# ---- banner_animator ----
Figure 1. Nets reached from selected ports (banner_animator).
Scale: 4 px per um.
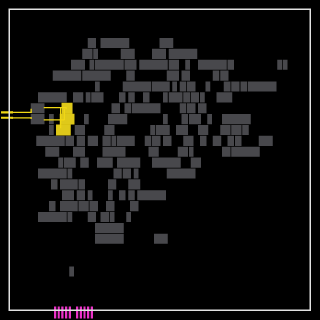
Figure 2. Cell placement (banner_animator).
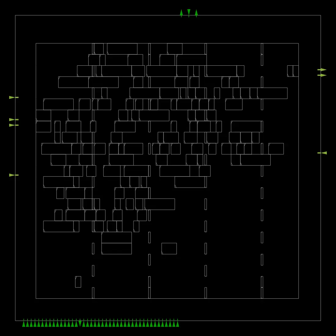
==> config.mk <==
export PLATFORM = sky130hd
export DESIGN_NAME = banner_animator
export DESIGN_NICKNAME = d
export VERILOG_FILES = /design/src/rtl/banner_animator.sv
export SDC_FILE = /design/constraint.sdc
export NUM_CORES = 1
export LEC_CHECK = 0
export CORE_MARGIN = 5
export CORE_UTILIZATION = 28
export CTS_BUF_LIST = sky130_fd_sc_hd__clkbuf_4
export DETAILED_ROUTE_END_ITERATION = 7
export GPL_ROUTABILITY_DRIVEN = 0
export PLACE_DENSITY = 0.58
export SLEW_MARGIN = 20
export SYNTH_ARGS = -nofsm -noshare
export SYNTH_HDL_FRONTEND = slang
export SYNTH_SLANG_ARGS = --single-unit
==> constraint.sdc <==
create_clock -name clk -period 3.8 [get_ports clk]
set_input_delay 0.57 -clock clk [delete_from_list [all_inputs] [get_ports clk]]
set_output_delay 0.57 -clock clk [all_outputs]
set_load 0.01 [all_outputs]
==> src/rtl/banner_animator.sv <==
// rtl/banner_animator.sv - animated ASCII-art banner renderer for the VGA title screen
// Reveal/scroll/blink state advances on frame_tick; the pixel path is one registered stage.
module banner_animator #(
  parameter int                           WIDTH        = 80,
  parameter int                           HEIGHT       = 8,
  parameter int                           SCALE        = 4,
  parameter int                           STEP_FRAMES  = 2,
  parameter int                           BLINK_FRAMES = 30,
  parameter logic [2:0]                   COLOR        = 3'b111,
  // Row 0 is the most significant word; within a word the MSB byte is column 0.
  parameter logic [HEIGHT*8*WIDTH-1:0]    ART_DATA     = '0
) (
  input  logic       clk,
  input  logic       rst,
  input  logic [9:0] pixel_x,
  input  logic [9:0] pixel_y,
  input  logic [9:0] origin_x,
  input  logic [9:0] origin_y,
  input  logic       frame_tick,
  input  logic       start,
  input  logic       stop,
  input  logic [1:0] mode,
  output logic       banner_r,
  output logic       banner_g,
  output logic       banner_b,
  output logic       busy,
  output logic       done
);

  localparam int SHIFT = (SCALE == 8) ? 3 : (SCALE == 4) ? 2 : (SCALE == 2) ? 1 : 0;
  localparam int FMAX  = (STEP_FRAMES > BLINK_FRAMES) ? STEP_FRAMES : BLINK_FRAMES;
  localparam int FCW   = (FMAX > 1) ? $clog2(FMAX) : 1;

  localparam logic [11:0]    XEXT     = 12'(WIDTH * SCALE);
  localparam logic [11:0]    YEXT     = 12'(HEIGHT * SCALE);
  localparam logic [10:0]    W11      = 11'(WIDTH);
  localparam logic [9:0]     WM1      = 10'(WIDTH - 1);
  localparam logic [FCW-1:0] STEP_M1  = FCW'(STEP_FRAMES - 1);
  localparam logic [FCW-1:0] BLINK_M1 = FCW'(BLINK_FRAMES - 1);

  typedef enum logic [1:0] {S_IDLE, S_REVEAL, S_SHOW} state_t;

  state_t         state_q, state_d;
  logic [1:0]     mode_q, mode_d;
  logic [FCW-1:0] frame_cnt_q, frame_cnt_d;
  logic [9:0]     reveal_cols_q, reveal_cols_d;
  logic [9:0]     scroll_q, scroll_d;
  logic           blink_vis_q, blink_vis_d;
  logic           done_d, busy_d;

  always_ff @(posedge clk) begin
    if (rst) begin
      state_q       <= S_IDLE;
      mode_q        <= 2'b00;
      frame_cnt_q   <= '0;
      reveal_cols_q <= '0;
      scroll_q      <= '0;
      blink_vis_q   <= 1'b1;
      done          <= 1'b0;
      busy          <= 1'b0;
    end else begin
      state_q       <= state_d;
      mode_q        <= mode_d;
      frame_cnt_q   <= frame_cnt_d;
      reveal_cols_q <= reveal_cols_d;
      scroll_q      <= scroll_d;
      blink_vis_q   <= blink_vis_d;
      done          <= done_d;
      busy          <= busy_d;
    end
  end

  // stop beats start; a tick coincident with start is swallowed by the restart.
  always_comb begin
    state_d       = state_q;
    mode_d        = mode_q;
    frame_cnt_d   = frame_cnt_q;
    reveal_cols_d = reveal_cols_q;
    scroll_d      = scroll_q;
    blink_vis_d   = blink_vis_q;
    done_d        = 1'b0;
    if (stop) begin
      state_d = S_IDLE;
    end else if (start) begin
      mode_d        = mode;
      frame_cnt_d   = '0;
      reveal_cols_d = '0;
      scroll_d      = '0;
      blink_vis_d   = 1'b1;
      state_d       = (mode == 2'b01) ? S_REVEAL : S_SHOW;
    end else if (frame_tick) begin
      case (state_q)
        S_REVEAL: begin
          if (frame_cnt_q == STEP_M1) begin
            frame_cnt_d   = '0;
            reveal_cols_d = reveal_cols_q + 10'd1;
            if (reveal_cols_q == WM1) begin
              state_d = S_SHOW;
              done_d  = 1'b1;
            end
          end else begin
            frame_cnt_d = frame_cnt_q + 1'b1;
          end
        end
        S_SHOW: begin
          if (mode_q == 2'b10) begin
            if (frame_cnt_q == STEP_M1) begin
              frame_cnt_d = '0;
              scroll_d    = (scroll_q == WM1) ? 10'd0 : scroll_q + 10'd1;
            end else begin
              frame_cnt_d = frame_cnt_q + 1'b1;
            end
          end else if (mode_q == 2'b11) begin
            if (frame_cnt_q == BLINK_M1) begin
              frame_cnt_d = '0;
              blink_vis_d = ~blink_vis_q;
            end else begin
              frame_cnt_d = frame_cnt_q + 1'b1;
            end
          end
        end
        default: ;
      endcase
    end
    // busy stays up through the done cycle
    busy_d = (state_d == S_REVEAL) || done_d;
  end

  logic [11:0]        px12, py12, ox12, oy12;
  logic               in_box;
  logic [9:0]         dx, dy, sx, sy;
  logic [10:0]        col;
  logic [8*WIDTH-1:0] row_word;
  logic [7:0]         ch;
  logic               lit;

  // Bounds are widened so an origin near 1023 clips instead of wrapping to low x/y.
  always_comb begin
    px12   = {2'b00, pixel_x};
    py12   = {2'b00, pixel_y};
    ox12   = {2'b00, origin_x};
    oy12   = {2'b00, origin_y};
    in_box = (px12 >= ox12) && (px12 < ox12 + XEXT) &&
             (py12 >= oy12) && (py12 < oy12 + YEXT);
    dx     = pixel_x - origin_x;
    dy     = pixel_y - origin_y;
    sx     = dx >> SHIFT;
    sy     = dy >> SHIFT;
    col    = {1'b0, sx};
    if (mode_q == 2'b10) begin
      col = {1'b0, sx} + {1'b0, scroll_q};
      if (col >= W11) col = col - W11;
    end
    row_word = '0;
    for (int r = 0; r < HEIGHT; r++) begin
      if (sy == 10'(r)) row_word = ART_DATA[(HEIGHT-1-r)*8*WIDTH +: 8*WIDTH];
    end
    ch = 8'h00;
    for (int c = 0; c < WIDTH; c++) begin
      if (col == 11'(c)) ch = row_word[(WIDTH-1-c)*8 +: 8];
    end
    lit = in_box && (ch != 8'h20) && (ch != 8'h00) && (state_q != S_IDLE) &&
          !((state_q == S_REVEAL) && (sx >= reveal_cols_q)) &&
          !((mode_q == 2'b11) && !blink_vis_q);
  end

  always_ff @(posedge clk) begin
    if (rst) begin
      banner_r <= 1'b0;
      banner_g <= 1'b0;
      banner_b <= 1'b0;
    end else begin
      banner_r <= lit & COLOR[2];
      banner_g <= lit & COLOR[1];
      banner_b <= lit & COLOR[0];
    end
  end

endmodule

==> Implementation_results.wiki <==
=== Synthesis and place and route ===
{| class="wikitable"
! Metric !! Value
|-
| Post-synth EDFFs || 0
|-
| Final setup skew || 0.009900 ns
|-
| Outcome || finished, final reports clean
|-
| Largest fanout on the critical path || 13
|-
| Number of vias in the routed layout || 1072
|-
| Wire length reported by the detailed router || 2643 um
|-
| Endpoint of the worst register-to-register path || reveal_cols_q[9]$_SDFFE_PP0P_
|-
| Setup violators final || 0
|-
| Routed wire length on met2 || 1202 um
|-
| Post-synth regs || 21
|-
| Total routing usage reported by global routing || 10.28%
|-
| Register clock-pin slew on the reported worst setup and hold paths || 0.13 ns
|-
| Kind of start point of the critical path || input pin
|-
| List of most frequent post-synthesis cells || dfxtp_1, nand2_1, nand4_1, nor2_1, a21oi_1
|-
| Resized Gates After CTS || 0
|-
| TritonCTS clock tree || done
|-
| Max clock buf depth || 2
|-
| Slew headroom || 54.81%
|-
| Fin worst setup slack || 1.637 ns
|-
| Post-detailed-route count of antenna-violating nets || 0
|-
| Htree depth || 1
|-
| Critical path's largest stage delay || 0.77 ns
|-
| Initial antenna violation count || 0
|-
| Fraction of layout instances using a drive strength above 1 || 6.250%
|-
| Cell at the root of the clock tree || clkbuf_4
|-
| Most common cell in the netlist || dfxtp_1
|-
| Final Instance Count excl. Fillers || 194
|-
| Die Wd || 74.88 um
|-
| Synthesized-area fraction occupied by and/or/nand/nor cells || 34.08%
|}
About Figure 1:
port	color	bits	direction	end cells
`origin_y`	magenta	10	input	0
`mode`	yellow	2	input	3
Top-Level Pins: 52
count of buffers inserted at the top-level ports: 8

About Figure 2:
proportion of cell area occupied by registers: 32.15%
count of inserted tapcells: 50

==> state kept, by name (all words and copies together), names as in the netlist <==
name	count
reveal_cols_q	10
frame_cnt_q	5
mode_q	2
state_q	2
busy	1
done	1
==> through the flow <==
stage | cell area (um2) | total power [mW] | hold slack (ns) | util (%)
after floorplan | 1186 | 0.2571 | 0.4541 | -
after global placement | 1277 | 0.2660 | 0.4741 | 31.71
after detailed placement | 1277 | 0.2671 | 0.4855 | 31.71
after CTS | 1308 | 0.3852 | 0.5056 | 32.45
after global routing | 1308 | 0.3993 | 0.5330 | 32.45
final | 1308 | 0.3787 | 0.5099 | 32.45
==> power breakdown <==
group          total (mW)  internal [mW]  leakage, nW  switching, mW
Clock               0.116         0.0402       0.0139         0.0763
Combinational      0.0370         0.0146        0.224         0.0224
Sequential          0.225          0.223        0.170        0.00257
Total               0.379          0.277        0.408          0.101
==> cell type report <==
class / count / share of cell area (%)
multi-input combinational: 106 / 53.21
sequential: 21 / 32.15
timing repair buffer: 8 / 6.124
tap: 50 / 4.785
clock buffer: 3 / 1.722
inverter: 5 / 1.435
clock inverter: 1 / 0.5742

# ---- pipe_sel_mux ----
`src/rtl/pipe_sel_mux.sv`:
```
// Registered NUM_IN-way selector with a valid/ready handshake and a 2-entry skid buffer.
// Define PIPE_SEL_MUX_RANGE_CHECK_EN to build the sticky out-of-range select flag err_sel.
module pipe_sel_mux #(
    parameter int WIDTH  = 5,
    parameter int NUM_IN = 3,
    parameter int SEL_W  = 2
) (
    input  logic                    clk,
    input  logic                    rst_n,
    input  logic [NUM_IN*WIDTH-1:0] in_bus,
    input  logic [SEL_W-1:0]        sel,
    input  logic                    in_valid,
    output logic                    in_ready,
    output logic [WIDTH-1:0]        out,
    output logic                    out_valid,
    input  logic                    out_ready,
    input  logic                    flush,
    output logic                    err_sel
);

    logic [WIDTH-1:0] skid_data;
    logic             skid_valid;
    logic             ready_q;
    logic [WIDTH-1:0] sel_value;
    logic             accept;
    logic             depart;

    assign accept   = in_valid && ready_q && !flush;
    assign depart   = out_valid && out_ready;
    assign in_ready = ready_q;

    // Out-of-range selects fall through to source 0.
    always_comb begin
        sel_value = in_bus[WIDTH-1:0];
        for (int k = 1; k < NUM_IN; k++) begin
            if (sel == SEL_W'(k)) begin
                sel_value = in_bus[k*WIDTH +: WIDTH];
            end
        end
    end

    // ready_q mirrors the next skid_valid so in_ready never sees out_ready combinationally.
    always_ff @(posedge clk) begin
        if (!rst_n) begin
            out        <= '0;
            out_valid  <= 1'b0;
            skid_data  <= '0;
            skid_valid <= 1'b0;
            ready_q    <= 1'b1;
        end else if (flush) begin
            out_valid  <= 1'b0;
            skid_valid <= 1'b0;
            ready_q    <= 1'b1;
        end else if (!out_valid) begin
            if (accept) begin
                out       <= sel_value;
                out_valid <= 1'b1;
            end
        end else if (!skid_valid) begin
            if (accept && depart) begin
                out <= sel_value;
            end else if (accept) begin
                skid_data  <= sel_value;
                skid_valid <= 1'b1;
                ready_q    <= 1'b0;
            end else if (depart) begin
                out_valid <= 1'b0;
            end
        end else if (depart) begin
            out        <= skid_data;
            skid_valid <= 1'b0;
            ready_q    <= 1'b1;
        end
    end

`ifdef PIPE_SEL_MUX_RANGE_CHECK_EN
    localparam logic [SEL_W:0] NUM_IN_LIM = (SEL_W+1)'(NUM_IN);

    logic err_q;

    // Sticky until reset; flush deliberately leaves it set.
    always_ff @(posedge clk) begin
        if (!rst_n) begin
            err_q <= 1'b0;
        end else if (accept && ({1'b0, sel} >= NUM_IN_LIM)) begin
            err_q <= 1'b1;
        end
    end

    assign err_sel = err_q;
`else
    assign err_sel = 1'b0;
`endif

endmodule

```
`config.mk`:
```
export PLATFORM = sky130hd
export DESIGN_NAME = pipe_sel_mux
export DESIGN_NICKNAME = d
export VERILOG_FILES = /design/src/rtl/pipe_sel_mux.sv
export SDC_FILE = /design/constraint.sdc
export NUM_CORES = 1
export LEC_CHECK = 0
export CAP_MARGIN = 0
export CORE_UTILIZATION = 30
export DETAILED_ROUTE_END_ITERATION = 6
export GPL_TIMING_DRIVEN = 0
export SYNTH_ARGS = -nofsm -noshare
export SYNTH_HDL_FRONTEND = slang
export SYNTH_SLANG_ARGS = --single-unit
```
`constraint.sdc`:
```
create_clock -name clk -period 1.8 [get_ports clk]
set_clock_uncertainty 0.15 [all_clocks]
set_input_delay 0.27 -clock clk [delete_from_list [all_inputs] [get_ports clk]]
set_output_delay 0.27 -clock clk [all_outputs]
set_load 0.01 [all_outputs]
```
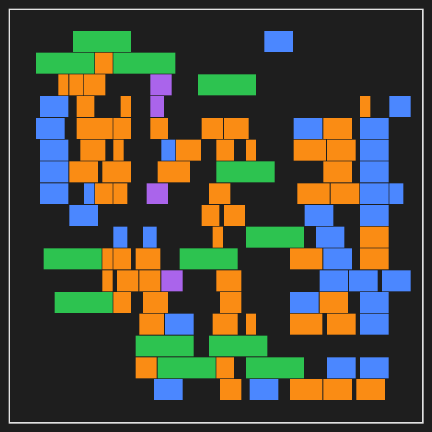
Figure 3: pipe_sel_mux, cells colored by class.
Scale: 8 px per um.
class	color	cells
remaining buffers and delay cells	blue	33
remaining logic cells	orange	57
registers	green	13
clock drivers and dummy loads	purple	4

==> Implementation_results.wiki <==
=== Synthesis and place and route ===
{| class="wikitable"
! Metric !! Value
|-
| Post-synth top area cell || dfxtp_1
|-
| Most instantiated flip-flop cell in the synthesis netlist || dfxtp_1
|-
| Die Wd || 51.52 um
|-
| Cells in synth_stat.txt || 76
|-
| Register clock-pin slew on the reported worst setup and hold paths || 0.09 ns
|-
| Average cell area after synthesis || 9.680 um2
|-
| Total routing usage reported by global routing || 15.26%
|-
| Startpoint of the worst-slack reg-to-reg timing path || skid_valid$_SDFFE_PP0P_
|-
| Top cell family by delay on the critical path || simple AND/OR/NAND/NOR gates
|-
| Outcome || finished, final reports clean
|-
| Share of the clock period used by the worst path after layout || 95.30%
|-
| Fraction of layout instances using a drive strength above 1 || 19.63%
|-
| Num CTS Buffers || 3
|-
| Biggest area cells || dfxtp_1, mux2i_1, mux2_2, o311ai_0, o211ai_1
|-
| Net count of the finished layout || 130
|-
| Highest signal layer in the routed design || met4
|-
| Chip height || 51.52 um
|-
| Post-cts hold-fix buffer tally || 0
|-
| Resized Gates After CTS || 0
|-
| Number of vias in the routed layout || 725
|-
| Post-detailed-route count of antenna-violating nets || 0
|-
| Endpoint of the worst hold path || skid_data[3]$_SDFFE_PN0P_
|-
| Endpoint of the worst register-to-register path || out[2]$_SDFFE_PN0P_
|-
| Post-route met1 wirelength || 813 um
|-
| Core region area || 2255 um2
|-
| Setup repair after global routing missed its margin || false
|-
| Type of the worst setup path || input pin to flop
|-
| Final antenna diode count || 0
|}
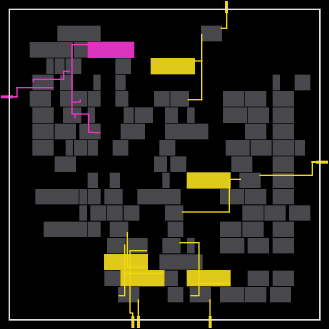
Figure 4: pipe_sel_mux, nets reached from selected ports.
Scale: 6 px per um.
port	color	bits	direction	end cells	wire
`out`	yellow	5	output	5	109 um
`out_valid`	magenta	1	output	1	47.2 um

flip-flops by register name, indices dropped and copies added (netlist names):
signal and count:
out_valid 1, in_ready 1, skid_valid 1, skid_data 5
out 5
worst min-delay path, delay by kind of cell (launching register included):
kind             cells  cell delay [ns]
AND/OR/NAND/NOR      1             0.06
AND-OR/OR-AND        1             0.07
flip-flops           1             0.31
area by class of cell:
cell class | count | area, um2
clock inverters | 1 | 5.005
inverters | 1 | 3.754
clock buffers | 3 | 22.52
fillers | 238 | 1185
multi-input cells | 56 | 440.4
plain buffers | 6 | 31.28
well taps | 28 | 35.03
flip-flops and latches | 13 | 261.5
repair buffers | 27 | 270.3
stage by stage:
stage                     utilization, %  hold slack [ns]
after floorplan                        -           0.2205
after global placement             46.17           0.3051
after detailed placement           46.17           0.3143
after CTS                          47.39           0.3276
after global routing               47.45           0.3586
final                              47.45           0.3276
cells in the final DEF, fill, tap and decap left out, types with 2 or more instances in the layout:
cell,instances
o211ai_1,5
or4_1,3
clkbuf_4,3
mux2_2,5
dfxtp_1,12
buf_2,4
o311ai_0,5
or4_2,2
clkdlybuf4s50_1,27
a31oi_1,2
o22ai_1,5
mux2i_1,10
nand2_1,6

# ---- sd_fifo_shift_thr ----
Figure 5. Cells colored by class (sd_fifo_shift_thr).
Scale: 3 px per um.
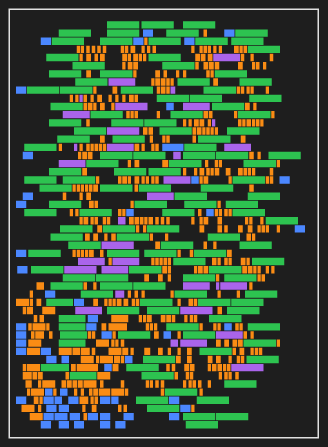
Figure 6. Cell density map (sd_fifo_shift_thr).
Scale: 3 px per um. The die is cut into 10 by 14 equal tiles; dark blue is low, red is high, 0 to 100% covered.
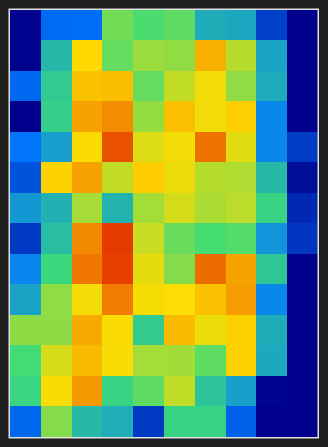
## src/rtl/sd_fifo_shift_thr.sv

```systemverilog
// sd_fifo_shift_thr: tail-write shift-register FIFO with sd handshakes, flush and
// registered almost-full/almost-empty flags against runtime thresholds.
module sd_fifo_shift_thr #(
    parameter int width  = 8,
    parameter int depth  = 16,
    parameter int rst_sz = 0,
    parameter int usz    = $clog2(depth + 1),
    parameter int asz    = $clog2(depth)
) (
    input  logic             clk,
    input  logic             reset,
    input  logic             flush,
    input  logic [width-1:0] c_data,
    input  logic             c_srdy,
    output logic             c_drdy,
    output logic [width-1:0] p_data,
    output logic             p_srdy,
    input  logic             p_drdy,
    input  logic [usz-1:0]   afull_thr,
    input  logic [usz-1:0]   aempty_thr,
    output logic [usz-1:0]   usage,
    output logic [usz-1:0]   nxt_usage,
    output logic             afull,
    output logic             aempty
);
    logic [width-1:0] data_buf [depth];
    logic [asz-1:0]   head;
    logic             wr;
    logic             rd;
    logic             shift;

    // Handshakes look only at registered usage, so no valid/ready passes through.
    assign c_drdy    = usage < usz'(depth);
    assign p_srdy    = usage != '0;
    assign wr        = c_srdy & c_drdy;
    assign rd        = p_srdy & p_drdy;
    assign shift     = wr & ~flush;
    assign nxt_usage = flush ? '0 : usage + usz'(wr) - usz'(rd);
    assign head      = p_srdy ? asz'(depth - int'(usage)) : asz'(depth - 1);
    assign p_data    = data_buf[head];

    always_ff @(posedge clk or negedge reset) begin
        if (!reset) begin
            usage  <= '0;
            afull  <= 1'b0;
            aempty <= 1'b1;
        end else begin
            usage  <= nxt_usage;
            afull  <= nxt_usage >= afull_thr;
            aempty <= nxt_usage <= aempty_thr;
        end
    end

    generate
        if (rst_sz == 0) begin : g_nr
            always_ff @(posedge clk) begin
                if (shift) begin
                    for (int i = 0; i < depth - 1; i++) data_buf[i] <= data_buf[i+1];
                    data_buf[depth-1] <= c_data;
                end
            end
        end else if (rst_sz >= width) begin : g_r
            always_ff @(posedge clk or negedge reset) begin
                if (!reset) begin
                    for (int i = 0; i < depth; i++) data_buf[i] <= '0;
                end else if (shift) begin
                    for (int i = 0; i < depth - 1; i++) data_buf[i] <= data_buf[i+1];
                    data_buf[depth-1] <= c_data;
                end
            end
        end else begin : g_p
            // Only the top rst_sz bits carry a reset; the rest stay plain flops.
            logic [rst_sz-1:0]       hi [depth];
            logic [width-rst_sz-1:0] lo [depth];
            always_ff @(posedge clk or negedge reset) begin
                if (!reset) begin
                    for (int i = 0; i < depth; i++) hi[i] <= '0;
                end else if (shift) begin
                    for (int i = 0; i < depth - 1; i++) hi[i] <= hi[i+1];
                    hi[depth-1] <= c_data[width-1:width-rst_sz];
                end
            end
            always_ff @(posedge clk) begin
                if (shift) begin
                    for (int i = 0; i < depth - 1; i++) lo[i] <= lo[i+1];
                    lo[depth-1] <= c_data[width-rst_sz-1:0];
                end
            end
            for (genvar k = 0; k < depth; k++) begin : g_cat
                assign data_buf[k] = {hi[k], lo[k]};
            end
        end
    endgenerate
endmodule

```

## config.mk

```make
export PLATFORM = sky130hd
export DESIGN_NAME = sd_fifo_shift_thr
export DESIGN_NICKNAME = d
export VERILOG_FILES = /design/src/rtl/sd_fifo_shift_thr.sv
export SDC_FILE = /design/constraint.sdc
export NUM_CORES = 1
export LEC_CHECK = 0
export ABC_AREA = 1
export CORE_ASPECT_RATIO = 1.4
export CORE_MARGIN = 1.5
export CORE_UTILIZATION = 45
export CTS_CLUSTER_SIZE = 40
export DETAILED_ROUTE_END_ITERATION = 16
export GPL_ROUTABILITY_DRIVEN = 0
export PLACE_DENSITY = 0.64
export SYNTH_ARGS = -nofsm -noshare
export SYNTH_HDL_FRONTEND = slang
export SYNTH_SLANG_ARGS = --single-unit
```

## constraint.sdc

```tcl
create_clock -name clk -period 6.44 [get_ports clk]
set_input_delay 1.932 -clock clk [delete_from_list [all_inputs] [get_ports clk]]
set_output_delay 1.932 -clock clk [all_outputs]
set_load 0.02 [all_outputs]
```

==> Implementation_results.wiki <==
=== Synthesis and place and route ===
{| class="wikitable"
! Metric !! Value
|-
| Transition at the pin with the smallest max-transition slack || 1.172 ns
|-
| Worst reg2reg path depth || 17
|-
| Outcome || finished, final reports clean
|-
| Number of vias in the routed layout || 4306
|-
| Layout filler cell count || 1123
|-
| Highest signal layer in the routed design || met4
|-
| Chip height || 142.3 um
|-
| Number of buffers and inverters on the critical path || 4
|-
| Worst IR Drop VDD || 0.2616 mV
|-
| Combinational gate area || 1707 um2
|-
| Fraction of area in non-clock buffers || 7.403%
|-
| Drt first-iter violations || 286
|-
| End point of the critical path || nxt_usage[1]
|-
| Num rows || 50
|-
| Initial antenna violation count || 0
|-
| Count of cells along the worst hold path || 0
|-
| Mean routed wirelength per cell || 14.83 um
|-
| Number of flip-flops in the largest register || 128
|-
| Routed via count divided by cell count || 4.995
|-
| Final antenna diode count || 0
|-
| Largest fanout on the critical path || 2
|}
Notes on Figure 5 above:
class	color	cells
remaining buffers and delay cells	blue	58
remaining logic cells	orange	455
registers	green	135
clock drivers and dummy loads	purple	32

Notes on Figure 6 above:
mean over tiles	50%
emptiest ninth of the die	south-east
nearly empty tiles	11%
tiles over 75% full	20%
fullest tile	94%
Util after Layout: 56.30%
core region area: 13450 um2
floorplan core density: 46.39%

layout by cell type, fill, tap and decap left out:
master	n
a21oi_1	9
buf_12	1
buf_4	13
bufinv_16	6
clkbuf_16	17
clkdlybuf4s50_1	43
clkinv_1	4
clkinv_2	1
clkinvlp_4	3
dfrtp_1	6
dfstp_2	1
dlymetal6s2s_1	1
edfxtp_1	128
fa_1	1
ha_1	18
inv_1	101
inv_2	4
inv_4	1
inv_6	1
nand2_1	130
nand2_2	3
nand3_1	105
nand3_4	1
nand4_1	2
nor2_1	68
nor2_4	1
nor3_4	1
o21a_1	1
o21ai_0	3
o21bai_1	1
o221ai_1	1
o311ai_0	1
or2_0	1
xnor2_1	1
xor2_1	1
repair_timing:
action,CTS,global route
setup endpoints to repair,0,1
hold buffers,0,0
resized,0,1
synthesized netlist by cell type, types with 2 or more instances:
master	instances
nand2_1	130
edfxtp_1	128
nand3_1	105
inv_1	101
nor2_1	69
buf_2	18
ha_1	18
a21oi_1	9
dfrtp_1	6
inv_2	4
clkbuf_1	3
nand2_2	3
o21ai_0	3
buf_4	2
nand4_1	2

# ---- ysyx_23060203_mem_arbiter ----
Figure 7. Signal wires on met1 (ysyx_23060203_mem_arbiter).
Scale: 3 px per um. Supply wires on this layer in gray. Cells faint in the background.
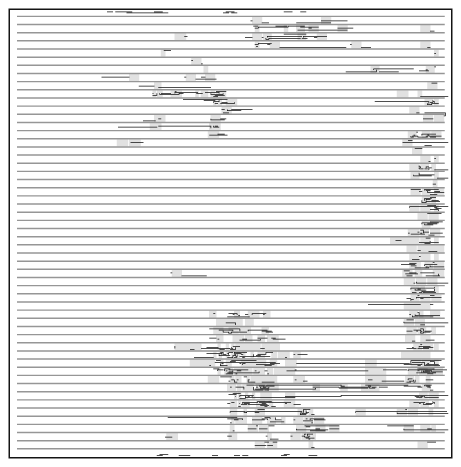
Figure 8. Cell placement (ysyx_23060203_mem_arbiter).
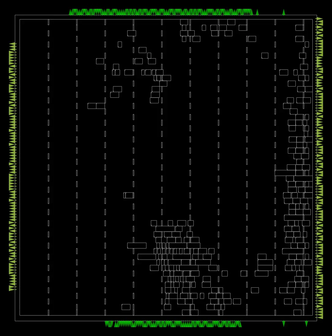
Figure 9. Cells colored by class (ysyx_23060203_mem_arbiter).
Scale: 2 px per um.
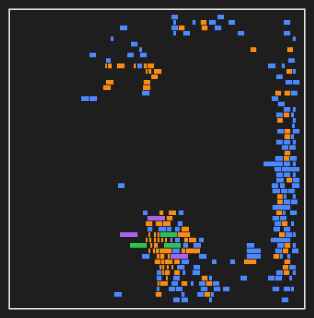
<file path="src/rtl/ysyx_23060203_pkg.sv">
// ysyx_23060203_pkg
//   Shared definitions for the memory read arbiter.
//   - ST_* : arbiter state encodings (legacy-compatible constants)
//   - arb_state_t : arbiter FSM state type built on those encodings
//   - MST_IFU / MST_LSU : master-select encoding used for last_grant
package ysyx_23060203_pkg;

    localparam logic [2:0] ST_IDLE   = 3'd0;
    localparam logic [2:0] ST_AR_IFU = 3'd1;
    localparam logic [2:0] ST_R_IFU  = 3'd2;
    localparam logic [2:0] ST_AR_LSU = 3'd3;
    localparam logic [2:0] ST_R_LSU  = 3'd4;

    typedef enum logic [2:0] {
        IDLE   = ST_IDLE,
        AR_IFU = ST_AR_IFU,
        R_IFU  = ST_R_IFU,
        AR_LSU = ST_AR_LSU,
        R_LSU  = ST_R_LSU
    } arb_state_t;

    localparam logic MST_IFU = 1'b0;
    localparam logic MST_LSU = 1'b1;

endpackage

</file>
<file path="src/rtl/ysyx_23060203_mem_arbiter.sv">
// ysyx_23060203_mem_arbiter
//   Shares the single memory read port between the IFU and the LSU, one
//   outstanding read at a time. Grant is registered in IDLE and held until
//   the rlast beat of the granted read. The LSU write channel is a pure
//   combinational pass-through.
//   Parameter LSU_PRIO: 1 = LSU wins ties, 0 = round-robin on ties.
//   Ports:
//     clock, reset          : core clock, synchronous active-high reset
//     ifu_* / lsu_* (AR, R) : read channels from the two masters
//     lsu_* (AW, W, B)      : LSU write channel
//     mem_* (AR, R)         : shared read master towards memory
//     mem_* (AW, W, B)      : write master towards memory
module ysyx_23060203_mem_arbiter
    import ysyx_23060203_pkg::*;
#(
    parameter int unsigned LSU_PRIO = 1
) (
    input  logic        clock,
    input  logic        reset,
    // IFU read channel
    input  logic [31:0] ifu_araddr,
    input  logic        ifu_arvalid,
    output logic        ifu_arready,
    output logic [31:0] ifu_rdata,
    output logic [1:0]  ifu_rresp,
    output logic        ifu_rvalid,
    input  logic        ifu_rready,
    output logic        ifu_rlast,
    // LSU read channel
    input  logic [31:0] lsu_araddr,
    input  logic        lsu_arvalid,
    output logic        lsu_arready,
    output logic [31:0] lsu_rdata,
    output logic [1:0]  lsu_rresp,
    output logic        lsu_rvalid,
    input  logic        lsu_rready,
    output logic        lsu_rlast,
    // LSU write channel
    input  logic [31:0] lsu_awaddr,
    input  logic        lsu_awvalid,
    output logic        lsu_awready,
    input  logic [31:0] lsu_wdata,
    input  logic [3:0]  lsu_wstrb,
    input  logic        lsu_wvalid,
    input  logic        lsu_wlast,
    output logic        lsu_wready,
    output logic [1:0]  lsu_bresp,
    output logic        lsu_bvalid,
    input  logic        lsu_bready,
    // memory read master
    output logic [31:0] mem_araddr,
    output logic        mem_arvalid,
    input  logic        mem_arready,
    input  logic [31:0] mem_rdata,
    input  logic [1:0]  mem_rresp,
    input  logic        mem_rvalid,
    output logic        mem_rready,
    input  logic        mem_rlast,
    // memory write master
    output logic [31:0] mem_awaddr,
    output logic        mem_awvalid,
    input  logic        mem_awready,
    output logic [31:0] mem_wdata,
    output logic [3:0]  mem_wstrb,
    output logic        mem_wvalid,
    output logic        mem_wlast,
    input  logic        mem_wready,
    input  logic [1:0]  mem_bresp,
    input  logic        mem_bvalid,
    output logic        mem_bready
);

    localparam logic PRIO_LSU = (LSU_PRIO != 0);

    arb_state_t state;
    logic       last_grant;
    logic       pick_lsu;

    // Tie: fixed LSU priority, or the master that did not win last time.
    always_comb begin
        pick_lsu = lsu_arvalid;
        if (lsu_arvalid && ifu_arvalid) begin
            pick_lsu = PRIO_LSU || (last_grant == MST_IFU);
        end
    end

    always_ff @(posedge clock) begin
        if (reset) begin
            state      <= IDLE;
            last_grant <= MST_IFU;
        end else begin
            case (state)
                IDLE: begin
                    if (ifu_arvalid || lsu_arvalid) begin
                        state      <= pick_lsu ? AR_LSU : AR_IFU;
                        last_grant <= pick_lsu ? MST_LSU : MST_IFU;
                    end
                end
                AR_IFU: if (ifu_arvalid && mem_arready) state <= R_IFU;
                AR_LSU: if (lsu_arvalid && mem_arready) state <= R_LSU;
                R_IFU:  if (mem_rvalid && ifu_rready && mem_rlast) state <= IDLE;
                R_LSU:  if (mem_rvalid && lsu_rready && mem_rlast) state <= IDLE;
                default: state <= IDLE;
            endcase
        end
    end

    // Read routing is purely a function of the registered state, so a new
    // request in IDLE can never reach mem_arvalid in the same cycle.
    always_comb begin
        mem_araddr  = '0;
        mem_arvalid = 1'b0;
        mem_rready  = 1'b0;
        ifu_arready = 1'b0;
        ifu_rvalid  = 1'b0;
        ifu_rlast   = 1'b0;
        lsu_arready = 1'b0;
        lsu_rvalid  = 1'b0;
        lsu_rlast   = 1'b0;
        case (state)
            AR_IFU: begin
                mem_araddr  = ifu_araddr;
                mem_arvalid = ifu_arvalid;
                ifu_arready = mem_arready;
            end
            AR_LSU: begin
                mem_araddr  = lsu_araddr;
                mem_arvalid = lsu_arvalid;
                lsu_arready = mem_arready;
            end
            R_IFU: begin
                ifu_rvalid = mem_rvalid;
                ifu_rlast  = mem_rlast;
                mem_rready = ifu_rready;
            end
            R_LSU: begin
                lsu_rvalid = mem_rvalid;
                lsu_rlast  = mem_rlast;
                mem_rready = lsu_rready;
            end
            default: ;
        endcase
    end

    // Data and response are qualified by rvalid, so they fan out unmuxed.
    assign ifu_rdata = mem_rdata;
    assign ifu_rresp = mem_rresp;
    assign lsu_rdata = mem_rdata;
    assign lsu_rresp = mem_rresp;

    assign mem_awaddr  = lsu_awaddr;
    assign mem_awvalid = lsu_awvalid;
    assign lsu_awready = mem_awready;
    assign mem_wdata   = lsu_wdata;
    assign mem_wstrb   = lsu_wstrb;
    assign mem_wvalid  = lsu_wvalid;
    assign mem_wlast   = lsu_wlast;
    assign lsu_wready  = mem_wready;
    assign lsu_bresp   = mem_bresp;
    assign lsu_bvalid  = mem_bvalid;
    assign mem_bready  = lsu_bready;

endmodule

</file>
<file path="config.mk">
export PLATFORM = sky130hd
export DESIGN_NAME = ysyx_23060203_mem_arbiter
export DESIGN_NICKNAME = d
export VERILOG_FILES = /design/src/rtl/ysyx_23060203_pkg.sv /design/src/rtl/ysyx_23060203_mem_arbiter.sv
export SDC_FILE = /design/constraint.sdc
export NUM_CORES = 1
export LEC_CHECK = 0
export ABC_AREA = 1
export CORE_AREA = 2 2 145 147
export CTS_CLUSTER_DIAMETER = 100
export CTS_CLUSTER_SIZE = 16
export DETAILED_ROUTE_END_ITERATION = 16
export DIE_AREA = 0 0 147 149
export PLACE_DENSITY = 0.44
export SYNTH_ARGS = -nofsm -noshare
export SYNTH_HDL_FRONTEND = slang
export SYNTH_SLANG_ARGS = --single-unit
</file>
<file path="constraint.sdc">
create_clock -name clock -period 1.07 [get_ports clock]
set_input_delay 0.1605 -clock clock [delete_from_list [all_inputs] [get_ports clock]]
set_output_delay 0.1605 -clock clock [all_outputs]
set_load 0.01 [all_outputs]
</file>
==> Implementation_results.wiki <==
=== Synthesis and place and route ===
{| class="wikitable"
! Metric !! Value
|-
| Power share of the sequential group || 6.1%
|-
| Tally of max-capacitance violations || 0
|-
| Setup violators final || 43
|-
| TritonCTS clock tree || done
|-
| Number of post-CTS setup repair buffers || 11
|-
| Worst Setup End Kind || output port
|-
| Total routing usage reported by global routing || 6.349%
|-
| Htree depth || 1
|-
| Number of flip-flops in the largest register || 3
|-
| Violations in the final reports || setup timing
|-
| Cell seen most often among critical-path stages || buf_6
|-
| Fin worst setup slack || -0.4380 ns
|-
| Most common cell in the netlist || buf_4
|-
| Outcome || finished, violations left
|-
| Nonclk buf count || 147
|-
| Power in combinational cells || 4.40 mW
|-
| Met3 usage in global routing || 4.862%
|-
| Fraction of area in non-clock buffers || 53.18%
|-
| Leak Pwr || 1.120 nW
|-
| Final hold vios || 0
|-
| Top-Level Pins || 369
|-
| Post-Place Cell Area || 2260 um2
|-
| Data arrival time of the critical path || 1.35 ns
|-
| Most instantiated flip-flop cell in the synthesis netlist || dfxtp_1
|-
| Area used by sequential logic in the layout || 71.32 um2
|}
Notes on Figure 7 above:
main direction	horizontal
longest straight run	37.7 um
nets with wire on the layer	272
share of all routed wire	22%
wire length reported by the detailed router: 8030 um
number of vias in the routed layout: 1562
M1 GR Usage: 3.951%

Notes on Figure 8 above:
core region area: 20560 um2
proportion of cell area occupied by registers: 2.768%
layout filler cell count: 2360
Util after Layout: 12.53%
num rows: 53

Notes on Figure 9 above:
class	color	cells
registers	green	3
clock drivers and dummy loads	purple	4
remaining buffers and delay cells	blue	147
remaining logic cells	orange	90

[cell families after synthesis]
family,after synthesis,synth area share [%]
buf+inv,165,67.63
flops,3,3.371
simple gates,41,11.59
compound gates,36,17.42
[path summary, 6_finish.rpt]
check	start	endpoint	slack (ns)	depth (start not counted)
worst min-delay path	lsu_awaddr[21]	mem_awaddr[21]	0.32	0
worst max register to register	state[0]$_SDFFE_PP0P_	state[2]$_SDFFE_PP0P_	-0.32	9
worst max-delay path	state[1]$_SDFFE_PP0P_	mem_araddr[19]	-0.44	6
worst min register to register	state[1]$_SDFFE_PP0P_	state[1]$_SDFFE_PP0P_	0.65	3
[per-stage QoR]
stage          utilization, %  total power [mW]  worst slack, ns  hold slack, ns
2_1_floorplan               -             2.585         -0.05173          0.3009
3_3_place_gp            10.99             3.899          -0.5880          0.3211
3_5_place_dp            10.99             3.929          -0.6222          0.3211
4_1_cts                 11.81             4.798          -0.4859          0.3211
5_1_grt                 12.52             5.702          -0.4968          0.3210
6_report                12.53             5.334          -0.4380          0.3210

# ---- serial_cmp_ctrl ----
Figure 10. Nets reached from selected ports (serial_cmp_ctrl).
Scale: 4 px per um.
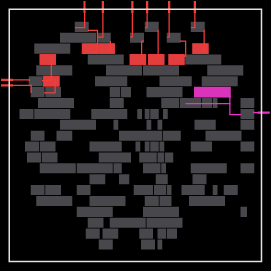
Figure 11. Signal wires on met1 (serial_cmp_ctrl).
Scale: 8 px per um. Supply wires on this layer in gray. Cells faint in the background.
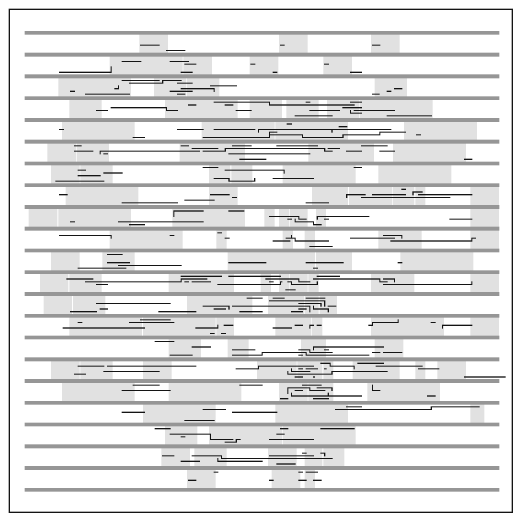
`src/rtl/serial_cmp_ctrl_pkg.sv`:
```
// Shared definitions for the bit-serial magnitude comparator controller.
package serial_cmp_ctrl_pkg;

   // Default operand width; legal range is 2..32.
   localparam int DEF_WIDTH = 8;

   // Controller state encoding.
   typedef enum logic {
      ST_IDLE = 1'b0,
      ST_RUN  = 1'b1
   } state_t;

   // Result flag bundle in the order {eq, neq, big_a, big_b}.
   typedef struct packed {
      logic eq;
      logic neq;
      logic big_a;
      logic big_b;
   } flags_t;

endpackage

```
`src/rtl/serial_cmp_ctrl_cmp_bit.sv`:
```
// Purely combinational 1-bit magnitude comparator.
module cmp_bit (
   input  logic x,
   input  logic y,
   output logic eq,
   output logic gt,
   output logic lt
);

   // Exactly one of eq/gt/lt is high for any input pair.
   always_comb begin
      eq = ~(x ^ y);
      gt = x & ~y;
      lt = ~x & y;
   end

endmodule

```
`src/rtl/serial_cmp_ctrl.sv`:
```
// Bit-serial magnitude comparator controller.
// Walks two latched operands MSB-first through a single 1-bit comparator,
// stopping at the first differing bit or after bit 0.
//
// Handshake: start is sampled only while idle (busy=0); the accepting edge
// latches a/b and raises busy. done is a one-cycle pulse on the edge that
// also drops busy; eq/neq/big_a/big_b update on that edge and then hold
// until the next done. A start seen in the done cycle is accepted on the
// following edge, so back-to-back compares have no idle gap.
module serial_cmp_ctrl
   import serial_cmp_ctrl_pkg::*;
#(
   parameter  int WIDTH = DEF_WIDTH,
   localparam int IDX_W = $clog2(WIDTH)
) (
   input  logic             clk,
   input  logic             rst_n,
   input  logic             start,
   input  logic [WIDTH-1:0] a,
   input  logic [WIDTH-1:0] b,
   output logic             busy,
   output logic             done,
   output logic             eq,
   output logic             neq,
   output logic             big_a,
   output logic             big_b,
   output logic             o_dbg_state
);

   state_t           r_state;
   logic [WIDTH-1:0] r_a;
   logic [WIDTH-1:0] r_b;
   logic [IDX_W-1:0] r_idx;
   logic             r_busy;
   logic             r_done;
   flags_t           r_flags;

   logic             w_a_bit;
   logic             w_b_bit;
   logic             w_eq;
   logic             w_gt;
   logic             w_lt;

   // Select the bit pair under test from the latched operands.
   always_comb begin
      w_a_bit = r_a[r_idx];
      w_b_bit = r_b[r_idx];
   end

   cmp_bit u_cmp_bit (
      .x  (w_a_bit),
      .y  (w_b_bit),
      .eq (w_eq),
      .gt (w_gt),
      .lt (w_lt)
   );

   // Controller FSM: operand capture, index walk and registered results.
   always_ff @(posedge clk or negedge rst_n) begin
      if (!rst_n) begin
         r_state <= ST_IDLE;
         r_a     <= '0;
         r_b     <= '0;
         r_idx   <= '0;
         r_busy  <= 1'b0;
         r_done  <= 1'b0;
         r_flags <= '0;
      end else begin
         r_done <= 1'b0;
         case (r_state)
            ST_IDLE: begin
               if (start) begin
                  r_a     <= a;
                  r_b     <= b;
                  r_idx   <= IDX_W'(WIDTH - 1);
                  r_busy  <= 1'b1;
                  r_state <= ST_RUN;
               end
            end
            ST_RUN: begin
               if (!w_eq) begin
                  // First differing bit decides the ordering.
                  r_flags.eq    <= 1'b0;
                  r_flags.neq   <= 1'b1;
                  r_flags.big_a <= w_gt;
                  r_flags.big_b <= w_lt;
                  r_done        <= 1'b1;
                  r_busy        <= 1'b0;
                  r_state       <= ST_IDLE;
               end else if (r_idx == '0) begin
                  // Every bit matched.
                  r_flags.eq    <= 1'b1;
                  r_flags.neq   <= 1'b0;
                  r_flags.big_a <= 1'b0;
                  r_flags.big_b <= 1'b0;
                  r_done        <= 1'b1;
                  r_busy        <= 1'b0;
                  r_state       <= ST_IDLE;
               end else begin
                  r_idx <= r_idx - 1'b1;
               end
            end
            default: begin
               r_state <= ST_IDLE;
               r_busy  <= 1'b0;
            end
         endcase
      end
   end

   // Outputs are driven straight from registers.
   always_comb begin
      busy        = r_busy;
      done        = r_done;
      eq          = r_flags.eq;
      neq         = r_flags.neq;
      big_a       = r_flags.big_a;
      big_b       = r_flags.big_b;
      o_dbg_state = r_state;
   end

endmodule

```
`config.mk`:
```
export PLATFORM = sky130hd
export DESIGN_NAME = serial_cmp_ctrl
export DESIGN_NICKNAME = d
export VERILOG_FILES = /design/src/rtl/serial_cmp_ctrl_pkg.sv /design/src/rtl/serial_cmp_ctrl_cmp_bit.sv /design/src/rtl/serial_cmp_ctrl.sv
export SDC_FILE = /design/constraint.sdc
export NUM_CORES = 1
export LEC_CHECK = 0
export CORE_MARGIN = 1.5
export CORE_UTILIZATION = 35
export CTS_CLUSTER_DIAMETER = 120
export DETAILED_ROUTE_END_ITERATION = 6
export PLACE_DENSITY = 0.55
export SLEW_MARGIN = 5
export SYNTH_ARGS = -nofsm -noshare
export SYNTH_HDL_FRONTEND = slang
export SYNTH_SLANG_ARGS = --single-unit
```
`constraint.sdc`:
```
create_clock -name clk -period 4.7 [get_ports clk]
set_clock_uncertainty 0.05 [all_clocks]
set_input_delay 0.94 -clock clk [delete_from_list [all_inputs] [get_ports clk]]
set_output_delay 0.94 -clock clk [all_outputs]
set_load 0.02 [all_outputs]
```
==> Implementation_results.wiki <==
=== Synthesis and place and route ===
{| class="wikitable"
! Metric !! Value
|-
| XORs/XNORs by Area || 0%
|-
| Num CTS Buffers || 3
|-
| Largest fanout on the critical path || 7
|-
| Outcome || finished, final reports clean
|-
| Num rows || 21
|-
| Gate count after technology mapping || 87
|-
| Max-area cell share || 52.16%
|-
| Gr ovfl total || 0
|-
| Post-synth regs || 26
|-
| Leak Pwr || 0.6805 nW
|-
| Die Outline Area || 3931 um2
|-
| Total negative slack for setup checks || 0 ns
|-
| End point of the critical path || o_dbg_state
|-
| Fraction of the yosys area taken by sequential cells || 52.16%
|-
| Dominant logic cell type in the layout || dfrtp_1
|-
| Fraction of registers with async set or reset after synthesis || 100.0%
|-
| Setup violators final || 0
|-
| Post-cts hold-fix buffer tally || 0
|-
| Drt first-iter violations || 17
|-
| Main logic family after synthesis || multiplexers
|-
| Endpoint of the worst register-to-register path || big_b$_DFFE_PN0P_
|-
| Power share of the sequential group || 37.8%
|-
| Chip height || 62.70 um
|-
| Largest net degree at the start of global routing || 27
|-
| Mean routed wirelength per cell || 12.28 um
|-
| Fraction of power spent switching nets || 33.10%
|-
| Endpoint of the worst hold path || r_a[5]$_DFFE_PN0P_
|-
| Die Wd || 62.70 um
|-
| Worst IR Drop VDD || 0.2090 mV
|-
| Share of the clock period used by the worst path after layout || 51.49%
|}
## Picture notes: Figure 10
port	color	bits	direction	end cells	wire
`big_a`	magenta	1	output	1	19.9 um
`b`	red	8	input	8	95.8 um

## Picture notes: Figure 11
main direction	horizontal
longest straight run	16.6 um
share of all routed wire	44%
nets with wire on the layer	112

[final cells by class]
class,instances,area (um2),share of cell area [%]
Multi-Input combinational cell,51,529.3,33.89
Sequential cell,26,650.6,41.67
Inverter,5,18.77,1.202
Tap cell,46,57.56,3.686
Clock inverter,1,30.03,1.923
Timing Repair Buffer,26,252.7,16.19
Clock buffer,3,22.52,1.442
[power by group through the flow]
stage          Combinational (mW)  Clock (mW)  Sequential, mW
6_report                    0.517       0.152           0.407
3_3_place_gp                0.515           0           0.417
3_5_place_dp                0.527           0           0.417
4_1_cts                     0.530       0.158           0.411
2_1_floorplan               0.402           0           0.415
5_1_grt                     0.564       0.171           0.424
[per-stage QoR]
step                      util, %  power (mW)  setup WS, ns  std cells
after floorplan                 -      0.8172         2.453         87
after global placement      44.67      0.9317         2.310        154
after detailed placement    44.67      0.9440         2.279        154
after CTS                   46.22       1.099         2.258        158
after global routing        46.07       1.159         2.136        158
final                       46.07       1.076         2.280        158
[synthesized netlist by cell type (2+ instances only)]
master,instances
nor2_1,2
inv_1,5
mux2_2,16
nand2_1,7
and2_1,2
buf_6,4
mux2_4,3
ha_1,4
mux2i_1,2
mux4_2,4
dfrtp_1,26

# ---- mem_port_arbiter ----
File: src/rtl/mem_port_arbiter.sv
// Arbitrates fetch and data requests onto one req/ack memory port, one transaction in flight.
// Optional ARB_TIMEOUT_EN adds a busy-cycle watchdog with a sticky timeout_err output.
module mem_port_arbiter #(
  parameter int DATAW            = 32,
  parameter int FETCH_STARVE_MAX = 4,
  parameter int TIMEOUT_CYCLES   = 64
) (
  input  logic             clock,
  input  logic             reset_n,
  input  logic             f_req,
  input  logic [DATAW-1:0] f_addr,
  output logic             f_gnt,
  output logic             f_valid,
  output logic [DATAW-1:0] f_rdata,
  input  logic             d_req,
  input  logic             d_rw,
  input  logic [DATAW-1:0] d_addr,
  input  logic [DATAW-1:0] d_wdata,
  input  logic [1:0]       d_size,
  input  logic             d_unsigned,
  output logic             d_gnt,
  output logic             d_valid,
  output logic [DATAW-1:0] d_rdata,
  output logic             m_req,
  output logic             m_rw,
  output logic [DATAW-1:0] m_addr,
  output logic [DATAW-1:0] m_wdata,
  output logic [1:0]       m_size,
  output logic             m_unsigned,
  input  logic             m_ack,
  input  logic [DATAW-1:0] m_rdata
`ifdef ARB_TIMEOUT_EN
  ,
  output logic             timeout_err
`endif
);

  localparam int SW = $clog2(FETCH_STARVE_MAX + 1);
  localparam logic [DATAW-1:0] BAD_DATA = DATAW'(32'hDEADBEEF);

  typedef enum logic [1:0] {IDLE, BUSY_F, BUSY_D} state_t;

  state_t           r_state;
  logic [SW-1:0]    r_streak;
  logic             r_m_req, r_m_rw, r_m_unsigned;
  logic [DATAW-1:0] r_m_addr, r_m_wdata;
  logic [1:0]       r_m_size;
  logic             r_f_valid, r_d_valid;
  logic [DATAW-1:0] r_f_rdata, r_d_rdata;

  logic             w_idle, w_starved, w_gnt_d, w_gnt_f;
  logic             w_timeout, w_done;
  logic [DATAW-1:0] w_ret_data;

  assign w_idle    = (r_state == IDLE);
  assign w_starved = f_req && (r_streak == SW'(FETCH_STARVE_MAX));
  assign w_gnt_d   = w_idle && d_req && !w_starved;
  assign w_gnt_f   = w_idle && f_req && !w_gnt_d;

`ifdef ARB_TIMEOUT_EN
  localparam int CW = $clog2(TIMEOUT_CYCLES + 1);
  logic [CW-1:0] r_busy_cnt;
  logic          r_timeout_err;

  assign w_timeout   = !w_idle && !m_ack && (r_busy_cnt == CW'(TIMEOUT_CYCLES - 1));
  assign timeout_err = r_timeout_err;

  always_ff @(posedge clock or negedge reset_n) begin
    if (!reset_n) begin
      r_busy_cnt    <= '0;
      r_timeout_err <= 1'b0;
    end else begin
      if (w_gnt_d || w_gnt_f)
        r_busy_cnt <= '0;
      else if (!w_idle)
        r_busy_cnt <= r_busy_cnt + CW'(1);
      if (w_timeout)
        r_timeout_err <= 1'b1;
    end
  end
`else
  assign w_timeout = 1'b0;
`endif

  // An ack on the watchdog's final cycle wins over the timeout.
  assign w_done     = m_ack || w_timeout;
  assign w_ret_data = m_ack ? m_rdata : BAD_DATA;

  always_ff @(posedge clock or negedge reset_n) begin
    if (!reset_n) begin
      r_state      <= IDLE;
      r_streak     <= '0;
      r_m_req      <= 1'b0;
      r_m_rw       <= 1'b0;
      r_m_addr     <= '0;
      r_m_wdata    <= '0;
      r_m_size     <= '0;
      r_m_unsigned <= 1'b0;
      r_f_valid    <= 1'b0;
      r_d_valid    <= 1'b0;
      r_f_rdata    <= '0;
      r_d_rdata    <= '0;
    end else begin
      r_f_valid <= 1'b0;
      r_d_valid <= 1'b0;
      case (r_state)
        IDLE: begin
          if (w_gnt_d) begin
            r_state      <= BUSY_D;
            r_m_req      <= 1'b1;
            r_m_rw       <= d_rw;
            r_m_addr     <= d_addr;
            r_m_wdata    <= d_wdata;
            r_m_size     <= d_size;
            r_m_unsigned <= d_unsigned;
            if (!f_req)
              r_streak <= '0;
            else if (r_streak != SW'(FETCH_STARVE_MAX))
              r_streak <= r_streak + SW'(1);
          end else if (w_gnt_f) begin
            r_state      <= BUSY_F;
            r_m_req      <= 1'b1;
            r_m_rw       <= 1'b0;
            r_m_addr     <= f_addr;
            r_m_wdata    <= '0;
            r_m_size     <= 2'd2;
            r_m_unsigned <= 1'b0;
            r_streak     <= '0;
          end
        end
        BUSY_F: begin
          if (w_done) begin
            r_state   <= IDLE;
            r_m_req   <= 1'b0;
            r_f_valid <= 1'b1;
            r_f_rdata <= w_ret_data;
          end
        end
        BUSY_D: begin
          if (w_done) begin
            r_state   <= IDLE;
            r_m_req   <= 1'b0;
            r_d_valid <= 1'b1;
            if (!r_m_rw || w_timeout)
              r_d_rdata <= w_ret_data;
          end
        end
        default: r_state <= IDLE;
      endcase
    end
  end

  assign f_gnt      = w_gnt_f;
  assign d_gnt      = w_gnt_d;
  assign f_valid    = r_f_valid;
  assign f_rdata    = r_f_rdata;
  assign d_valid    = r_d_valid;
  assign d_rdata    = r_d_rdata;
  assign m_req      = r_m_req;
  assign m_rw       = r_m_rw;
  assign m_addr     = r_m_addr;
  assign m_wdata    = r_m_wdata;
  assign m_size     = r_m_size;
  assign m_unsigned = r_m_unsigned;

endmodule

File: config.mk
export PLATFORM = sky130hd
export DESIGN_NAME = mem_port_arbiter
export DESIGN_NICKNAME = d
export VERILOG_FILES = /design/src/rtl/mem_port_arbiter.sv
export SDC_FILE = /design/constraint.sdc
export NUM_CORES = 1
export LEC_CHECK = 0
export CORE_MARGIN = 2
export CORE_UTILIZATION = 45
export DETAILED_ROUTE_END_ITERATION = 8
export GPL_TIMING_DRIVEN = 0
export PLACE_DENSITY = 0.86
export SYNTH_ARGS = -nofsm -noshare
export SYNTH_HDL_FRONTEND = slang
export SYNTH_SLANG_ARGS = --single-unit
File: constraint.sdc
create_clock -name clock -period 5.2 [get_ports clock]
set_clock_uncertainty 0.05 [all_clocks]
set_input_delay 1.04 -clock clock [delete_from_list [all_inputs] [get_ports clock]]
set_output_delay 1.04 -clock clock [all_outputs]
set_load 0.05 [all_outputs]
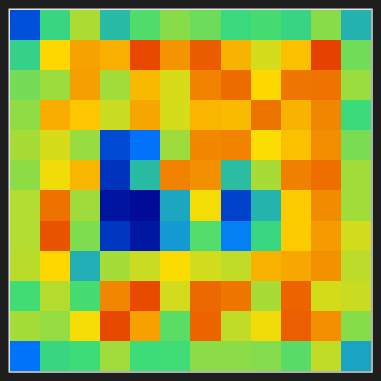
Figure 12: mem_port_arbiter, cell density map.
Scale: 3 px per um. The die is cut into 12 by 12 equal tiles; dark blue is low, red is high, 0 to 100% covered.
emptiest ninth of the die	center
fullest tile	93%
mean over tiles	65%
tiles over 75% full	37%
floorplan core density: 46.04%
core region area: 13240 um2
Util after Layout: 72.32%

==> Implementation_results.wiki <==
=== Synthesis and place and route ===
{| class="wikitable"
! Metric !! Value
|-
| Outcome || finished, final reports clean
|-
| Chip height || 120.4 um
|-
| Fraction of registers with async set or reset after synthesis || 100.0%
|-
| Vias in the first global route || 4830
|-
| Final weighted congestion in routability-driven placement || 0.7727
|-
| Fraction of area in non-clock buffers || 30.40%
|-
| Data arrival time of the critical path || 3.16 ns
|-
| Commonest cells after routing, fill and taps aside || clkdlybuf4s50_1, dfrtp_1, mux2_2, inv_1, nand2_1
|-
| Chain of cells forming the critical path || clkdlybuf4s50_1 > nand2_1 > a31oi_1 > buf_4 > buf_4 > clkdlybuf4s50_1
|-
| Number of buffers and inverters on the critical path || 4
|-
| Pwr per Cell Area || 770.8 nW/um2
|-
| Type of the worst setup path || input pin to output port
|-
| Transition at the pin with the smallest max-transition slack || 0.6244 ns
|-
| Slew headroom || 58.24%
|-
| Remaining routing DRC violations || 0
|}
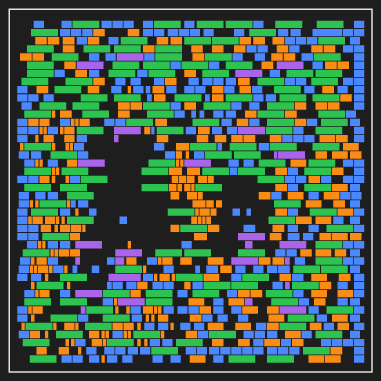
Figure 13: mem_port_arbiter, cells colored by class.
Scale: 3 px per um.
class	color	cells
registers	green	140
clock drivers and dummy loads	purple	27
remaining buffers and delay cells	blue	296
remaining logic cells	orange	270

-- worst register-to-register path, delay by kind of cell, from the launching register on --
kind | cells | cell delay, ns
AND-OR/OR-AND | 1 | 0.18
adder cells (fa/ha/maj) | 1 | 0.28
buffers and inverters | 3 | 0.49
flip-flops | 1 | 0.40
multiplexers | 1 | 0.35
AND/OR/NAND/NOR | 1 | 0.09
-- synthesized netlist by cell type, types with 2 or more instances --
master,n
a32o_1,2
and2_1,3
buf_2,11
buf_4,6
buf_6,5
dfrtp_1,140
ha_1,5
inv_1,41
mux2_2,98
mux2_4,30
mux2i_1,35
nand2_1,37
nand2b_1,4
o21ai_0,2
o31ai_1,2
-- state kept, by name (all words and copies together) (netlist names), 2 cells and up --
register / cells
d_rdata: 32
m_size: 2
m_addr: 32
r_streak: 3
m_wdata: 32
f_rdata: 32
r_state: 2
-- power groups by stage --
stage          clock (mW)  combinational (mW)  sequential [mW]
6_report             1.07                4.39             1.93
5_1_grt              1.14                4.57             1.99
4_1_cts              1.09                4.43             1.93
3_5_place_dp            0                4.41             1.94
3_3_place_gp            0                4.33             1.90
2_1_floorplan           0                1.09             3.75

# ---- operand_fetch_stage ----
===== src/rtl/cpu_pkg.sv =====
// Shared definitions for the 8-bit pipelined core: instruction field layout,
// opcode set and the per-opcode operand/writeback classification helpers.
package cpu_pkg;

    localparam int unsigned DW_DEF = 8;
    localparam int unsigned AW_DEF = 3;
    localparam int unsigned IW_DEF = 16;

    localparam int unsigned OPC_LSB = 12;
    localparam int unsigned RD_LSB  = 9;
    localparam int unsigned RS1_LSB = 6;
    localparam int unsigned RS2_LSB = 3;
    localparam int unsigned IMM_W   = 6;

    typedef enum logic [3:0] {
        OP_ADD  = 4'd0,
        OP_SUB  = 4'd1,
        OP_AND  = 4'd2,
        OP_OR   = 4'd3,
        OP_ADDI = 4'd4,
        OP_LD   = 4'd5,
        OP_ST   = 4'd6,
        OP_BEQ  = 4'd7,
        OP_NOP  = 4'd15
    } opcode_e;

    typedef enum logic {
        ST_EMPTY = 1'b0,
        ST_FULL  = 1'b1
    } ofs_state_e;

    // Undefined encodings (8..14) collapse to NOP so they never read or write registers.
    function automatic opcode_e decode_op(input logic [3:0] raw);
        case (raw)
            4'd0:    return OP_ADD;
            4'd1:    return OP_SUB;
            4'd2:    return OP_AND;
            4'd3:    return OP_OR;
            4'd4:    return OP_ADDI;
            4'd5:    return OP_LD;
            4'd6:    return OP_ST;
            4'd7:    return OP_BEQ;
            default: return OP_NOP;
        endcase
    endfunction

    function automatic logic uses_rs1(input opcode_e op);
        return op inside {OP_ADD, OP_SUB, OP_AND, OP_OR, OP_ADDI, OP_LD, OP_ST, OP_BEQ};
    endfunction

    function automatic logic uses_rs2(input opcode_e op);
        return op inside {OP_ADD, OP_SUB, OP_AND, OP_OR, OP_ST, OP_BEQ};
    endfunction

    function automatic logic writes_rd(input opcode_e op);
        return op inside {OP_ADD, OP_SUB, OP_AND, OP_OR, OP_ADDI, OP_LD};
    endfunction

    function automatic logic uses_imm(input opcode_e op);
        return op inside {OP_ADDI, OP_LD};
    endfunction

endpackage


===== src/rtl/operand_forward_mux.sv =====
// Selects the freshest value for one source register: EX result, then MEM,
// then the WB write in flight, falling back to the register file read data.
module operand_forward_mux
    import cpu_pkg::*;
#(
    parameter int unsigned DW = DW_DEF,
    parameter int unsigned AW = AW_DEF
) (
    input  logic [AW-1:0] i_src,
    input  logic          i_ex_en,
    input  logic [AW-1:0] i_ex_rd,
    input  logic [DW-1:0] i_ex_data,
    input  logic          i_mem_en,
    input  logic [AW-1:0] i_mem_rd,
    input  logic [DW-1:0] i_mem_data,
    input  logic          i_wb_en,
    input  logic [AW-1:0] i_wb_rd,
    input  logic [DW-1:0] i_wb_data,
    input  logic [DW-1:0] i_rdata,
    output logic [DW-1:0] o_data
);

    always_comb begin
        o_data = i_rdata;
        if (i_ex_en && (i_ex_rd == i_src)) begin
            o_data = i_ex_data;
        end else if (i_mem_en && (i_mem_rd == i_src)) begin
            o_data = i_mem_data;
        end else if (i_wb_en && (i_wb_rd == i_src)) begin
            o_data = i_wb_data;
        end
    end

endmodule


===== src/rtl/operand_fetch_stage.sv =====
// ID stage: decodes the IF/ID instruction, reads and forwards operands, stalls
// on load-use hazards and registers the ID/EX bundle behind a valid/ready handshake.
module operand_fetch_stage
    import cpu_pkg::*;
#(
    parameter int unsigned DW = DW_DEF,
    parameter int unsigned AW = AW_DEF,
    parameter int unsigned IW = IW_DEF
) (
    input  logic          clk,
    input  logic          reset,
    input  logic          in_valid,
    input  logic [IW-1:0] in_instr,
    output logic          in_ready,
    input  logic          flush,
    output logic [AW-1:0] srcreg1,
    output logic [AW-1:0] srcreg2,
    input  logic [DW-1:0] rdata1,
    input  logic [DW-1:0] rdata2,
    input  logic          ex_valid,
    input  logic          ex_we,
    input  logic          ex_is_load,
    input  logic [AW-1:0] ex_rd,
    input  logic [DW-1:0] ex_result,
    input  logic          mem_valid,
    input  logic          mem_we,
    input  logic [AW-1:0] mem_rd,
    input  logic [DW-1:0] mem_result,
    input  logic          wb_write,
    input  logic [AW-1:0] wb_destreg,
    input  logic [DW-1:0] wb_data,
    output logic          out_valid,
    input  logic          out_ready,
    output logic [3:0]    out_opcode,
    output logic [AW-1:0] out_rd,
    output logic [DW-1:0] out_opa,
    output logic [DW-1:0] out_opb,
    output logic [DW-1:0] out_stdata,
    output logic          out_we,
    output logic          out_is_load,
    output logic          out_is_store,
    output logic          out_is_branch
);

    opcode_e       w_op;
    logic [DW-1:0] w_imm;
    logic [DW-1:0] w_fwd1;
    logic [DW-1:0] w_fwd2;
    logic          w_ex_en;
    logic          w_mem_en;
    logic          w_hazard;
    logic          w_accept;

    ofs_state_e    r_state;
    opcode_e       r_opcode;
    logic [AW-1:0] r_rd;
    logic [DW-1:0] r_opa;
    logic [DW-1:0] r_opb;
    logic [DW-1:0] r_stdata;
    logic          r_we;
    logic          r_is_load;
    logic          r_is_store;
    logic          r_is_branch;

    assign w_op    = decode_op(in_instr[OPC_LSB +: 4]);
    assign srcreg1 = in_instr[RS1_LSB +: AW];
    assign srcreg2 = in_instr[RS2_LSB +: AW];
    assign w_imm   = {{(DW-IMM_W){in_instr[IMM_W-1]}}, in_instr[IMM_W-1:0]};

    // A load in EX has no data yet, so it is excluded from EX bypass and stalls instead.
    assign w_ex_en  = ex_valid & ex_we & ~ex_is_load;
    assign w_mem_en = mem_valid & mem_we;

    assign w_hazard = in_valid & ex_valid & ex_is_load & ex_we &
                      ((uses_rs1(w_op) & (ex_rd == srcreg1)) |
                       (uses_rs2(w_op) & (ex_rd == srcreg2)));

    assign out_valid = (r_state == ST_FULL);
    assign in_ready  = reset & (~out_valid | out_ready) & ~w_hazard & ~flush;
    assign w_accept  = in_valid & in_ready;

    operand_forward_mux #(.DW(DW), .AW(AW)) u_fwd1 (
        .i_src      (srcreg1),
        .i_ex_en    (w_ex_en),
        .i_ex_rd    (ex_rd),
        .i_ex_data  (ex_result),
        .i_mem_en   (w_mem_en),
        .i_mem_rd   (mem_rd),
        .i_mem_data (mem_result),
        .i_wb_en    (wb_write),
        .i_wb_rd    (wb_destreg),
        .i_wb_data  (wb_data),
        .i_rdata    (rdata1),
        .o_data     (w_fwd1)
    );

    operand_forward_mux #(.DW(DW), .AW(AW)) u_fwd2 (
        .i_src      (srcreg2),
        .i_ex_en    (w_ex_en),
        .i_ex_rd    (ex_rd),
        .i_ex_data  (ex_result),
        .i_mem_en   (w_mem_en),
        .i_mem_rd   (mem_rd),
        .i_mem_data (mem_result),
        .i_wb_en    (wb_write),
        .i_wb_rd    (wb_destreg),
        .i_wb_data  (wb_data),
        .i_rdata    (rdata2),
        .o_data     (w_fwd2)
    );

    // Flush beats accept; a hazard simply blocks accept, so a draining output becomes a bubble.
    always_ff @(posedge clk) begin
        if (!reset) begin
            r_state     <= ST_EMPTY;
            r_opcode    <= OP_NOP;
            r_rd        <= '0;
            r_opa       <= '0;
            r_opb       <= '0;
            r_stdata    <= '0;
            r_we        <= 1'b0;
            r_is_load   <= 1'b0;
            r_is_store  <= 1'b0;
            r_is_branch <= 1'b0;
        end else if (flush) begin
            r_state <= ST_EMPTY;
        end else if (w_accept) begin
            r_state     <= ST_FULL;
            r_opcode    <= w_op;
            r_rd        <= in_instr[RD_LSB +: AW];
            r_opa       <= w_fwd1;
            r_opb       <= uses_imm(w_op) ? w_imm : w_fwd2;
            r_stdata    <= w_fwd2;
            r_we        <= writes_rd(w_op);
            r_is_load   <= (w_op == OP_LD);
            r_is_store  <= (w_op == OP_ST);
            r_is_branch <= (w_op == OP_BEQ);
        end else if (out_ready) begin
            r_state <= ST_EMPTY;
        end
    end

    assign out_opcode    = r_opcode;
    assign out_rd        = r_rd;
    assign out_opa       = r_opa;
    assign out_opb       = r_opb;
    assign out_stdata    = r_stdata;
    assign out_we        = r_we;
    assign out_is_load   = r_is_load;
    assign out_is_store  = r_is_store;
    assign out_is_branch = r_is_branch;

endmodule


===== config.mk =====
export PLATFORM = sky130hd
export DESIGN_NAME = operand_fetch_stage
export DESIGN_NICKNAME = d
export VERILOG_FILES = /design/src/rtl/cpu_pkg.sv /design/src/rtl/operand_forward_mux.sv /design/src/rtl/operand_fetch_stage.sv
export SDC_FILE = /design/constraint.sdc
export NUM_CORES = 1
export LEC_CHECK = 0
export CORE_ASPECT_RATIO = 1.1
export CORE_MARGIN = 5
export CORE_UTILIZATION = 43
export DETAILED_ROUTE_END_ITERATION = 6
export GPL_TIMING_DRIVEN = 0
export HOLD_SLACK_MARGIN = 0.03
export PLACE_DENSITY_LB_ADDON = 0.2
export SLEW_MARGIN = 15
export SYNTH_ARGS = -nofsm -noshare
export SYNTH_HDL_FRONTEND = slang
export SYNTH_SLANG_ARGS = --single-unit

===== constraint.sdc =====
create_clock -name clk -period 5.7 [get_ports clk]
set_clock_uncertainty 0.15 [all_clocks]
set_input_delay 0.855 -clock clk [delete_from_list [all_inputs] [get_ports clk]]
set_output_delay 0.855 -clock clk [all_outputs]
set_load 0.1 [all_outputs]

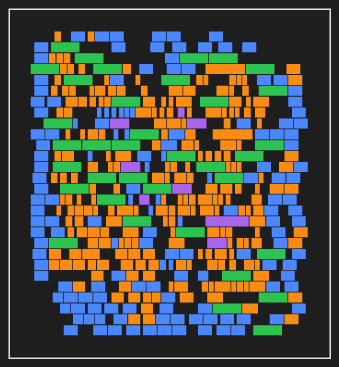
Figure 14: operand_fetch_stage, cells colored by class.
Scale: 4 px per um.
class	color	cells
remaining logic cells	orange	220
registers	green	36
remaining buffers and delay cells	blue	146
clock drivers and dummy loads	purple	8

==> Implementation_results.wiki <==
=== Synthesis and place and route ===
{| class="wikitable"
! Metric !! Value
|-
| Final antenna diode count || 0
|-
| Mean routed wirelength per cell || 18.50 um
|-
| Maximum operating frequency || 197.0 MHz
|-
| Final hold vios || 0
|-
| Setup repair after global routing missed its margin || false
|-
| Share of the clock period used by the worst path after layout || 89.04%
|-
| Kind of start point of the critical path || input pin
|-
| Endpoint of the worst register-to-register path || out_we$_SDFFE_PN0P_
|-
| Transition at the pin with the smallest max-transition slack || 1.268 ns
|-
| Clock latency reported for the late side of the worst-skew pair || 0.29 ns
|-
| Outcome || finished, final reports clean
|-
| Net count of the finished layout || 485
|-
| Total number of clock tree sinks || 36
|-
| Area used by sequential logic in the layout || 720.7 um2
|-
| Library cells used by synthesis || 37
|-
| First element of the critical path || in_instr[4]
|}
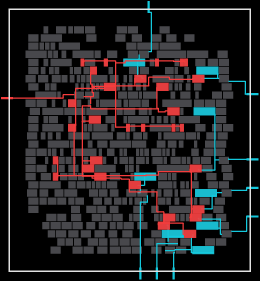
Figure 15: operand_fetch_stage, nets reached from selected ports.
Scale: 3 px per um.
port	color	bits	direction	end cells	wire
`out_opa`	cyan	8	output	8	218 um
`reset`	red	1	input	30	400 um
Top-Level Pins: 119
count of buffers inserted at the top-level ports: 118

[per-layer routing]
layer | global-route usage (%) | up-vias | share of wire [%]
met4 | 8.909 | 0 | 2.2
met3 | 7.692 | 23 | 10
met5 | 0 | - | 0
met2 | 43.28 | 180 | 48
li1 | - | 1302 | -
met1 | 31.18 | 1332 | 40
[state kept, by name, summed over array words and instances (netlist names)]
name	flops
out_opa	8
out_opb	8
out_stdata	8
out_opcode	4
out_rd	3
out_is_branch	1
out_is_load	1
out_is_store	1
out_valid	1
out_we	1
[power by group through the flow]
stage	sequential [mW]	combinational, mW	clock (mW)
after floorplan	0.363	0.0929	0
after global placement	0.276	0.287	0
after detailed placement	0.276	0.291	0
after CTS	0.271	0.292	0.232
after global routing	0.272	0.307	0.242
final	0.271	0.293	0.233
[metrics by stage]
step / utilization [%] / worst slack, ns / hold WS, ns / instance area, um2
CTS: 69.96 / 0.6405 / 0.3292 / 3701
floorplan: - / 1.772 / 0.7867 / 2308
global placement: 67.74 / 0.6872 / 0.3126 / 3583
detailed placement: 67.86 / 0.6594 / 0.3182 / 3590
finish: 69.96 / 0.6246 / 0.3309 / 3701
global route: 69.96 / 0.5187 / 0.3639 / 3701

# ---- uart_frame_tx ----
Figure 16. Cells colored by class (uart_frame_tx).
Scale: 4 px per um.
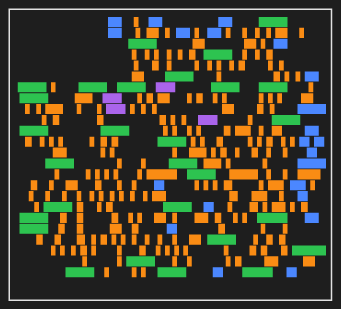
Figure 17. Nets reached from selected ports (uart_frame_tx).
Scale: 3 px per um.
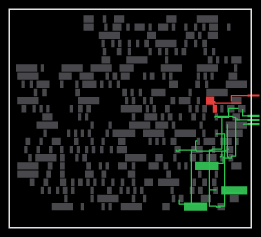
[config.mk]
export PLATFORM = sky130hd
export DESIGN_NAME = uart_frame_tx
export DESIGN_NICKNAME = d
export VERILOG_FILES = /design/src/rtl/uart_frame_tx.sv
export SDC_FILE = /design/constraint.sdc
export NUM_CORES = 1
export LEC_CHECK = 0
export ABC_AREA = 1
export CELL_PAD_IN_SITES_DETAIL_PLACEMENT = 1
export CELL_PAD_IN_SITES_GLOBAL_PLACEMENT = 2
export CORE_ASPECT_RATIO = 0.9
export CORE_UTILIZATION = 30
export DETAILED_ROUTE_END_ITERATION = 7
export HOLD_SLACK_MARGIN = 0.1
export PLACE_DENSITY = 0.76
export SLEW_MARGIN = 10
export SYNTH_ARGS = -nofsm -noshare
export SYNTH_HDL_FRONTEND = slang
export SYNTH_SLANG_ARGS = --single-unit
[constraint.sdc]
create_clock -name clk -period 1.7 [get_ports clk]
set_input_delay 0.425 -clock clk [delete_from_list [all_inputs] [get_ports clk]]
set_output_delay 0.425 -clock clk [all_outputs]
set_load 0.05 [all_outputs]
[src/rtl/uart_frame_tx.sv]
// UART frame transmitter: start bit, FRAME_WD data bits LSB first, optional
// even/odd parity bit, one stop bit, then a one-cycle DONE with tx_done.
module uart_frame_tx #(
    parameter int    CLK_FREQUENCE = 50_000_000,
    parameter int    BAUD_RATE     = 9600,
    parameter string PARITY        = "NONE",
    parameter int    FRAME_WD      = 8
) (
    input  logic                clk,
    input  logic                rst,
    input  logic                frame_en,
    input  logic [FRAME_WD-1:0] data_frame,
    output logic                uart_tx,
    output logic                busy,
    output logic                tx_done,
    output logic [2:0]          state_dbg
);

    localparam int BIT_CYC = CLK_FREQUENCE / BAUD_RATE;
    localparam int CW      = (BIT_CYC > 1) ? $clog2(BIT_CYC) : 1;
    localparam int BW      = (FRAME_WD > 1) ? $clog2(FRAME_WD) : 1;

    localparam bit PAR_EVEN = (PARITY == "EVEN");
    localparam bit PAR_ODD  = (PARITY == "ODD");
    localparam bit PAR_EN   = PAR_EVEN || PAR_ODD;

    localparam logic [CW-1:0] CNT_LAST = CW'(BIT_CYC - 1);
    localparam logic [CW-1:0] CNT_ONE  = CW'(1);
    localparam logic [BW-1:0] BIT_LAST = BW'(FRAME_WD - 1);
    localparam logic [BW-1:0] BIT_ONE  = BW'(1);

    typedef enum logic [2:0] {
        IDLE       = 3'd0,
        START_BIT  = 3'd1,
        DATA_FRAME = 3'd2,
        PARITY_BIT = 3'd3,
        STOP_BIT   = 3'd4,
        DONE       = 3'd5
    } state_t;

    state_t              state_q, state_d;
    logic [CW-1:0]       cnt_q, cnt_d;
    logic [BW-1:0]       bit_q, bit_d;
    logic [FRAME_WD-1:0] data_q, data_d;
    logic                tx_q, tx_d;
    logic                bit_end;

    // Handshake: frame_en is a one-cycle valid strobe and !busy is ready; a
    // request transfers only in a cycle where both hold, otherwise it is
    // dropped (never queued).
    always_ff @(posedge clk) begin
        if (rst) begin
            state_q <= IDLE;
            cnt_q   <= '0;
            bit_q   <= '0;
            data_q  <= '0;
            tx_q    <= 1'b1;
        end else begin
            state_q <= state_d;
            cnt_q   <= cnt_d;
            bit_q   <= bit_d;
            data_q  <= data_d;
            tx_q    <= tx_d;
        end
    end

    assign bit_end = (cnt_q == CNT_LAST);

    always_comb begin
        state_d = state_q;
        cnt_d   = bit_end ? '0 : cnt_q + CNT_ONE;
        bit_d   = bit_q;
        data_d  = data_q;
        tx_d    = tx_q;
        case (state_q)
            IDLE: begin
                cnt_d = '0;
                tx_d  = 1'b1;
                if (frame_en) begin
                    state_d = START_BIT;
                    data_d  = data_frame;
                    bit_d   = '0;
                    tx_d    = 1'b0;
                end
            end
            START_BIT: begin
                if (bit_end) begin
                    state_d = DATA_FRAME;
                    tx_d    = data_q[0];
                end
            end
            DATA_FRAME: begin
                if (bit_end) begin
                    // Rotate rather than shift: after FRAME_WD bits the
                    // register holds the latched word again.
                    data_d = {data_q[0], data_q[FRAME_WD-1:1]};
                    if (bit_q == BIT_LAST) begin
                        bit_d = '0;
                        if (PAR_EN) begin
                            state_d = PARITY_BIT;
                            tx_d    = PAR_ODD ? ~^data_q : ^data_q;
                        end else begin
                            state_d = STOP_BIT;
                            tx_d    = 1'b1;
                        end
                    end else begin
                        bit_d = bit_q + BIT_ONE;
                        tx_d  = data_q[1];
                    end
                end
            end
            PARITY_BIT: begin
                if (bit_end) begin
                    state_d = STOP_BIT;
                    tx_d    = 1'b1;
                end
            end
            STOP_BIT: begin
                if (bit_end) begin
                    state_d = DONE;
                    tx_d    = 1'b1;
                end
            end
            DONE: begin
                state_d = IDLE;
                cnt_d   = '0;
                tx_d    = 1'b1;
            end
            default: begin
                state_d = IDLE;
                cnt_d   = '0;
                tx_d    = 1'b1;
            end
        endcase
    end

    assign uart_tx   = tx_q;
    assign busy      = (state_q != IDLE);
    assign tx_done   = (state_q == DONE);
    assign state_dbg = state_q;

endmodule

==> Implementation_results.wiki <==
=== Synthesis and place and route ===
{| class="wikitable"
! Metric !! Value
|-
| Share of the clock period used by the worst path after layout || 96.72%
|-
| Outcome || finished, final reports clean
|-
| Global route hottest layer || met2
|-
| Largest net degree at the start of global routing || 18
|-
| Post-synth regs || 28
|-
| Combinational gate area || 929.6 um2
|-
| Fraction of the yosys area taken by sequential cells || 33.97%
|-
| Share of cell area taken by muxes after synthesis || 0%
|-
| Chip height || 72.37 um
|-
| Vias in the first global route || 1456
|-
| Fin worst setup slack || 0.05584 ns
|-
| Number of buffers and inverters on the critical path || 2
|-
| Launch point of the worst hold path || cnt_q[0]$_SDFF_PP0_
|-
| Met2 track utilization from global routing || 23.74%
|-
| Transition at the pin with the smallest max-transition slack || 0.4031 ns
|-
| OpenROAD warning count || 26
|-
| Cell type taking the most area || multi-input combinational cells
|-
| Crit. path cell count || 3
|-
| Core region area || 5286 um2
|}
## Picture notes: Figure 16
class	color	cells
remaining buffers and delay cells	blue	22
remaining logic cells	orange	216
clock drivers and dummy loads	purple	4
registers	green	28

## Picture notes: Figure 17
port	color	bits	direction	end cells	wire
`frame_en`	red	1	input	2	21.6 um
`state_dbg`	green	3	output	3	190 um
Top-Level Pins: 17
count of buffers inserted at the top-level ports: 16

[synth_stat cells, types with 2 or more instances]
master   instances  area share [%]
o21ai_2          8             4.2
nor2_2           2            0.76
xor2_1           4             2.1
inv_1           37             8.4
nor2_1          45              10
nand3_2          4             2.4
nand2_1         58              13
ha_1             3             2.3
nand3_1         30             9.1
dfxtp_1         28              34
a21oi_1          7             2.1
o21ai_0          3            0.91
nor3_1           4             1.2
[placed cells by master (no fill, tap or decap), types with 3 or more instances in the layout]
| cell | count |
|---|---|
| a21oi_1 | 7 |
| buf_4 | 9 |
| clkbuf_8 | 4 |
| clkdlybuf4s50_1 | 10 |
| dfxtp_1 | 25 |
| ha_1 | 3 |
| inv_1 | 36 |
| nand2_1 | 57 |
| nand3_1 | 30 |
| nand3_2 | 4 |
| nor2_1 | 45 |
| nor3_1 | 3 |
| o21ai_0 | 3 |
| o21ai_2 | 8 |
| xor2_1 | 4 |
[report_power, final]
part	switching, mW	internal, mW
logic	1.32	0.678
clock network	0.222	0.208
registers	0.107	0.829
[sequential cells by signal (all words and copies together), names as in the netlist]
signal / count
bit_q: 3
cnt_q: 13
state_dbg: 3
uart_tx: 1
data_q: 8

# ---- uart_tx_arbiter ----
File: src/rtl/uart_tx_arbiter.sv
// uart_tx_arbiter: round-robin scheduler sharing one uart_send transmitter between NUM_REQ byte sources.
// Ports: clk/rst (async active-high); req_valid/req_data/req_last in, req_ready one-hot accept out;
// uart_en/uart_data strobe to uart_send, uart_busy back; grant_id/grant_valid, err_tmo, byte_cnt status.
// Optional packet lock: define UART_ARB_LOCK_EN to keep serving one requester until req_last=1.
module uart_tx_arbiter #(
    parameter int NUM_REQ   = 4,
    parameter int ID_W      = 2,
    parameter int START_TMO = 16
) (
    input  logic                 clk,
    input  logic                 rst,
    input  logic [NUM_REQ-1:0]   req_valid,
    input  logic [NUM_REQ*8-1:0] req_data,
    input  logic [NUM_REQ-1:0]   req_last,
    output logic [NUM_REQ-1:0]   req_ready,
    output logic                 uart_en,
    output logic [7:0]           uart_data,
    input  logic                 uart_busy,
    output logic [ID_W-1:0]      grant_id,
    output logic                 grant_valid,
    output logic                 err_tmo,
    output logic [15:0]          byte_cnt
);
    localparam int TW = $clog2(START_TMO + 1);

    typedef enum logic [2:0] {IDLE, GRANT, FIRE, WAIT_START, WAIT_DONE} state_t;

    state_t            state;
    logic [ID_W-1:0]   ptr, pick, idx, ptr_next;
    logic [ID_W:0]     sum;
    logic [TW-1:0]     tmo_cnt;
    logic [NUM_REQ-1:0] cand;
    logic              any;

`ifdef UART_ARB_LOCK_EN
    logic locked, last_q;
    // while locked only the owner of the open packet may be picked
    assign cand = locked ? req_valid & (NUM_REQ'(1) << grant_id) : req_valid;
`else
    logic unused_last;
    assign unused_last = ^req_last;
    assign cand = req_valid;
`endif

    assign ptr_next = grant_id == ID_W'(NUM_REQ - 1) ? '0 : grant_id + 1'b1;

    // scan downward so the requester closest to ptr is the one left in pick
    always_comb begin
        pick = ptr;
        any  = 1'b0;
        sum  = '0;
        idx  = '0;
        for (int k = NUM_REQ - 1; k >= 0; k--) begin
            sum = {1'b0, ptr} + (ID_W + 1)'(k);
            idx = sum >= (ID_W + 1)'(NUM_REQ) ? ID_W'(sum - (ID_W + 1)'(NUM_REQ)) : ID_W'(sum);
            if (cand[idx]) begin
                pick = idx;
                any  = 1'b1;
            end
        end
    end

    // the pick is registered on the IDLE edge so req_ready is visible during GRANT
    always_ff @(posedge clk or posedge rst) begin
        if (rst) begin
            state       <= IDLE;
            ptr         <= '0;
            tmo_cnt     <= '0;
            req_ready   <= '0;
            uart_en     <= 1'b0;
            uart_data   <= '0;
            grant_id    <= '0;
            grant_valid <= 1'b0;
            err_tmo     <= 1'b0;
            byte_cnt    <= '0;
`ifdef UART_ARB_LOCK_EN
            locked      <= 1'b0;
            last_q      <= 1'b0;
`endif
        end else begin
            req_ready <= '0;
            uart_en   <= 1'b0;
            err_tmo   <= 1'b0;
            case (state)
                IDLE: if (any) begin
                    req_ready   <= NUM_REQ'(1) << pick;
                    uart_data   <= req_data[8*pick +: 8];
                    grant_id    <= pick;
                    grant_valid <= 1'b1;
`ifdef UART_ARB_LOCK_EN
                    last_q      <= req_last[pick];
`endif
                    state       <= GRANT;
                end
                GRANT: begin
                    uart_en <= 1'b1;
                    state   <= FIRE;
                end
                FIRE: begin
                    tmo_cnt <= '0;
                    state   <= WAIT_START;
                end
                WAIT_START: begin
                    if (uart_busy) begin
                        state <= WAIT_DONE;
                    end else if (tmo_cnt == TW'(START_TMO - 1)) begin
                        err_tmo     <= 1'b1;
                        grant_valid <= 1'b0;
                        state       <= IDLE;
`ifdef UART_ARB_LOCK_EN
                        locked      <= 1'b0;
`endif
                    end else begin
                        tmo_cnt <= tmo_cnt + 1'b1;
                    end
                end
                WAIT_DONE: if (!uart_busy) begin
                    byte_cnt    <= byte_cnt + 1'b1;
                    grant_valid <= 1'b0;
                    state       <= IDLE;
`ifdef UART_ARB_LOCK_EN
                    locked      <= !last_q;
                    ptr         <= last_q ? ptr_next : grant_id;
`else
                    ptr         <= ptr_next;
`endif
                end
                default: state <= IDLE;
            endcase
        end
    end
endmodule
File: config.mk
export PLATFORM = sky130hd
export DESIGN_NAME = uart_tx_arbiter
export DESIGN_NICKNAME = d
export VERILOG_FILES = /design/src/rtl/uart_tx_arbiter.sv
export SDC_FILE = /design/constraint.sdc
export NUM_CORES = 1
export LEC_CHECK = 0
export CORE_ASPECT_RATIO = 2
export CORE_MARGIN = 2
export CORE_UTILIZATION = 45
export DETAILED_ROUTE_END_ITERATION = 7
export PLACE_DENSITY = 0.8
export SLEW_MARGIN = 10
export SYNTH_ARGS = -nofsm -noshare
export SYNTH_HDL_FRONTEND = slang
export SYNTH_SLANG_ARGS = --single-unit
File: constraint.sdc
create_clock -name clk -period 2.5 [get_ports clk]
set_clock_uncertainty 0.05 [all_clocks]
set_input_delay 0.375 -clock clk [delete_from_list [all_inputs] [get_ports clk]]
set_output_delay 0.375 -clock clk [all_outputs]
set_load 0.02 [all_outputs]
==> Implementation_results.wiki <==
=== Synthesis and place and route ===
{| class="wikitable"
! Metric !! Value
|-
| Pwr per Cell Area || 890.8 nW/um2
|-
| Shortest clock period the worst path allows after layout || 2.174 ns
|-
| Global-route wire length before repair || 8024 um
|-
| First element of the critical path || req_valid[0]
|-
| Area share of fa/ha/maj cells after synthesis || 2.313%
|-
| Worst IR Drop VDD || 0.6573 mV
|-
| Slew headroom || 47.46%
|-
| Die Outline Area || 5411 um2
|-
| Total negative slack for setup checks || 0 ns
|-
| Req. time, crit path || 2.67 ns
|-
| End point of the critical path || uart_data[3]$_DFFE_PP0P_
|-
| Area added between synthesis and finish || 43.03%
|-
| Data arrival time of the critical path || 2.34 ns
|-
| Setup violators final || 0
|-
| Net Count, Synth || 247
|-
| Half-perimeter wire length after placement || 3898 um
|-
| Transition at the pin with the smallest max-transition slack || 0.7809 ns
|-
| Die Wd || 53.03 um
|-
| Number of flip-flops in the largest register || 16
|-
| Outcome || finished, final reports clean
|-
| Largest net degree at the start of global routing || 44
|-
| Cells in synth_stat.txt || 200
|-
| Fraction of layout instances using a drive strength above 1 || 8.929%
|}
-- power by group --
part | leakage [nW] | switching (mW) | internal [mW]
combinational | 0.791 | 0.577 | 0.584
clock | 0.0581 | 0.240 | 0.297
sequential | 0.564 | 0.185 | 0.873
-- per-layer routing --
layer	global-route usage, %	vias up	wire length, um
li1	-	870	-
met1	19.63	922	1752
met2	37.50	60	2955
met3	4.678	5	347
met4	8.679	0	63
met5	0	-	0
-- final cells by class --
| class | count | share of cell area (%) |
|---|---|---|
| multi-input combinational | 145 | 33.04 |
| inverter | 5 | 0.6066 |
| tap | 55 | 2.224 |
| clock buffer | 5 | 2.224 |
| clock inverter | 3 | 1.415 |
| timing repair buffer | 79 | 25.72 |
| sequential | 43 | 34.78 |
-- per-stage QoR --
step	instance area (um2)	power (mW)	hold WS (ns)
2_1_floorplan	2163	1.755	0.3914
3_3_place_gp	2982	2.202	0.4111
3_5_place_dp	2982	2.231	0.4226
4_1_cts	3094	2.781	0.3647
5_1_grt	3094	2.924	0.4018
6_report	3094	2.756	0.3590
-- worst max-delay path: stages --
cell	delay, ns
clkdlybuf4s50_1	0.57
nor4_1	0.11
nor4_1	0.61
nand2_1	0.40
o221ai_1	0.28
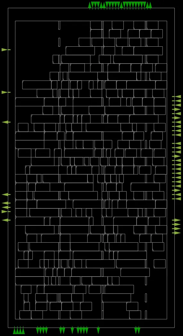
Figure 18: uart_tx_arbiter, cell placement.
num rows: 35
Final Instance Count excl. Fillers: 335
Util after Layout: 67.29%
core region area: 4598 um2
count of inserted tapcells: 55

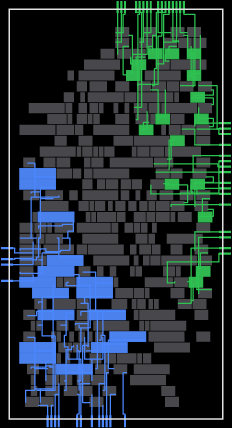
Figure 19: uart_tx_arbiter, nets reached from selected ports.
Scale: 4 px per um.
port	color	bits	direction	end cells	wire
`byte_cnt`	blue	16	output	16	625 um
`req_data`	green	32	input	16	670 um
count of buffers inserted at the top-level ports: 71
Top-Level Pins: 76

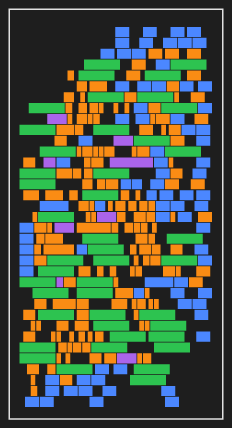
Figure 20: uart_tx_arbiter, cells colored by class.
Scale: 4 px per um.
class	color	cells
clock drivers and dummy loads	purple	8
remaining buffers and delay cells	blue	79
registers	green	43
remaining logic cells	orange	150


# ---- cache_mem_arbiter ----
[src/rtl/cache_mem_arbiter_pkg.sv]
// ----------------------------------------------------------------------------
// Shared types for the cache/memory arbiter.
//
//   rv32i_types          : core-wide constants (performance counter width)
//   arbiteraddressmux    : select encoding for the pmem address source
//   cache_mem_arbiter_pkg: arbiter FSM states, line geometry, line alignment
//
// No ports; packages only.
// ----------------------------------------------------------------------------
package rv32i_types;
    localparam int perf_counter_width = 32;
endpackage

package arbiteraddressmux;
    typedef enum logic {
        sel_icache = 1'b0,
        sel_dcache = 1'b1
    } arbiteraddressmux_sel_t;
endpackage

package cache_mem_arbiter_pkg;
    localparam int ADDR_W = 32;
    localparam int LINE_W = 256;

    typedef enum logic [1:0] {
        IDLE    = 2'd0,
        SERVE_I = 2'd1,
        SERVE_D = 2'd2,
        DONE    = 2'd3
    } arb_state_t;

    // Lines are 32 bytes, so the byte offset bits never reach memory.
    function automatic logic [ADDR_W-1:0] line_align(input logic [ADDR_W-1:0] addr);
        return addr & ~32'h0000_001F;
    endfunction
endpackage

[src/rtl/cache_mem_arbiter_sat_counter.sv]
// ----------------------------------------------------------------------------
// sat_counter: synchronous up-counter that sticks at all-ones.
//
// Ports:
//   clk   in  1      clock
//   clear in  1      synchronous clear (wins over inc)
//   inc   in  1      count one event this cycle
//   count out WIDTH  current count
// ----------------------------------------------------------------------------
module sat_counter #(
    parameter int WIDTH = 32
) (
    input  logic             clk,
    input  logic             clear,
    input  logic             inc,
    output logic [WIDTH-1:0] count
);

    logic [WIDTH-1:0] count_q;

    always_ff @(posedge clk) begin
        if (clear) begin
            count_q <= '0;
        end else if (inc && (count_q != {WIDTH{1'b1}})) begin
            count_q <= count_q + {{(WIDTH-1){1'b0}}, 1'b1};
        end
    end

    assign count = count_q;

endmodule

[src/rtl/cache_mem_arbiter.sv]
// ----------------------------------------------------------------------------
// cache_mem_arbiter: shares the single cacheline memory port between the
// I-cache (read only) and the D-cache (read / write-back).
//
// The D-cache normally wins; after MAX_D_STREAK consecutive D grants taken
// while the I-cache was waiting, the I-cache is forced through once.
// Each transfer is IDLE -> SERVE_x -> (pmem_resp) -> DONE -> IDLE.
//
// Ports:
//   clk, rst                          clock, synchronous active-high reset
//   i_read, i_address                 I-cache line read request
//   i_rdata, i_resp                   I-cache response (one-cycle pulse)
//   d_read, d_write, d_address,
//   d_wdata                           D-cache line read / write-back request
//   d_rdata, d_resp                   D-cache response (one-cycle pulse)
//   pmem_read, pmem_write,
//   pmem_address, pmem_wdata          memory request (from latched state)
//   pmem_rdata, pmem_resp             memory response
//   i_grant_count, d_grant_count,
//   conflict_count                    saturating performance counters
// ----------------------------------------------------------------------------
module cache_mem_arbiter
    import cache_mem_arbiter_pkg::*;
    import arbiteraddressmux::*;
#(
    parameter int MAX_D_STREAK = 4,
    parameter int CNT_W        = rv32i_types::perf_counter_width
) (
    input  logic              clk,
    input  logic              rst,

    input  logic              i_read,
    input  logic [31:0]       i_address,
    output logic [255:0]      i_rdata,
    output logic              i_resp,

    input  logic              d_read,
    input  logic              d_write,
    input  logic [31:0]       d_address,
    input  logic [255:0]      d_wdata,
    output logic [255:0]      d_rdata,
    output logic              d_resp,

    output logic              pmem_read,
    output logic              pmem_write,
    output logic [31:0]       pmem_address,
    output logic [255:0]      pmem_wdata,
    input  logic [255:0]      pmem_rdata,
    input  logic              pmem_resp,

    output logic [CNT_W-1:0]  i_grant_count,
    output logic [CNT_W-1:0]  d_grant_count,
    output logic [CNT_W-1:0]  conflict_count
);

    localparam int STREAK_W = $clog2(MAX_D_STREAK + 1);
    localparam logic [STREAK_W-1:0] STREAK_MAX = STREAK_W'(MAX_D_STREAK);

    arb_state_t             state_q, state_d;
    logic [ADDR_W-1:0]      addr_q;
    logic [LINE_W-1:0]      wdata_q;
    logic                   write_q;
    logic [STREAK_W-1:0]    streak_q;

    logic                   d_req;
    logic                   grant_i, grant_d;
    logic                   i_forced;
    arbiteraddressmux_sel_t addr_sel;
    logic [ADDR_W-1:0]      mux_address;

    assign d_req    = d_read | d_write;
    assign i_forced = i_read && (streak_q == STREAK_MAX);

    always_comb begin
        state_d  = state_q;
        grant_i  = 1'b0;
        grant_d  = 1'b0;
        addr_sel = sel_icache;
        case (state_q)
            IDLE: begin
                if (d_req && !i_forced) begin
                    grant_d  = 1'b1;
                    addr_sel = sel_dcache;
                    state_d  = SERVE_D;
                end else if (i_read) begin
                    grant_i  = 1'b1;
                    state_d  = SERVE_I;
                end
            end
            SERVE_I, SERVE_D: begin
                if (pmem_resp) begin
                    state_d = DONE;
                end
            end
            DONE:    state_d = IDLE;
            default: state_d = IDLE;
        endcase
    end

    assign mux_address = (addr_sel == sel_dcache) ? d_address : i_address;

    // A simultaneous read+write from the D-cache is treated as a write-back.
    always_ff @(posedge clk) begin
        if (rst) begin
            state_q  <= IDLE;
            addr_q   <= '0;
            wdata_q  <= '0;
            write_q  <= 1'b0;
            streak_q <= '0;
        end else begin
            state_q <= state_d;
            if (grant_i || grant_d) begin
                addr_q  <= line_align(mux_address);
                write_q <= grant_d && d_write;
            end
            if (grant_d) begin
                wdata_q <= d_wdata;
            end
            if (grant_i) begin
                streak_q <= '0;
            end else if (grant_d) begin
                if (!i_read) begin
                    streak_q <= '0;
                end else if (streak_q != STREAK_MAX) begin
                    streak_q <= streak_q + {{(STREAK_W-1){1'b0}}, 1'b1};
                end
            end
        end
    end

    always_ff @(posedge clk) begin
        if (!rst) begin
            assert (!(d_read && d_write))
                else $error("cache_mem_arbiter: d_read and d_write asserted together");
        end
    end

    // Memory side is driven only from registered state, never from requesters.
    assign pmem_read    = (state_q == SERVE_I) || ((state_q == SERVE_D) && !write_q);
    assign pmem_write   = (state_q == SERVE_D) && write_q;
    assign pmem_address = addr_q;
    assign pmem_wdata   = wdata_q;

    assign i_resp  = (state_q == SERVE_I) && pmem_resp;
    assign d_resp  = (state_q == SERVE_D) && pmem_resp;
    assign i_rdata = i_resp ? pmem_rdata : '0;
    assign d_rdata = d_resp ? pmem_rdata : '0;

    sat_counter #(.WIDTH(CNT_W)) u_i_grant_cnt (
        .clk   (clk),
        .clear (rst),
        .inc   (grant_i),
        .count (i_grant_count)
    );

    sat_counter #(.WIDTH(CNT_W)) u_d_grant_cnt (
        .clk   (clk),
        .clear (rst),
        .inc   (grant_d),
        .count (d_grant_count)
    );

    sat_counter #(.WIDTH(CNT_W)) u_conflict_cnt (
        .clk   (clk),
        .clear (rst),
        .inc   ((state_q == IDLE) && i_read && d_req),
        .count (conflict_count)
    );

endmodule

[config.mk]
export PLATFORM = sky130hd
export DESIGN_NAME = cache_mem_arbiter
export DESIGN_NICKNAME = d
export VERILOG_FILES = /design/src/rtl/cache_mem_arbiter_pkg.sv /design/src/rtl/cache_mem_arbiter_sat_counter.sv /design/src/rtl/cache_mem_arbiter.sv
export SDC_FILE = /design/constraint.sdc
export NUM_CORES = 1
export LEC_CHECK = 0
export ABC_AREA = 1
export CELL_PAD_IN_SITES_DETAIL_PLACEMENT = 0
export CELL_PAD_IN_SITES_GLOBAL_PLACEMENT = 1
export CORE_AREA = 2 2 581 583
export DETAILED_ROUTE_END_ITERATION = 6
export DIE_AREA = 0 0 583 585
export PLACE_DENSITY_LB_ADDON = 0.1
export SYNTH_ARGS = -nofsm -noshare
export SYNTH_HDL_FRONTEND = slang
export SYNTH_SLANG_ARGS = --single-unit
[constraint.sdc]
create_clock -name clk -period 2.2 [get_ports clk]
set_input_delay 0.22 -clock clk [delete_from_list [all_inputs] [get_ports clk]]
set_output_delay 0.22 -clock clk [all_outputs]
set_load 0.01 [all_outputs]
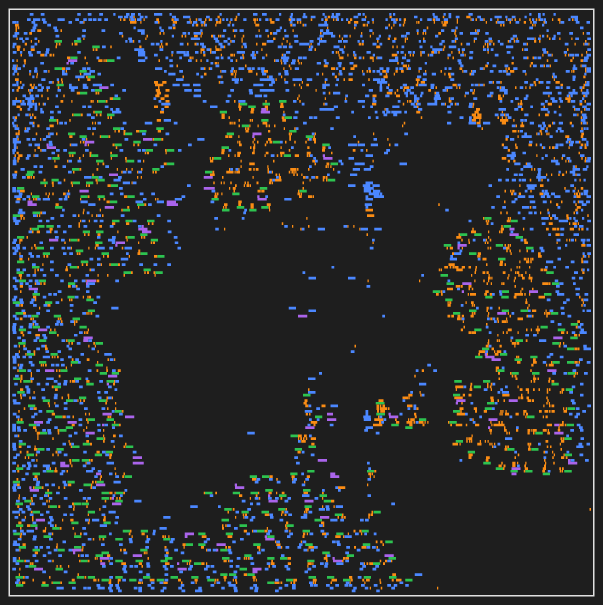
Figure 21: cache_mem_arbiter, cells colored by class.
Scale: 1 px per um.
class	color	cells
remaining logic cells	orange	2537
clock drivers and dummy loads	purple	116
registers	green	385
remaining buffers and delay cells	blue	2028

==> Implementation_results.wiki <==
=== Synthesis and place and route ===
{| class="wikitable"
! Metric !! Value
|-
| Biggest power consumer among the groups || combinational cells
|-
| Launch point of the worst hold path || d_wdata[207]
|-
| Violations in the final reports || setup timing
|-
| Inverters excl. clock || 346
|-
| Fin worst setup slack || -0.5477 ns
|-
| Met2 track utilization from global routing || 22.14%
|-
| Number of vias in the routed layout || 27695
|-
| Req. time, crit path || 1.98 ns
|-
| Total number of clock tree sinks || 385
|-
| Min Hold Slack || 0.08411 ns
|-
| Worst IR Drop VDD || 0.5087 mV
|-
| Util after Layout || 14.14%
|-
| Final Power || 44.67 mW
|-
| Crit-path slowest cell || dfxtp_4
|-
| Mean routed wirelength per cell || 24.51 um
|-
| Setup violators final || 516
|-
| Routed wire length on met2 || 113200 um
|-
| Number of multi-input combinational cells in the layout || 2191
|-
| Cell seen most often among critical-path stages || buf_12
|-
| Die Wd || 583 um
|-
| Global-route wire length before repair || 286300 um
|-
| M1 GR Usage || 14.24%
|-
| Outcome || finished, violations left
|-
| Chip area estimate from yosys synthesis || 19100 um2
|}
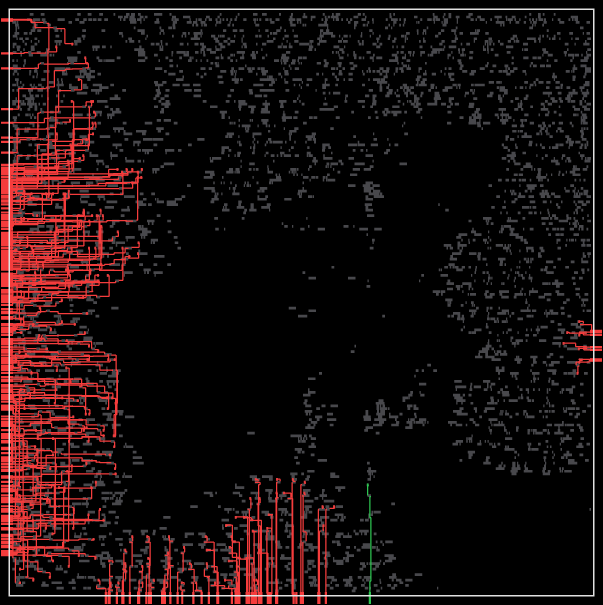
Figure 22: cache_mem_arbiter, nets reached from selected ports.
Scale: 1 px per um.
port	color	bits	direction	end cells	wire
`d_wdata`	red	256	input	256	18700 um
`pmem_write`	green	1	output	1	111 um

synth_stat cells (11+ instances only):
cell and number:
nand4_1 24, nor2_2 13, nand2_1 343, a21oi_1 86, a31oi_1 29, nand3_1 123, inv_1 335, clkbuf_1 120
dfxtp_1 385, buf_2 46, buf_6 11, o21ai_0 260, nor2_1 1266
worst max-delay path: cells and delay by family (launching register included):
kind | cells | cell delay, ns
buf+inv | 9 | 1.13
fa+ha+maj | 1 | 0.14
simple gates | 2 | 0.17
flops | 1 | 0.36
what timing repair did:
item | 4_1_cts | 5_1_grt
resized | 411 | 1145
buffers inserted | 13 | 112
hold buffers | 165 | 0
gates cloned | 5 | 21
pin swaps | 0 | 14
setup endpoints to repair | 573 | 593
endpoints found under the hold margin | 173 | 0
registers in the layout, summed over array words and instances (netlist names):
signal	cells
pmem_address	27
u_i_grant_cnt.count	32
u_conflict_cnt.count	32
pmem_wdata	256
streak_q	3
write_q	1
state_q	2
u_d_grant_cnt.count	32
kinds of logic after synthesis:
family	Yosys count	share of synthesized area, %
and+or+nand+nor	1792	37.16
other	1	0.01964
DFF	385	40.36
adders and majority gates	9	0.5896
buffers and inverters	534	11.41
AOI/OAI and AO/OA	376	10.06
xor gates and xnor gates	9	0.4128

# ---- cmul_seq ----
Figure 23. Cell density map (cmul_seq).
Scale: 2 px per um. The die is cut into 16 by 17 equal tiles; dark blue is low, red is high, 0 to 100% covered.
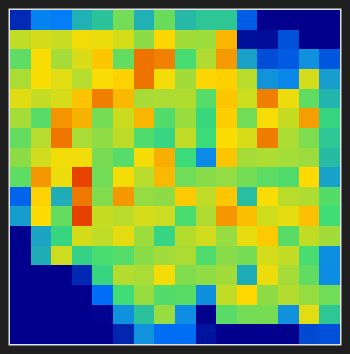
Figure 24. Nets reached from selected ports (cmul_seq).
Scale: 1.5 px per um.
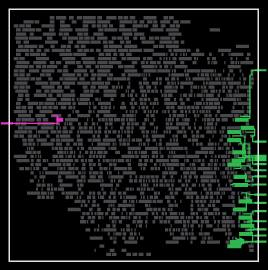
Figure 25. Signal wires on met1 (cmul_seq).
Scale: 3 px per um. Supply wires on this layer in gray. Cells faint in the background.
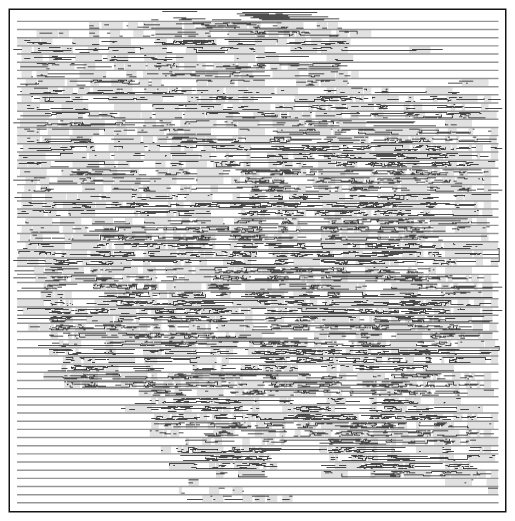
**src/rtl/cmul_seq.sv**
```systemverilog
`timescale 1ns/1ps
// cmul_seq: complex twiddle-multiply sequencer for the 64-point FFT datapath.
// One complex Q1.15 sample and twiddle are accepted. The four partial products
// are formed on one shared external 16x16 signed multiplier over four cycles
// and accumulated. The sums are rounded back to Q1.15 and presented on a
// valid/ready output.
//
// Parameters:
//   FRAC_BITS  fractional bits of the I/O format (product shift)
//   CONJ       1 = multiply by the conjugate twiddle (IFFT), 0 = plain
//
// Ports:
//   clk, reset_n                      clock, async active-low reset
//   in_valid / in_ready               input handshake
//   a_re, a_im, w_re, w_im            sample and twiddle, signed Q1.15
//   mul_multiplier, mul_multiplicand  operands to the shared multiplier
//   mul_result                        combinational signed product from it
//   out_valid / out_ready             output handshake
//   y_re, y_im                        rounded result, signed Q1.15
//   sat_flag                          result was clamped (saturating build)
//
// Build option: define CMUL_SAT_EN to saturate out-of-range results.
// Without it, results wrap to 16 bits and sat_flag stays 0.
module cmul_seq #(
    parameter int unsigned FRAC_BITS = 15,
    parameter bit          CONJ      = 1'b0
) (
    input  logic        clk,
    input  logic        reset_n,
    input  logic        in_valid,
    output logic        in_ready,
    input  logic [15:0] a_re,
    input  logic [15:0] a_im,
    input  logic [15:0] w_re,
    input  logic [15:0] w_im,
    output logic [15:0] mul_multiplier,
    output logic [15:0] mul_multiplicand,
    input  logic [31:0] mul_result,
    output logic        out_valid,
    input  logic        out_ready,
    output logic [15:0] y_re,
    output logic [15:0] y_im,
    output logic        sat_flag
);

    localparam int unsigned ACC_W = 33;

    localparam logic [2:0] S_IDLE = 3'd0;
    localparam logic [2:0] S_P0   = 3'd1;
    localparam logic [2:0] S_P1   = 3'd2;
    localparam logic [2:0] S_P2   = 3'd3;
    localparam logic [2:0] S_P3   = 3'd4;
    localparam logic [2:0] S_RND  = 3'd5;
    localparam logic [2:0] S_OUT  = 3'd6;

    localparam logic signed [ACC_W-1:0] HALF = ACC_W'(1) << (FRAC_BITS - 1);
`ifdef CMUL_SAT_EN
    localparam logic signed [ACC_W-1:0] Y_MAX = {{(ACC_W-16){1'b0}}, 16'h7FFF};
    localparam logic signed [ACC_W-1:0] Y_MIN = {{(ACC_W-16){1'b1}}, 16'h8000};
`endif

    logic [2:0]              state_q, state_d;
    logic                    rdy_en_q;
    logic [15:0]             ar_q, ai_q, wr_q, wi_q;
    logic [15:0]             ar_d, ai_d, wr_d, wi_d;
    logic signed [ACC_W-1:0] acc_re_q, acc_re_d, acc_im_q, acc_im_d;
    logic [15:0]             y_re_q, y_re_d, y_im_q, y_im_d;
    logic                    sat_q, sat_d;
    logic                    accept;
    logic signed [ACC_W-1:0] prod_ext;
    logic [16:0]             rnd_re, rnd_im;

    // Returns {clamped, value}: round-half-up, then saturate or wrap.
    function automatic logic [16:0] round_q(input logic signed [ACC_W-1:0] acc);
        logic signed [ACC_W-1:0] t;
        t = (acc + HALF) >>> FRAC_BITS;
`ifdef CMUL_SAT_EN
        if (t > Y_MAX) begin
            round_q = {1'b1, 16'h7FFF};
        end else if (t < Y_MIN) begin
            round_q = {1'b1, 16'h8000};
        end else begin
            round_q = {1'b0, 16'(t)};
        end
`else
        round_q = {1'b0, 16'(t)};
`endif
    endfunction

    // rdy_en_q holds in_ready low until the first edge after reset release.
    assign in_ready  = rdy_en_q & ((state_q == S_IDLE) | ((state_q == S_OUT) & out_ready));
    assign accept    = in_valid & in_ready;
    assign out_valid = (state_q == S_OUT);
    assign y_re      = y_re_q;
    assign y_im      = y_im_q;
    assign sat_flag  = sat_q;

    assign prod_ext  = signed'({mul_result[31], mul_result});
    assign rnd_re    = round_q(acc_re_q);
    assign rnd_im    = round_q(acc_im_q);

    // Operand mux kept apart from the accumulate logic: mul_result depends
    // combinationally on these outputs.
    always_comb begin
        mul_multiplier   = '0;
        mul_multiplicand = '0;
        case (state_q)
            S_P0: begin mul_multiplier = ar_q; mul_multiplicand = wr_q; end
            S_P1: begin mul_multiplier = ai_q; mul_multiplicand = wi_q; end
            S_P2: begin mul_multiplier = ar_q; mul_multiplicand = wi_q; end
            S_P3: begin mul_multiplier = ai_q; mul_multiplicand = wr_q; end
            default: ;
        endcase
    end

    always_comb begin
        state_d  = state_q;
        ar_d     = ar_q;
        ai_d     = ai_q;
        wr_d     = wr_q;
        wi_d     = wi_q;
        acc_re_d = acc_re_q;
        acc_im_d = acc_im_q;
        y_re_d   = y_re_q;
        y_im_d   = y_im_q;
        sat_d    = sat_q;

        case (state_q)
            S_IDLE: if (accept) state_d = S_P0;
            S_P0: begin
                acc_re_d = prod_ext;
                state_d  = S_P1;
            end
            S_P1: begin
                acc_re_d = CONJ ? (acc_re_q + prod_ext) : (acc_re_q - prod_ext);
                state_d  = S_P2;
            end
            S_P2: begin
                acc_im_d = CONJ ? -prod_ext : prod_ext;
                state_d  = S_P3;
            end
            S_P3: begin
                acc_im_d = acc_im_q + prod_ext;
                state_d  = S_RND;
            end
            S_RND: begin
                y_re_d  = rnd_re[15:0];
                y_im_d  = rnd_im[15:0];
                sat_d   = rnd_re[16] | rnd_im[16];
                state_d = S_OUT;
            end
            S_OUT: begin
                if (out_ready) state_d = in_valid ? S_P0 : S_IDLE;
            end
            default: state_d = S_IDLE;
        endcase

        if (accept) begin
            ar_d  = a_re;
            ai_d  = a_im;
            wr_d  = w_re;
            wi_d  = w_im;
            sat_d = 1'b0;
        end
    end

    always_ff @(posedge clk or negedge reset_n) begin
        if (!reset_n) begin
            state_q  <= S_IDLE;
            rdy_en_q <= 1'b0;
            ar_q     <= '0;
            ai_q     <= '0;
            wr_q     <= '0;
            wi_q     <= '0;
            acc_re_q <= '0;
            acc_im_q <= '0;
            y_re_q   <= '0;
            y_im_q   <= '0;
            sat_q    <= 1'b0;
        end else begin
            state_q  <= state_d;
            rdy_en_q <= 1'b1;
            ar_q     <= ar_d;
            ai_q     <= ai_d;
            wr_q     <= wr_d;
            wi_q     <= wi_d;
            acc_re_q <= acc_re_d;
            acc_im_q <= acc_im_d;
            y_re_q   <= y_re_d;
            y_im_q   <= y_im_d;
            sat_q    <= sat_d;
        end
    end

endmodule

```
**config.mk**
```make
export PLATFORM = sky130hd
export DESIGN_NAME = cmul_seq
export DESIGN_NICKNAME = d
export VERILOG_FILES = /design/src/rtl/cmul_seq.sv
export SDC_FILE = /design/constraint.sdc
export NUM_CORES = 1
export LEC_CHECK = 0
export CORE_AREA = 2 2 163 165
export DETAILED_ROUTE_END_ITERATION = 10
export DIE_AREA = 0 0 165 167
export HOLD_SLACK_MARGIN = 0.12
export PLACE_DENSITY = 0.65
export SYNTH_ARGS = -nofsm -noshare
export SYNTH_HDL_FRONTEND = slang
export SYNTH_SLANG_ARGS = --single-unit
export TNS_END_PERCENT = 50
```
**constraint.sdc**
```tcl
create_clock -name clk -period 3.2 [get_ports clk]
set_clock_uncertainty 0.1 [all_clocks]
set_input_delay 0.48 -clock clk [delete_from_list [all_inputs] [get_ports clk]]
set_output_delay 0.48 -clock clk [all_outputs]
set_load 0.1 [all_outputs]
```
==> Implementation_results.wiki <==
=== Synthesis and place and route ===
{| class="wikitable"
! Metric !! Value
|-
| Top cell family by delay on the critical path || AND-OR/OR-AND gates
|-
| Finished layout cell area || 14750 um2
|-
| Top-Level Pins || 167
|-
| Clock latency reported for the late side of the worst-skew pair || 0.44 ns
|-
| Max clock buf depth || 2
|-
| Slew headroom || 43.80%
|-
| Count of cells along the worst hold path || 2
|-
| Chain of cells forming the critical path || clkdlybuf4s50_1 > ha_1 > fa_1 > nor2b_1 > o21ai_1 > a21oi_2 > o211ai_1 > a211oi_2 > buf_4 > or4_4 > nor4b_2 > nor3_1
|-
| Number of vias in the routed layout || 10132
|-
| Post-detailed-route count of antenna-violating nets || 0
|-
| Setup repair after global routing missed its margin || false
|-
| Gr ovfl total || 0
|-
| Routed via count divided by cell count || 5.598
|-
| Hold crit path type || flop to flop
|-
| First element of the critical path || mul_result[0]
|-
| Outcome || finished, final reports clean
|-
| Global-route wire length before repair || 52260 um
|-
| Crit-path slowest cell || clkdlybuf4s50_1
|-
| Max-area cell share || 37.00%
|-
| Wire length on met3 || 1965 um
|-
| First-pass DRT Iterations || 5
|-
| Endpoint of the worst hold path || y_im[13]$_DFFE_PN0P_
|-
| Library cells used by synthesis || 75
|-
| Num CTS Buffers || 17
|}
## Picture notes: Figure 23
emptiest ninth of the die	south-west
tiles over 75% full	14%
fullest tile	93%
mean over tiles	52%
nearly empty tiles	11%

## Picture notes: Figure 24
port	color	bits	direction	end cells	wire
`out_valid`	magenta	1	output	1	41.0 um
`y_re`	green	16	output	16	315 um

## Picture notes: Figure 25
main direction	horizontal
longest straight run	39.1 um

==> cell type report <==
| type | count | area (um2) |
|---|---|---|
| Clock buffer | 17 | 425.4 |
| Clock inverter | 15 | 183.9 |
| Fill cell | 2279 | 11010 |
| Inverter | 48 | 180.2 |
| Multi-Input combinational cell | 931 | 6520 |
| Sequential cell | 162 | 4054 |
| Tap cell | 335 | 419.2 |
| Timing Repair Buffer | 302 | 2967 |
==> worst min-delay path: cells and delay by family, from the launching register on <==
kind,cells,cell delay [ns]
AOI/OAI and AO/OA,1,0.06
DFF,1,0.34
and+or+nand+nor,1,0.04
==> cell families (layout without fill, tap and decap cells) <==
family / Yosys count / after routing / share of synthesized area [%]
AND-OR/OR-AND: 381 / 381 / 23.56
AND/OR/NAND/NOR: 336 / 336 / 14.55
flip-flops: 162 / 162 / 37.00
buffers and inverters: 112 / 382 / 3.894
multiplexers: 78 / 78 / 7.880
XOR/XNOR: 70 / 70 / 5.596
adder cells (fa/ha/maj): 64 / 64 / 7.446
other: 2 / 2 / 0.06855
==> per-layer routing <==
metal	up-vias	GRT usage (%)
met3	56	4.658
met5	-	0
met4	0	9.376
li1	4913	-
met2	297	39.33
met1	4866	30.98

# ---- clk_div_sched ----
===== src/rtl/clk_div_sched.sv =====
// Scheduled divide-by-2/4/8/16 generator on a single clock with start/stop control.
// A 4-bit counter drives the phase outputs, and a drain state finishes the current div16 period.
module clk_div_sched (
  input  logic       clk,
  input  logic       reset,
  input  logic       start,
  input  logic       stop,
  input  logic [3:0] mask,
  output logic [3:0] phase,
  output logic [3:0] tick,
  output logic       y,
  output logic       busy,
  output logic       done,
  output logic [7:0] periods
);

  localparam int unsigned CNT_W = 4;
  localparam int unsigned PER_W = 8;

  typedef enum logic [1:0] {
    IDLE  = 2'd0,
    RUN   = 2'd1,
    DRAIN = 2'd2
  } state_t;

  state_t             state;
  logic [CNT_W-1:0]   cnt;
  logic [CNT_W-1:0]   mask_q;
  logic               wrap;

  assign wrap = (cnt == {CNT_W{1'b1}});

  // Control FSM, counter, period count and done pulse
  always_ff @(posedge clk or posedge reset) begin
    if (reset) begin
      state   <= IDLE;
      cnt     <= '0;
      mask_q  <= '0;
      periods <= '0;
      done    <= 1'b0;
    end else begin
      done <= 1'b0;
      case (state)
        IDLE: begin
          if (start) begin
            state   <= RUN;
            cnt     <= '0;
            mask_q  <= mask;
            periods <= '0;
          end
        end
        RUN, DRAIN: begin
          cnt <= cnt + CNT_W'(1);
          if (wrap && (periods != {PER_W{1'b1}})) begin
            periods <= periods + PER_W'(1);
          end
          // The drain always ends on a wrap, so cnt returns to 0 as it enters IDLE
          if ((state == DRAIN) && wrap) begin
            state <= IDLE;
            done  <= 1'b1;
          end else if ((state == RUN) && stop) begin
            state <= DRAIN;
          end
        end
        default: begin
          state <= IDLE;
          cnt   <= '0;
        end
      endcase
    end
  end

  assign busy  = (state != IDLE);
  assign phase = cnt;

  // Each tick marks the last cycle before the matching phase bit toggles
  assign tick[0] = busy & cnt[0];
  assign tick[1] = busy & (&cnt[1:0]);
  assign tick[2] = busy & (&cnt[2:0]);
  assign tick[3] = busy & (&cnt[3:0]);

  assign y = busy & (mask_q != '0) & (&(cnt | ~mask_q));

endmodule


===== config.mk =====
export PLATFORM = sky130hd
export DESIGN_NAME = clk_div_sched
export DESIGN_NICKNAME = d
export VERILOG_FILES = /design/src/rtl/clk_div_sched.sv
export SDC_FILE = /design/constraint.sdc
export NUM_CORES = 1
export LEC_CHECK = 0
export CAP_MARGIN = 10
export CORE_MARGIN = 5
export CORE_UTILIZATION = 40
export DETAILED_ROUTE_END_ITERATION = 7
export PLACE_DENSITY = 0.74
export SYNTH_ARGS = -nofsm -noshare
export SYNTH_HDL_FRONTEND = slang
export SYNTH_SLANG_ARGS = --single-unit

===== constraint.sdc =====
create_clock -name clk -period 1.49 [get_ports clk]
set_input_delay 0.298 -clock clk [delete_from_list [all_inputs] [get_ports clk]]
set_output_delay 0.298 -clock clk [all_outputs]
set_load 0.03 [all_outputs]

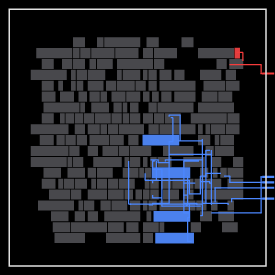
Figure 26: clk_div_sched, nets reached from selected ports.
Scale: 4 px per um.
port	color	bits	direction	end cells	wire
`phase`	blue	4	output	4	317 um
`reset`	red	1	input	1	13.8 um
Top-Level Pins: 27
count of buffers inserted at the top-level ports: 26

==> Implementation_results.wiki <==
=== Synthesis and place and route ===
{| class="wikitable"
! Metric !! Value
|-
| Fin worst setup slack || -0.3086 ns
|-
| Met2 track utilization from global routing || 28.64%
|-
| Count of inserted tapcells || 31
|-
| Global-route wire length before repair || 5554 um
|-
| Outcome || finished, violations left
|-
| Dominant logic cell type in the layout || buf_4
|-
| Share of the clock period used by the worst path after layout || 120.7%
|-
| Power share of the sequential group || 22.1%
|-
| Fraction of layout instances using a drive strength above 1 || 53.30%
|-
| Gate count after technology mapping || 126
|-
| Cells in synth_stat.txt || 126
|-
| Final setup skew || 0.004700 ns
|-
| Clock latency reported for the late side of the worst-skew pair || 0.30 ns
|-
| Worst Setup End Kind || output port
|-
| Violations in the final reports || setup timing
|-
| Post-synth top area cell || dfrtp_1
|-
| Pwr per Cell Area || 1617 nW/um2
|-
| Chip area estimate from yosys synthesis || 1159 um2
|-
| Combinational gate area || 908.4 um2
|-
| Mean routed wirelength per cell || 16.82 um
|-
| M1 GR Usage || 20.94%
|-
| Post-route met1 wirelength || 1569 um
|-
| Register clock-pin slew on the reported worst setup and hold paths || 0.11 ns
|-
| Synth Area in Compound Gates || 15.55%
|-
| Routed wire length on met2 || 2038 um
|-
| Area used by sequential logic in the layout || 480.5 um2
|-
| Number of vias in the routed layout || 1260
|-
| Setup violators final || 21
|-
| Post-synth regs || 19
|-
| Share of cell area taken by muxes after synthesis || 5.724%
|}
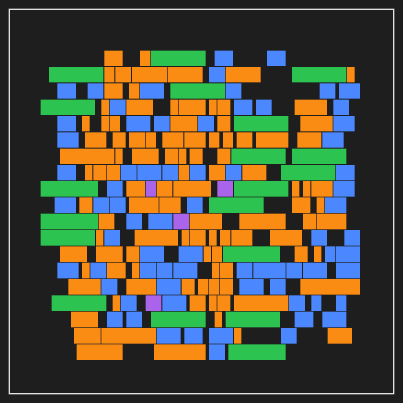
Figure 27: clk_div_sched, cells colored by class.
Scale: 6 px per um.
class	color	cells
clock drivers and dummy loads	purple	4
registers	green	19
remaining buffers and delay cells	blue	71
remaining logic cells	orange	103

-- flip-flops by register name (all words and copies together) (netlist names) --
signal,count
periods,8
mask_q,4
phase,4
state,2
done,1
-- repair_timing --
item,4_1_cts,5_1_grt
hold buffers,0,0
pin swaps,6,13
endpoints found under the setup margin,34,29
setup buffers,5,13
hold endpoints to repair,0,0
gates resized,47,47
-- power by group through the flow --
| stage | clock (mW) | sequential, mW | combinational [mW] |
|---|---|---|---|
| floorplan | 0 | 0.877 | 0.876 |
| global placement | 0 | 0.754 | 1.56 |
| detailed placement | 0 | 0.766 | 1.61 |
| CTS | 0.276 | 0.741 | 1.91 |
| global route | 0.308 | 0.768 | 2.55 |
| finish | 0.267 | 0.752 | 2.39 |
-- metrics by stage --
stage	worst slack [ns]	TNS [ns]	power (mW)	utilization, %	instances
global route	-0.4045	-4.283	3.626	76.36	228
global placement	-0.2305	-1.890	2.318	62.16	206
floorplan	-0.07662	-0.2688	1.753	-	126
CTS	-0.3080	-1.585	2.928	67.47	215
finish	-0.3086	-2.750	3.405	76.36	228
detailed placement	-0.2800	-2.395	2.374	62.16	206

# ---- exec_sequencer ----
Figure 28. Nets reached from selected ports (exec_sequencer).
Scale: 3 px per um.
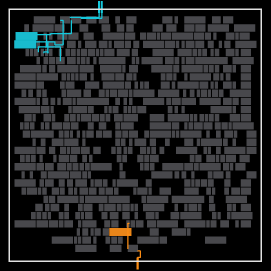
Figure 29. Cell placement (exec_sequencer).
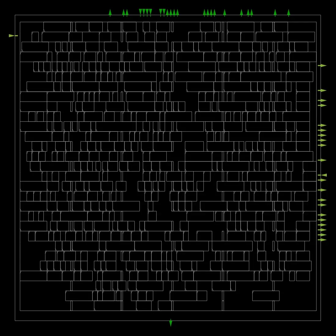
===== config.mk =====
export PLATFORM = sky130hd
export DESIGN_NAME = exec_sequencer
export DESIGN_NICKNAME = d
export VERILOG_FILES = /design/src/rtl/exec_sequencer.sv
export SDC_FILE = /design/constraint.sdc
export NUM_CORES = 1
export LEC_CHECK = 0
export CORE_UTILIZATION = 55
export CTS_CLUSTER_DIAMETER = 200
export DETAILED_ROUTE_END_ITERATION = 10
export GPL_TIMING_DRIVEN = 0
export PLACE_DENSITY = 0.79
export SLEW_MARGIN = 20
export SYNTH_ARGS = -nofsm -noshare
export SYNTH_HDL_FRONTEND = slang
export SYNTH_SLANG_ARGS = --single-unit

===== constraint.sdc =====
create_clock -name CLK -period 3.55 [get_ports CLK]
set_input_delay 1.065 -clock CLK [delete_from_list [all_inputs] [get_ports CLK]]
set_output_delay 1.065 -clock CLK [all_outputs]
set_load 0.01 [all_outputs]

===== src/rtl/exec_sequencer.sv =====
// Multi-cycle execution sequencer: decides retire (advance) and writeback per cycle
// for fixed-latency ops and UART I/O handshakes, with stall counter and I/O watchdog.
module exec_sequencer #(
  parameter int unsigned LAT_W      = 2,
  parameter int unsigned STALL_W    = 32,
  parameter int unsigned IO_TIMEOUT = 2**24
) (
  input  logic               CLK,
  input  logic               RST,
  input  logic               issue,
  input  logic [LAT_W-1:0]   lat,
  input  logic               io_req,
  input  logic               io_ok,
  input  logic               flush,
  output logic               advance,
  output logic               wb_en,
  output logic [LAT_W-1:0]   stage,
  output logic               busy,
  output logic [STALL_W-1:0] stall_cnt,
  output logic               io_timeout
);

  localparam int unsigned WAIT_W = $clog2(IO_TIMEOUT + 1);

  typedef enum logic [1:0] {
    IDLE   = 2'd0,
    MULTI  = 2'd1,
    IOWAIT = 2'd2
  } state_t;

  state_t              state, state_n;
  logic [LAT_W-1:0]    stage_n, lat_q, lat_q_n;
  logic [WAIT_W-1:0]   io_wait_cnt, wait_n;
  logic [STALL_W-1:0]  stall_n;
  logic                tmo_n;

  // State and registered outputs
  always_ff @(posedge CLK) begin
    if (RST) begin
      state       <= IDLE;
      stage       <= '0;
      lat_q       <= '0;
      io_wait_cnt <= '0;
      stall_cnt   <= '0;
      io_timeout  <= 1'b0;
      busy        <= 1'b0;
    end else begin
      state       <= state_n;
      stage       <= stage_n;
      lat_q       <= lat_q_n;
      io_wait_cnt <= wait_n;
      stall_cnt   <= stall_n;
      io_timeout  <= tmo_n;
      busy        <= (state_n == MULTI);
    end
  end

  // Next-state, retire and writeback decisions
  always_comb begin
    state_n = state;
    stage_n = stage;
    lat_q_n = lat_q;
    wait_n  = io_wait_cnt;
    tmo_n   = io_timeout;
    stall_n = stall_cnt;
    advance = 1'b0;
    wb_en   = 1'b0;

    // An explicit flush, or issue vanishing mid-op, aborts without writeback
    if (flush || (state != IDLE && !issue)) begin
      state_n = IDLE;
      stage_n = '0;
      wait_n  = '0;
      tmo_n   = 1'b0;
    end else begin
      case (state)
        IDLE, IOWAIT: begin
          if (issue) begin
            if (io_req) begin
              advance = io_ok;
              wb_en   = io_ok;
              if (io_ok) begin
                state_n = IDLE;
                wait_n  = '0;
              end else begin
                state_n = IOWAIT;
                if (io_wait_cnt != WAIT_W'(IO_TIMEOUT))
                  wait_n = io_wait_cnt + WAIT_W'(1);
                if (wait_n == WAIT_W'(IO_TIMEOUT))
                  tmo_n = 1'b1;
              end
            end else if (lat == '0) begin
              advance = 1'b1;
              wb_en   = 1'b1;
              state_n = IDLE;
              wait_n  = '0;
            end else begin
              lat_q_n = lat;
              stage_n = LAT_W'(1);
              state_n = MULTI;
              wait_n  = '0;
            end
          end
        end
        MULTI: begin
          if (stage == lat_q) begin
            advance = 1'b1;
            wb_en   = 1'b1;
            state_n = IDLE;
            stage_n = '0;
          end else begin
            stage_n = stage + LAT_W'(1);
          end
        end
        default: begin
          state_n = IDLE;
          stage_n = '0;
        end
      endcase
    end

    if (issue && !advance && !flush)
      stall_n = stall_cnt + STALL_W'(1);

    // Reset overrides retire even though the registers only clear at the edge
    if (RST) begin
      advance = 1'b0;
      wb_en   = 1'b0;
    end
  end

endmodule


==> Implementation_results.wiki <==
=== Synthesis and place and route ===
{| class="wikitable"
! Metric !! Value
|-
| Outcome || finished, final reports clean
|-
| Transition at the pin with the smallest max-transition slack || 1.111 ns
|-
| Crit-path slowest cell || clkdlybuf4s50_1
|-
| Cell at the root of the clock tree || clkbuf_8
|-
| Proportion of cell area occupied by registers || 29.03%
|-
| Count of buffers inserted at the top-level ports || 44
|-
| Worst reg2reg path depth || 6
|-
| Core region area || 6386 um2
|-
| Number of post-CTS setup repair buffers || 0
|-
| Hold crit path type || flop to flop
|-
| End point of the critical path || wb_en
|-
| Final antenna diode count || 0
|-
| Setup repair after global routing missed its margin || false
|-
| Reg with most FFs || stall_cnt
|-
| Post-cts hold-fix buffer tally || 0
|-
| Combinational fraction of the cell area || 47.49%
|-
| Total number of clock tree sinks || 65
|-
| Cell type taking the most area || multi-input combinational cells
|-
| Num CTS Buffers || 9
|-
| Max-area cell share || 35.60%
|-
| Startpoint of the worst-slack reg-to-reg timing path || state[0]$_SDFF_PP0_
|}
Notes on Figure 28 above:
port	color	bits	direction	end cells	wire
`io_timeout`	orange	1	output	1	14.6 um
`stage`	cyan	2	output	2	80.6 um

Notes on Figure 29 above:
layout sequential cell count: 65
layout filler cell count: 511

tightest hold or removal path, delay by kind of cell, from the launching register on:
family / cells / cell delay, ns
flip-flops: 1 / 0.31
AND-OR/OR-AND: 1 / 0.05
AND/OR/NAND/NOR: 1 / 0.05
kinds of logic after synthesis:
logic type / count (synthesis) / share of synthesized area (%)
and+or+nand+nor: 216 / 30.78
AOI/OAI and AO/OA: 97 / 16.23
DFF: 65 / 35.60
buffers and inverters: 51 / 6.607
xor gates and xnor gates: 30 / 7.190
muxes: 9 / 2.568
adders and majority gates: 3 / 1.027
metrics by stage:
| step | cells | setup slack [ns] | setup TNS, ns |
|---|---|---|---|
| 5_1_grt | 608 | 0.003074 | 0 |
| 6_report | 608 | 0.07766 | 0 |
| 2_1_floorplan | 471 | 0.3055 | 0 |
| 3_3_place_gp | 592 | -1.063 | -4.058 |
| 3_5_place_dp | 592 | -1.048 | -4.167 |
| 4_1_cts | 608 | 0.01529 | 0 |
per-layer routing:
layer | vias to the layer above | global-route usage (%) | part of all wire [%]
met2 | 135 | 46.57 | 47
met1 | 1684 | 35.72 | 44
met3 | 23 | 5.935 | 6.7
li1 | 1797 | - | -
met4 | 0 | 12.94 | 2.5
met5 | - | 0 | 0


==> notes/layouts.md <==
Pictures saved along the way, in no particular order.

Cell density map.
picture 1
Scale: 4 px per um. The die is cut into 8 by 8 equal tiles; dark blue is low, red is high, 0 to 100% covered.
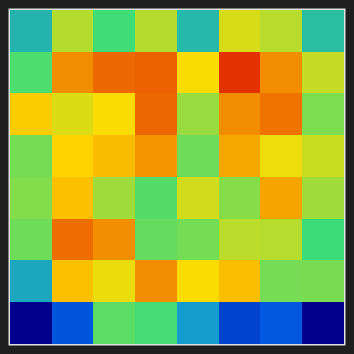
picture 2
Scale: 4 px per um. The die is cut into 8 by 7 equal tiles; dark blue is low, red is high, 0 to 100% covered.
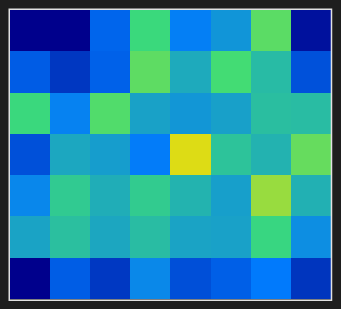
picture 3
Scale: 0.5 px per um. The die is cut into 29 by 29 equal tiles; dark blue is low, red is high, 0 to 100% covered.
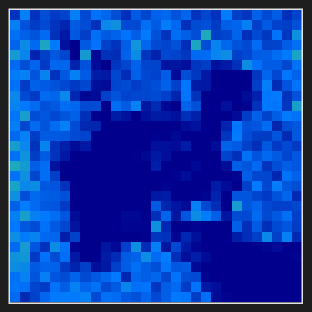
picture 4
Scale: 4 px per um. The die is cut into 5 by 10 equal tiles; dark blue is low, red is high, 0 to 100% covered.
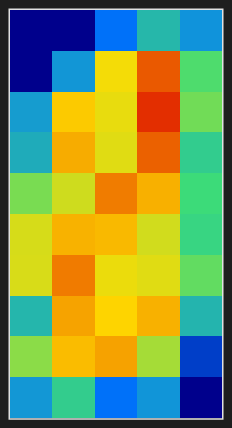
picture 5
Scale: 4 px per um. The die is cut into 7 by 7 equal tiles; dark blue is low, red is high, 0 to 100% covered.
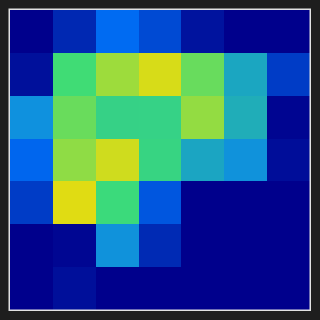
picture 6
Scale: 2 px per um. The die is cut into 15 by 15 equal tiles; dark blue is low, red is high, 0 to 100% covered.
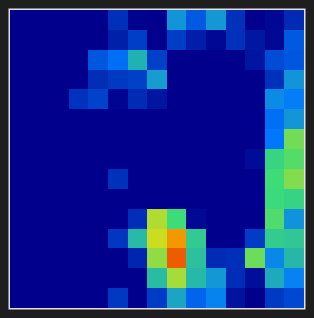
exec_sequencer: picture 1
cache_mem_arbiter: picture 3
banner_animator: picture 5
ysyx_23060203_mem_arbiter: picture 6
uart_tx_arbiter: picture 4
uart_frame_tx: picture 2
Of these, largest die: picture 3

Key to picture 3:
emptiest ninth of the die	center
fullest tile	37%
mean over tiles	12%


==> notes/layouts.md <==
Pictures saved along the way, in no particular order.

Cell placement.
Plate I
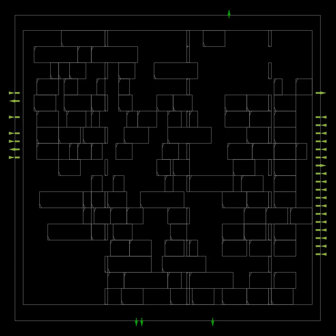
Plate II
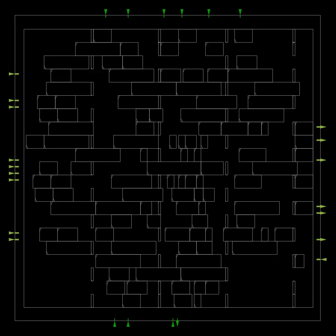
Plate III
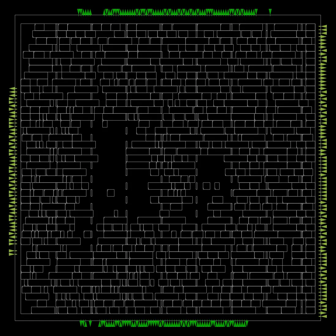
Plate IV
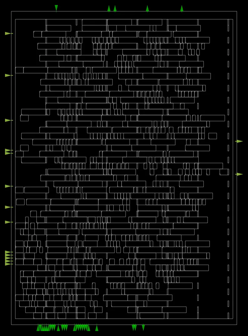
Plate V
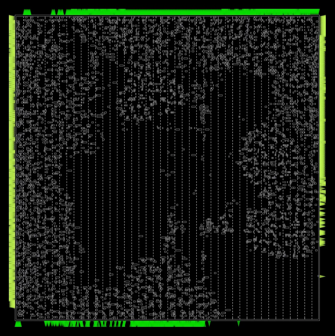
Plate VI
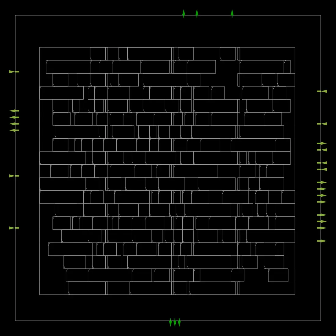
pipe_sel_mux is Plate I.
clk_div_sched is Plate VI.
mem_port_arbiter is Plate III.
serial_cmp_ctrl is Plate II.
cache_mem_arbiter is Plate V.
sd_fifo_shift_thr is Plate IV.
- lowest utilization: Plate V

Power and IR drop assume default switching activity.
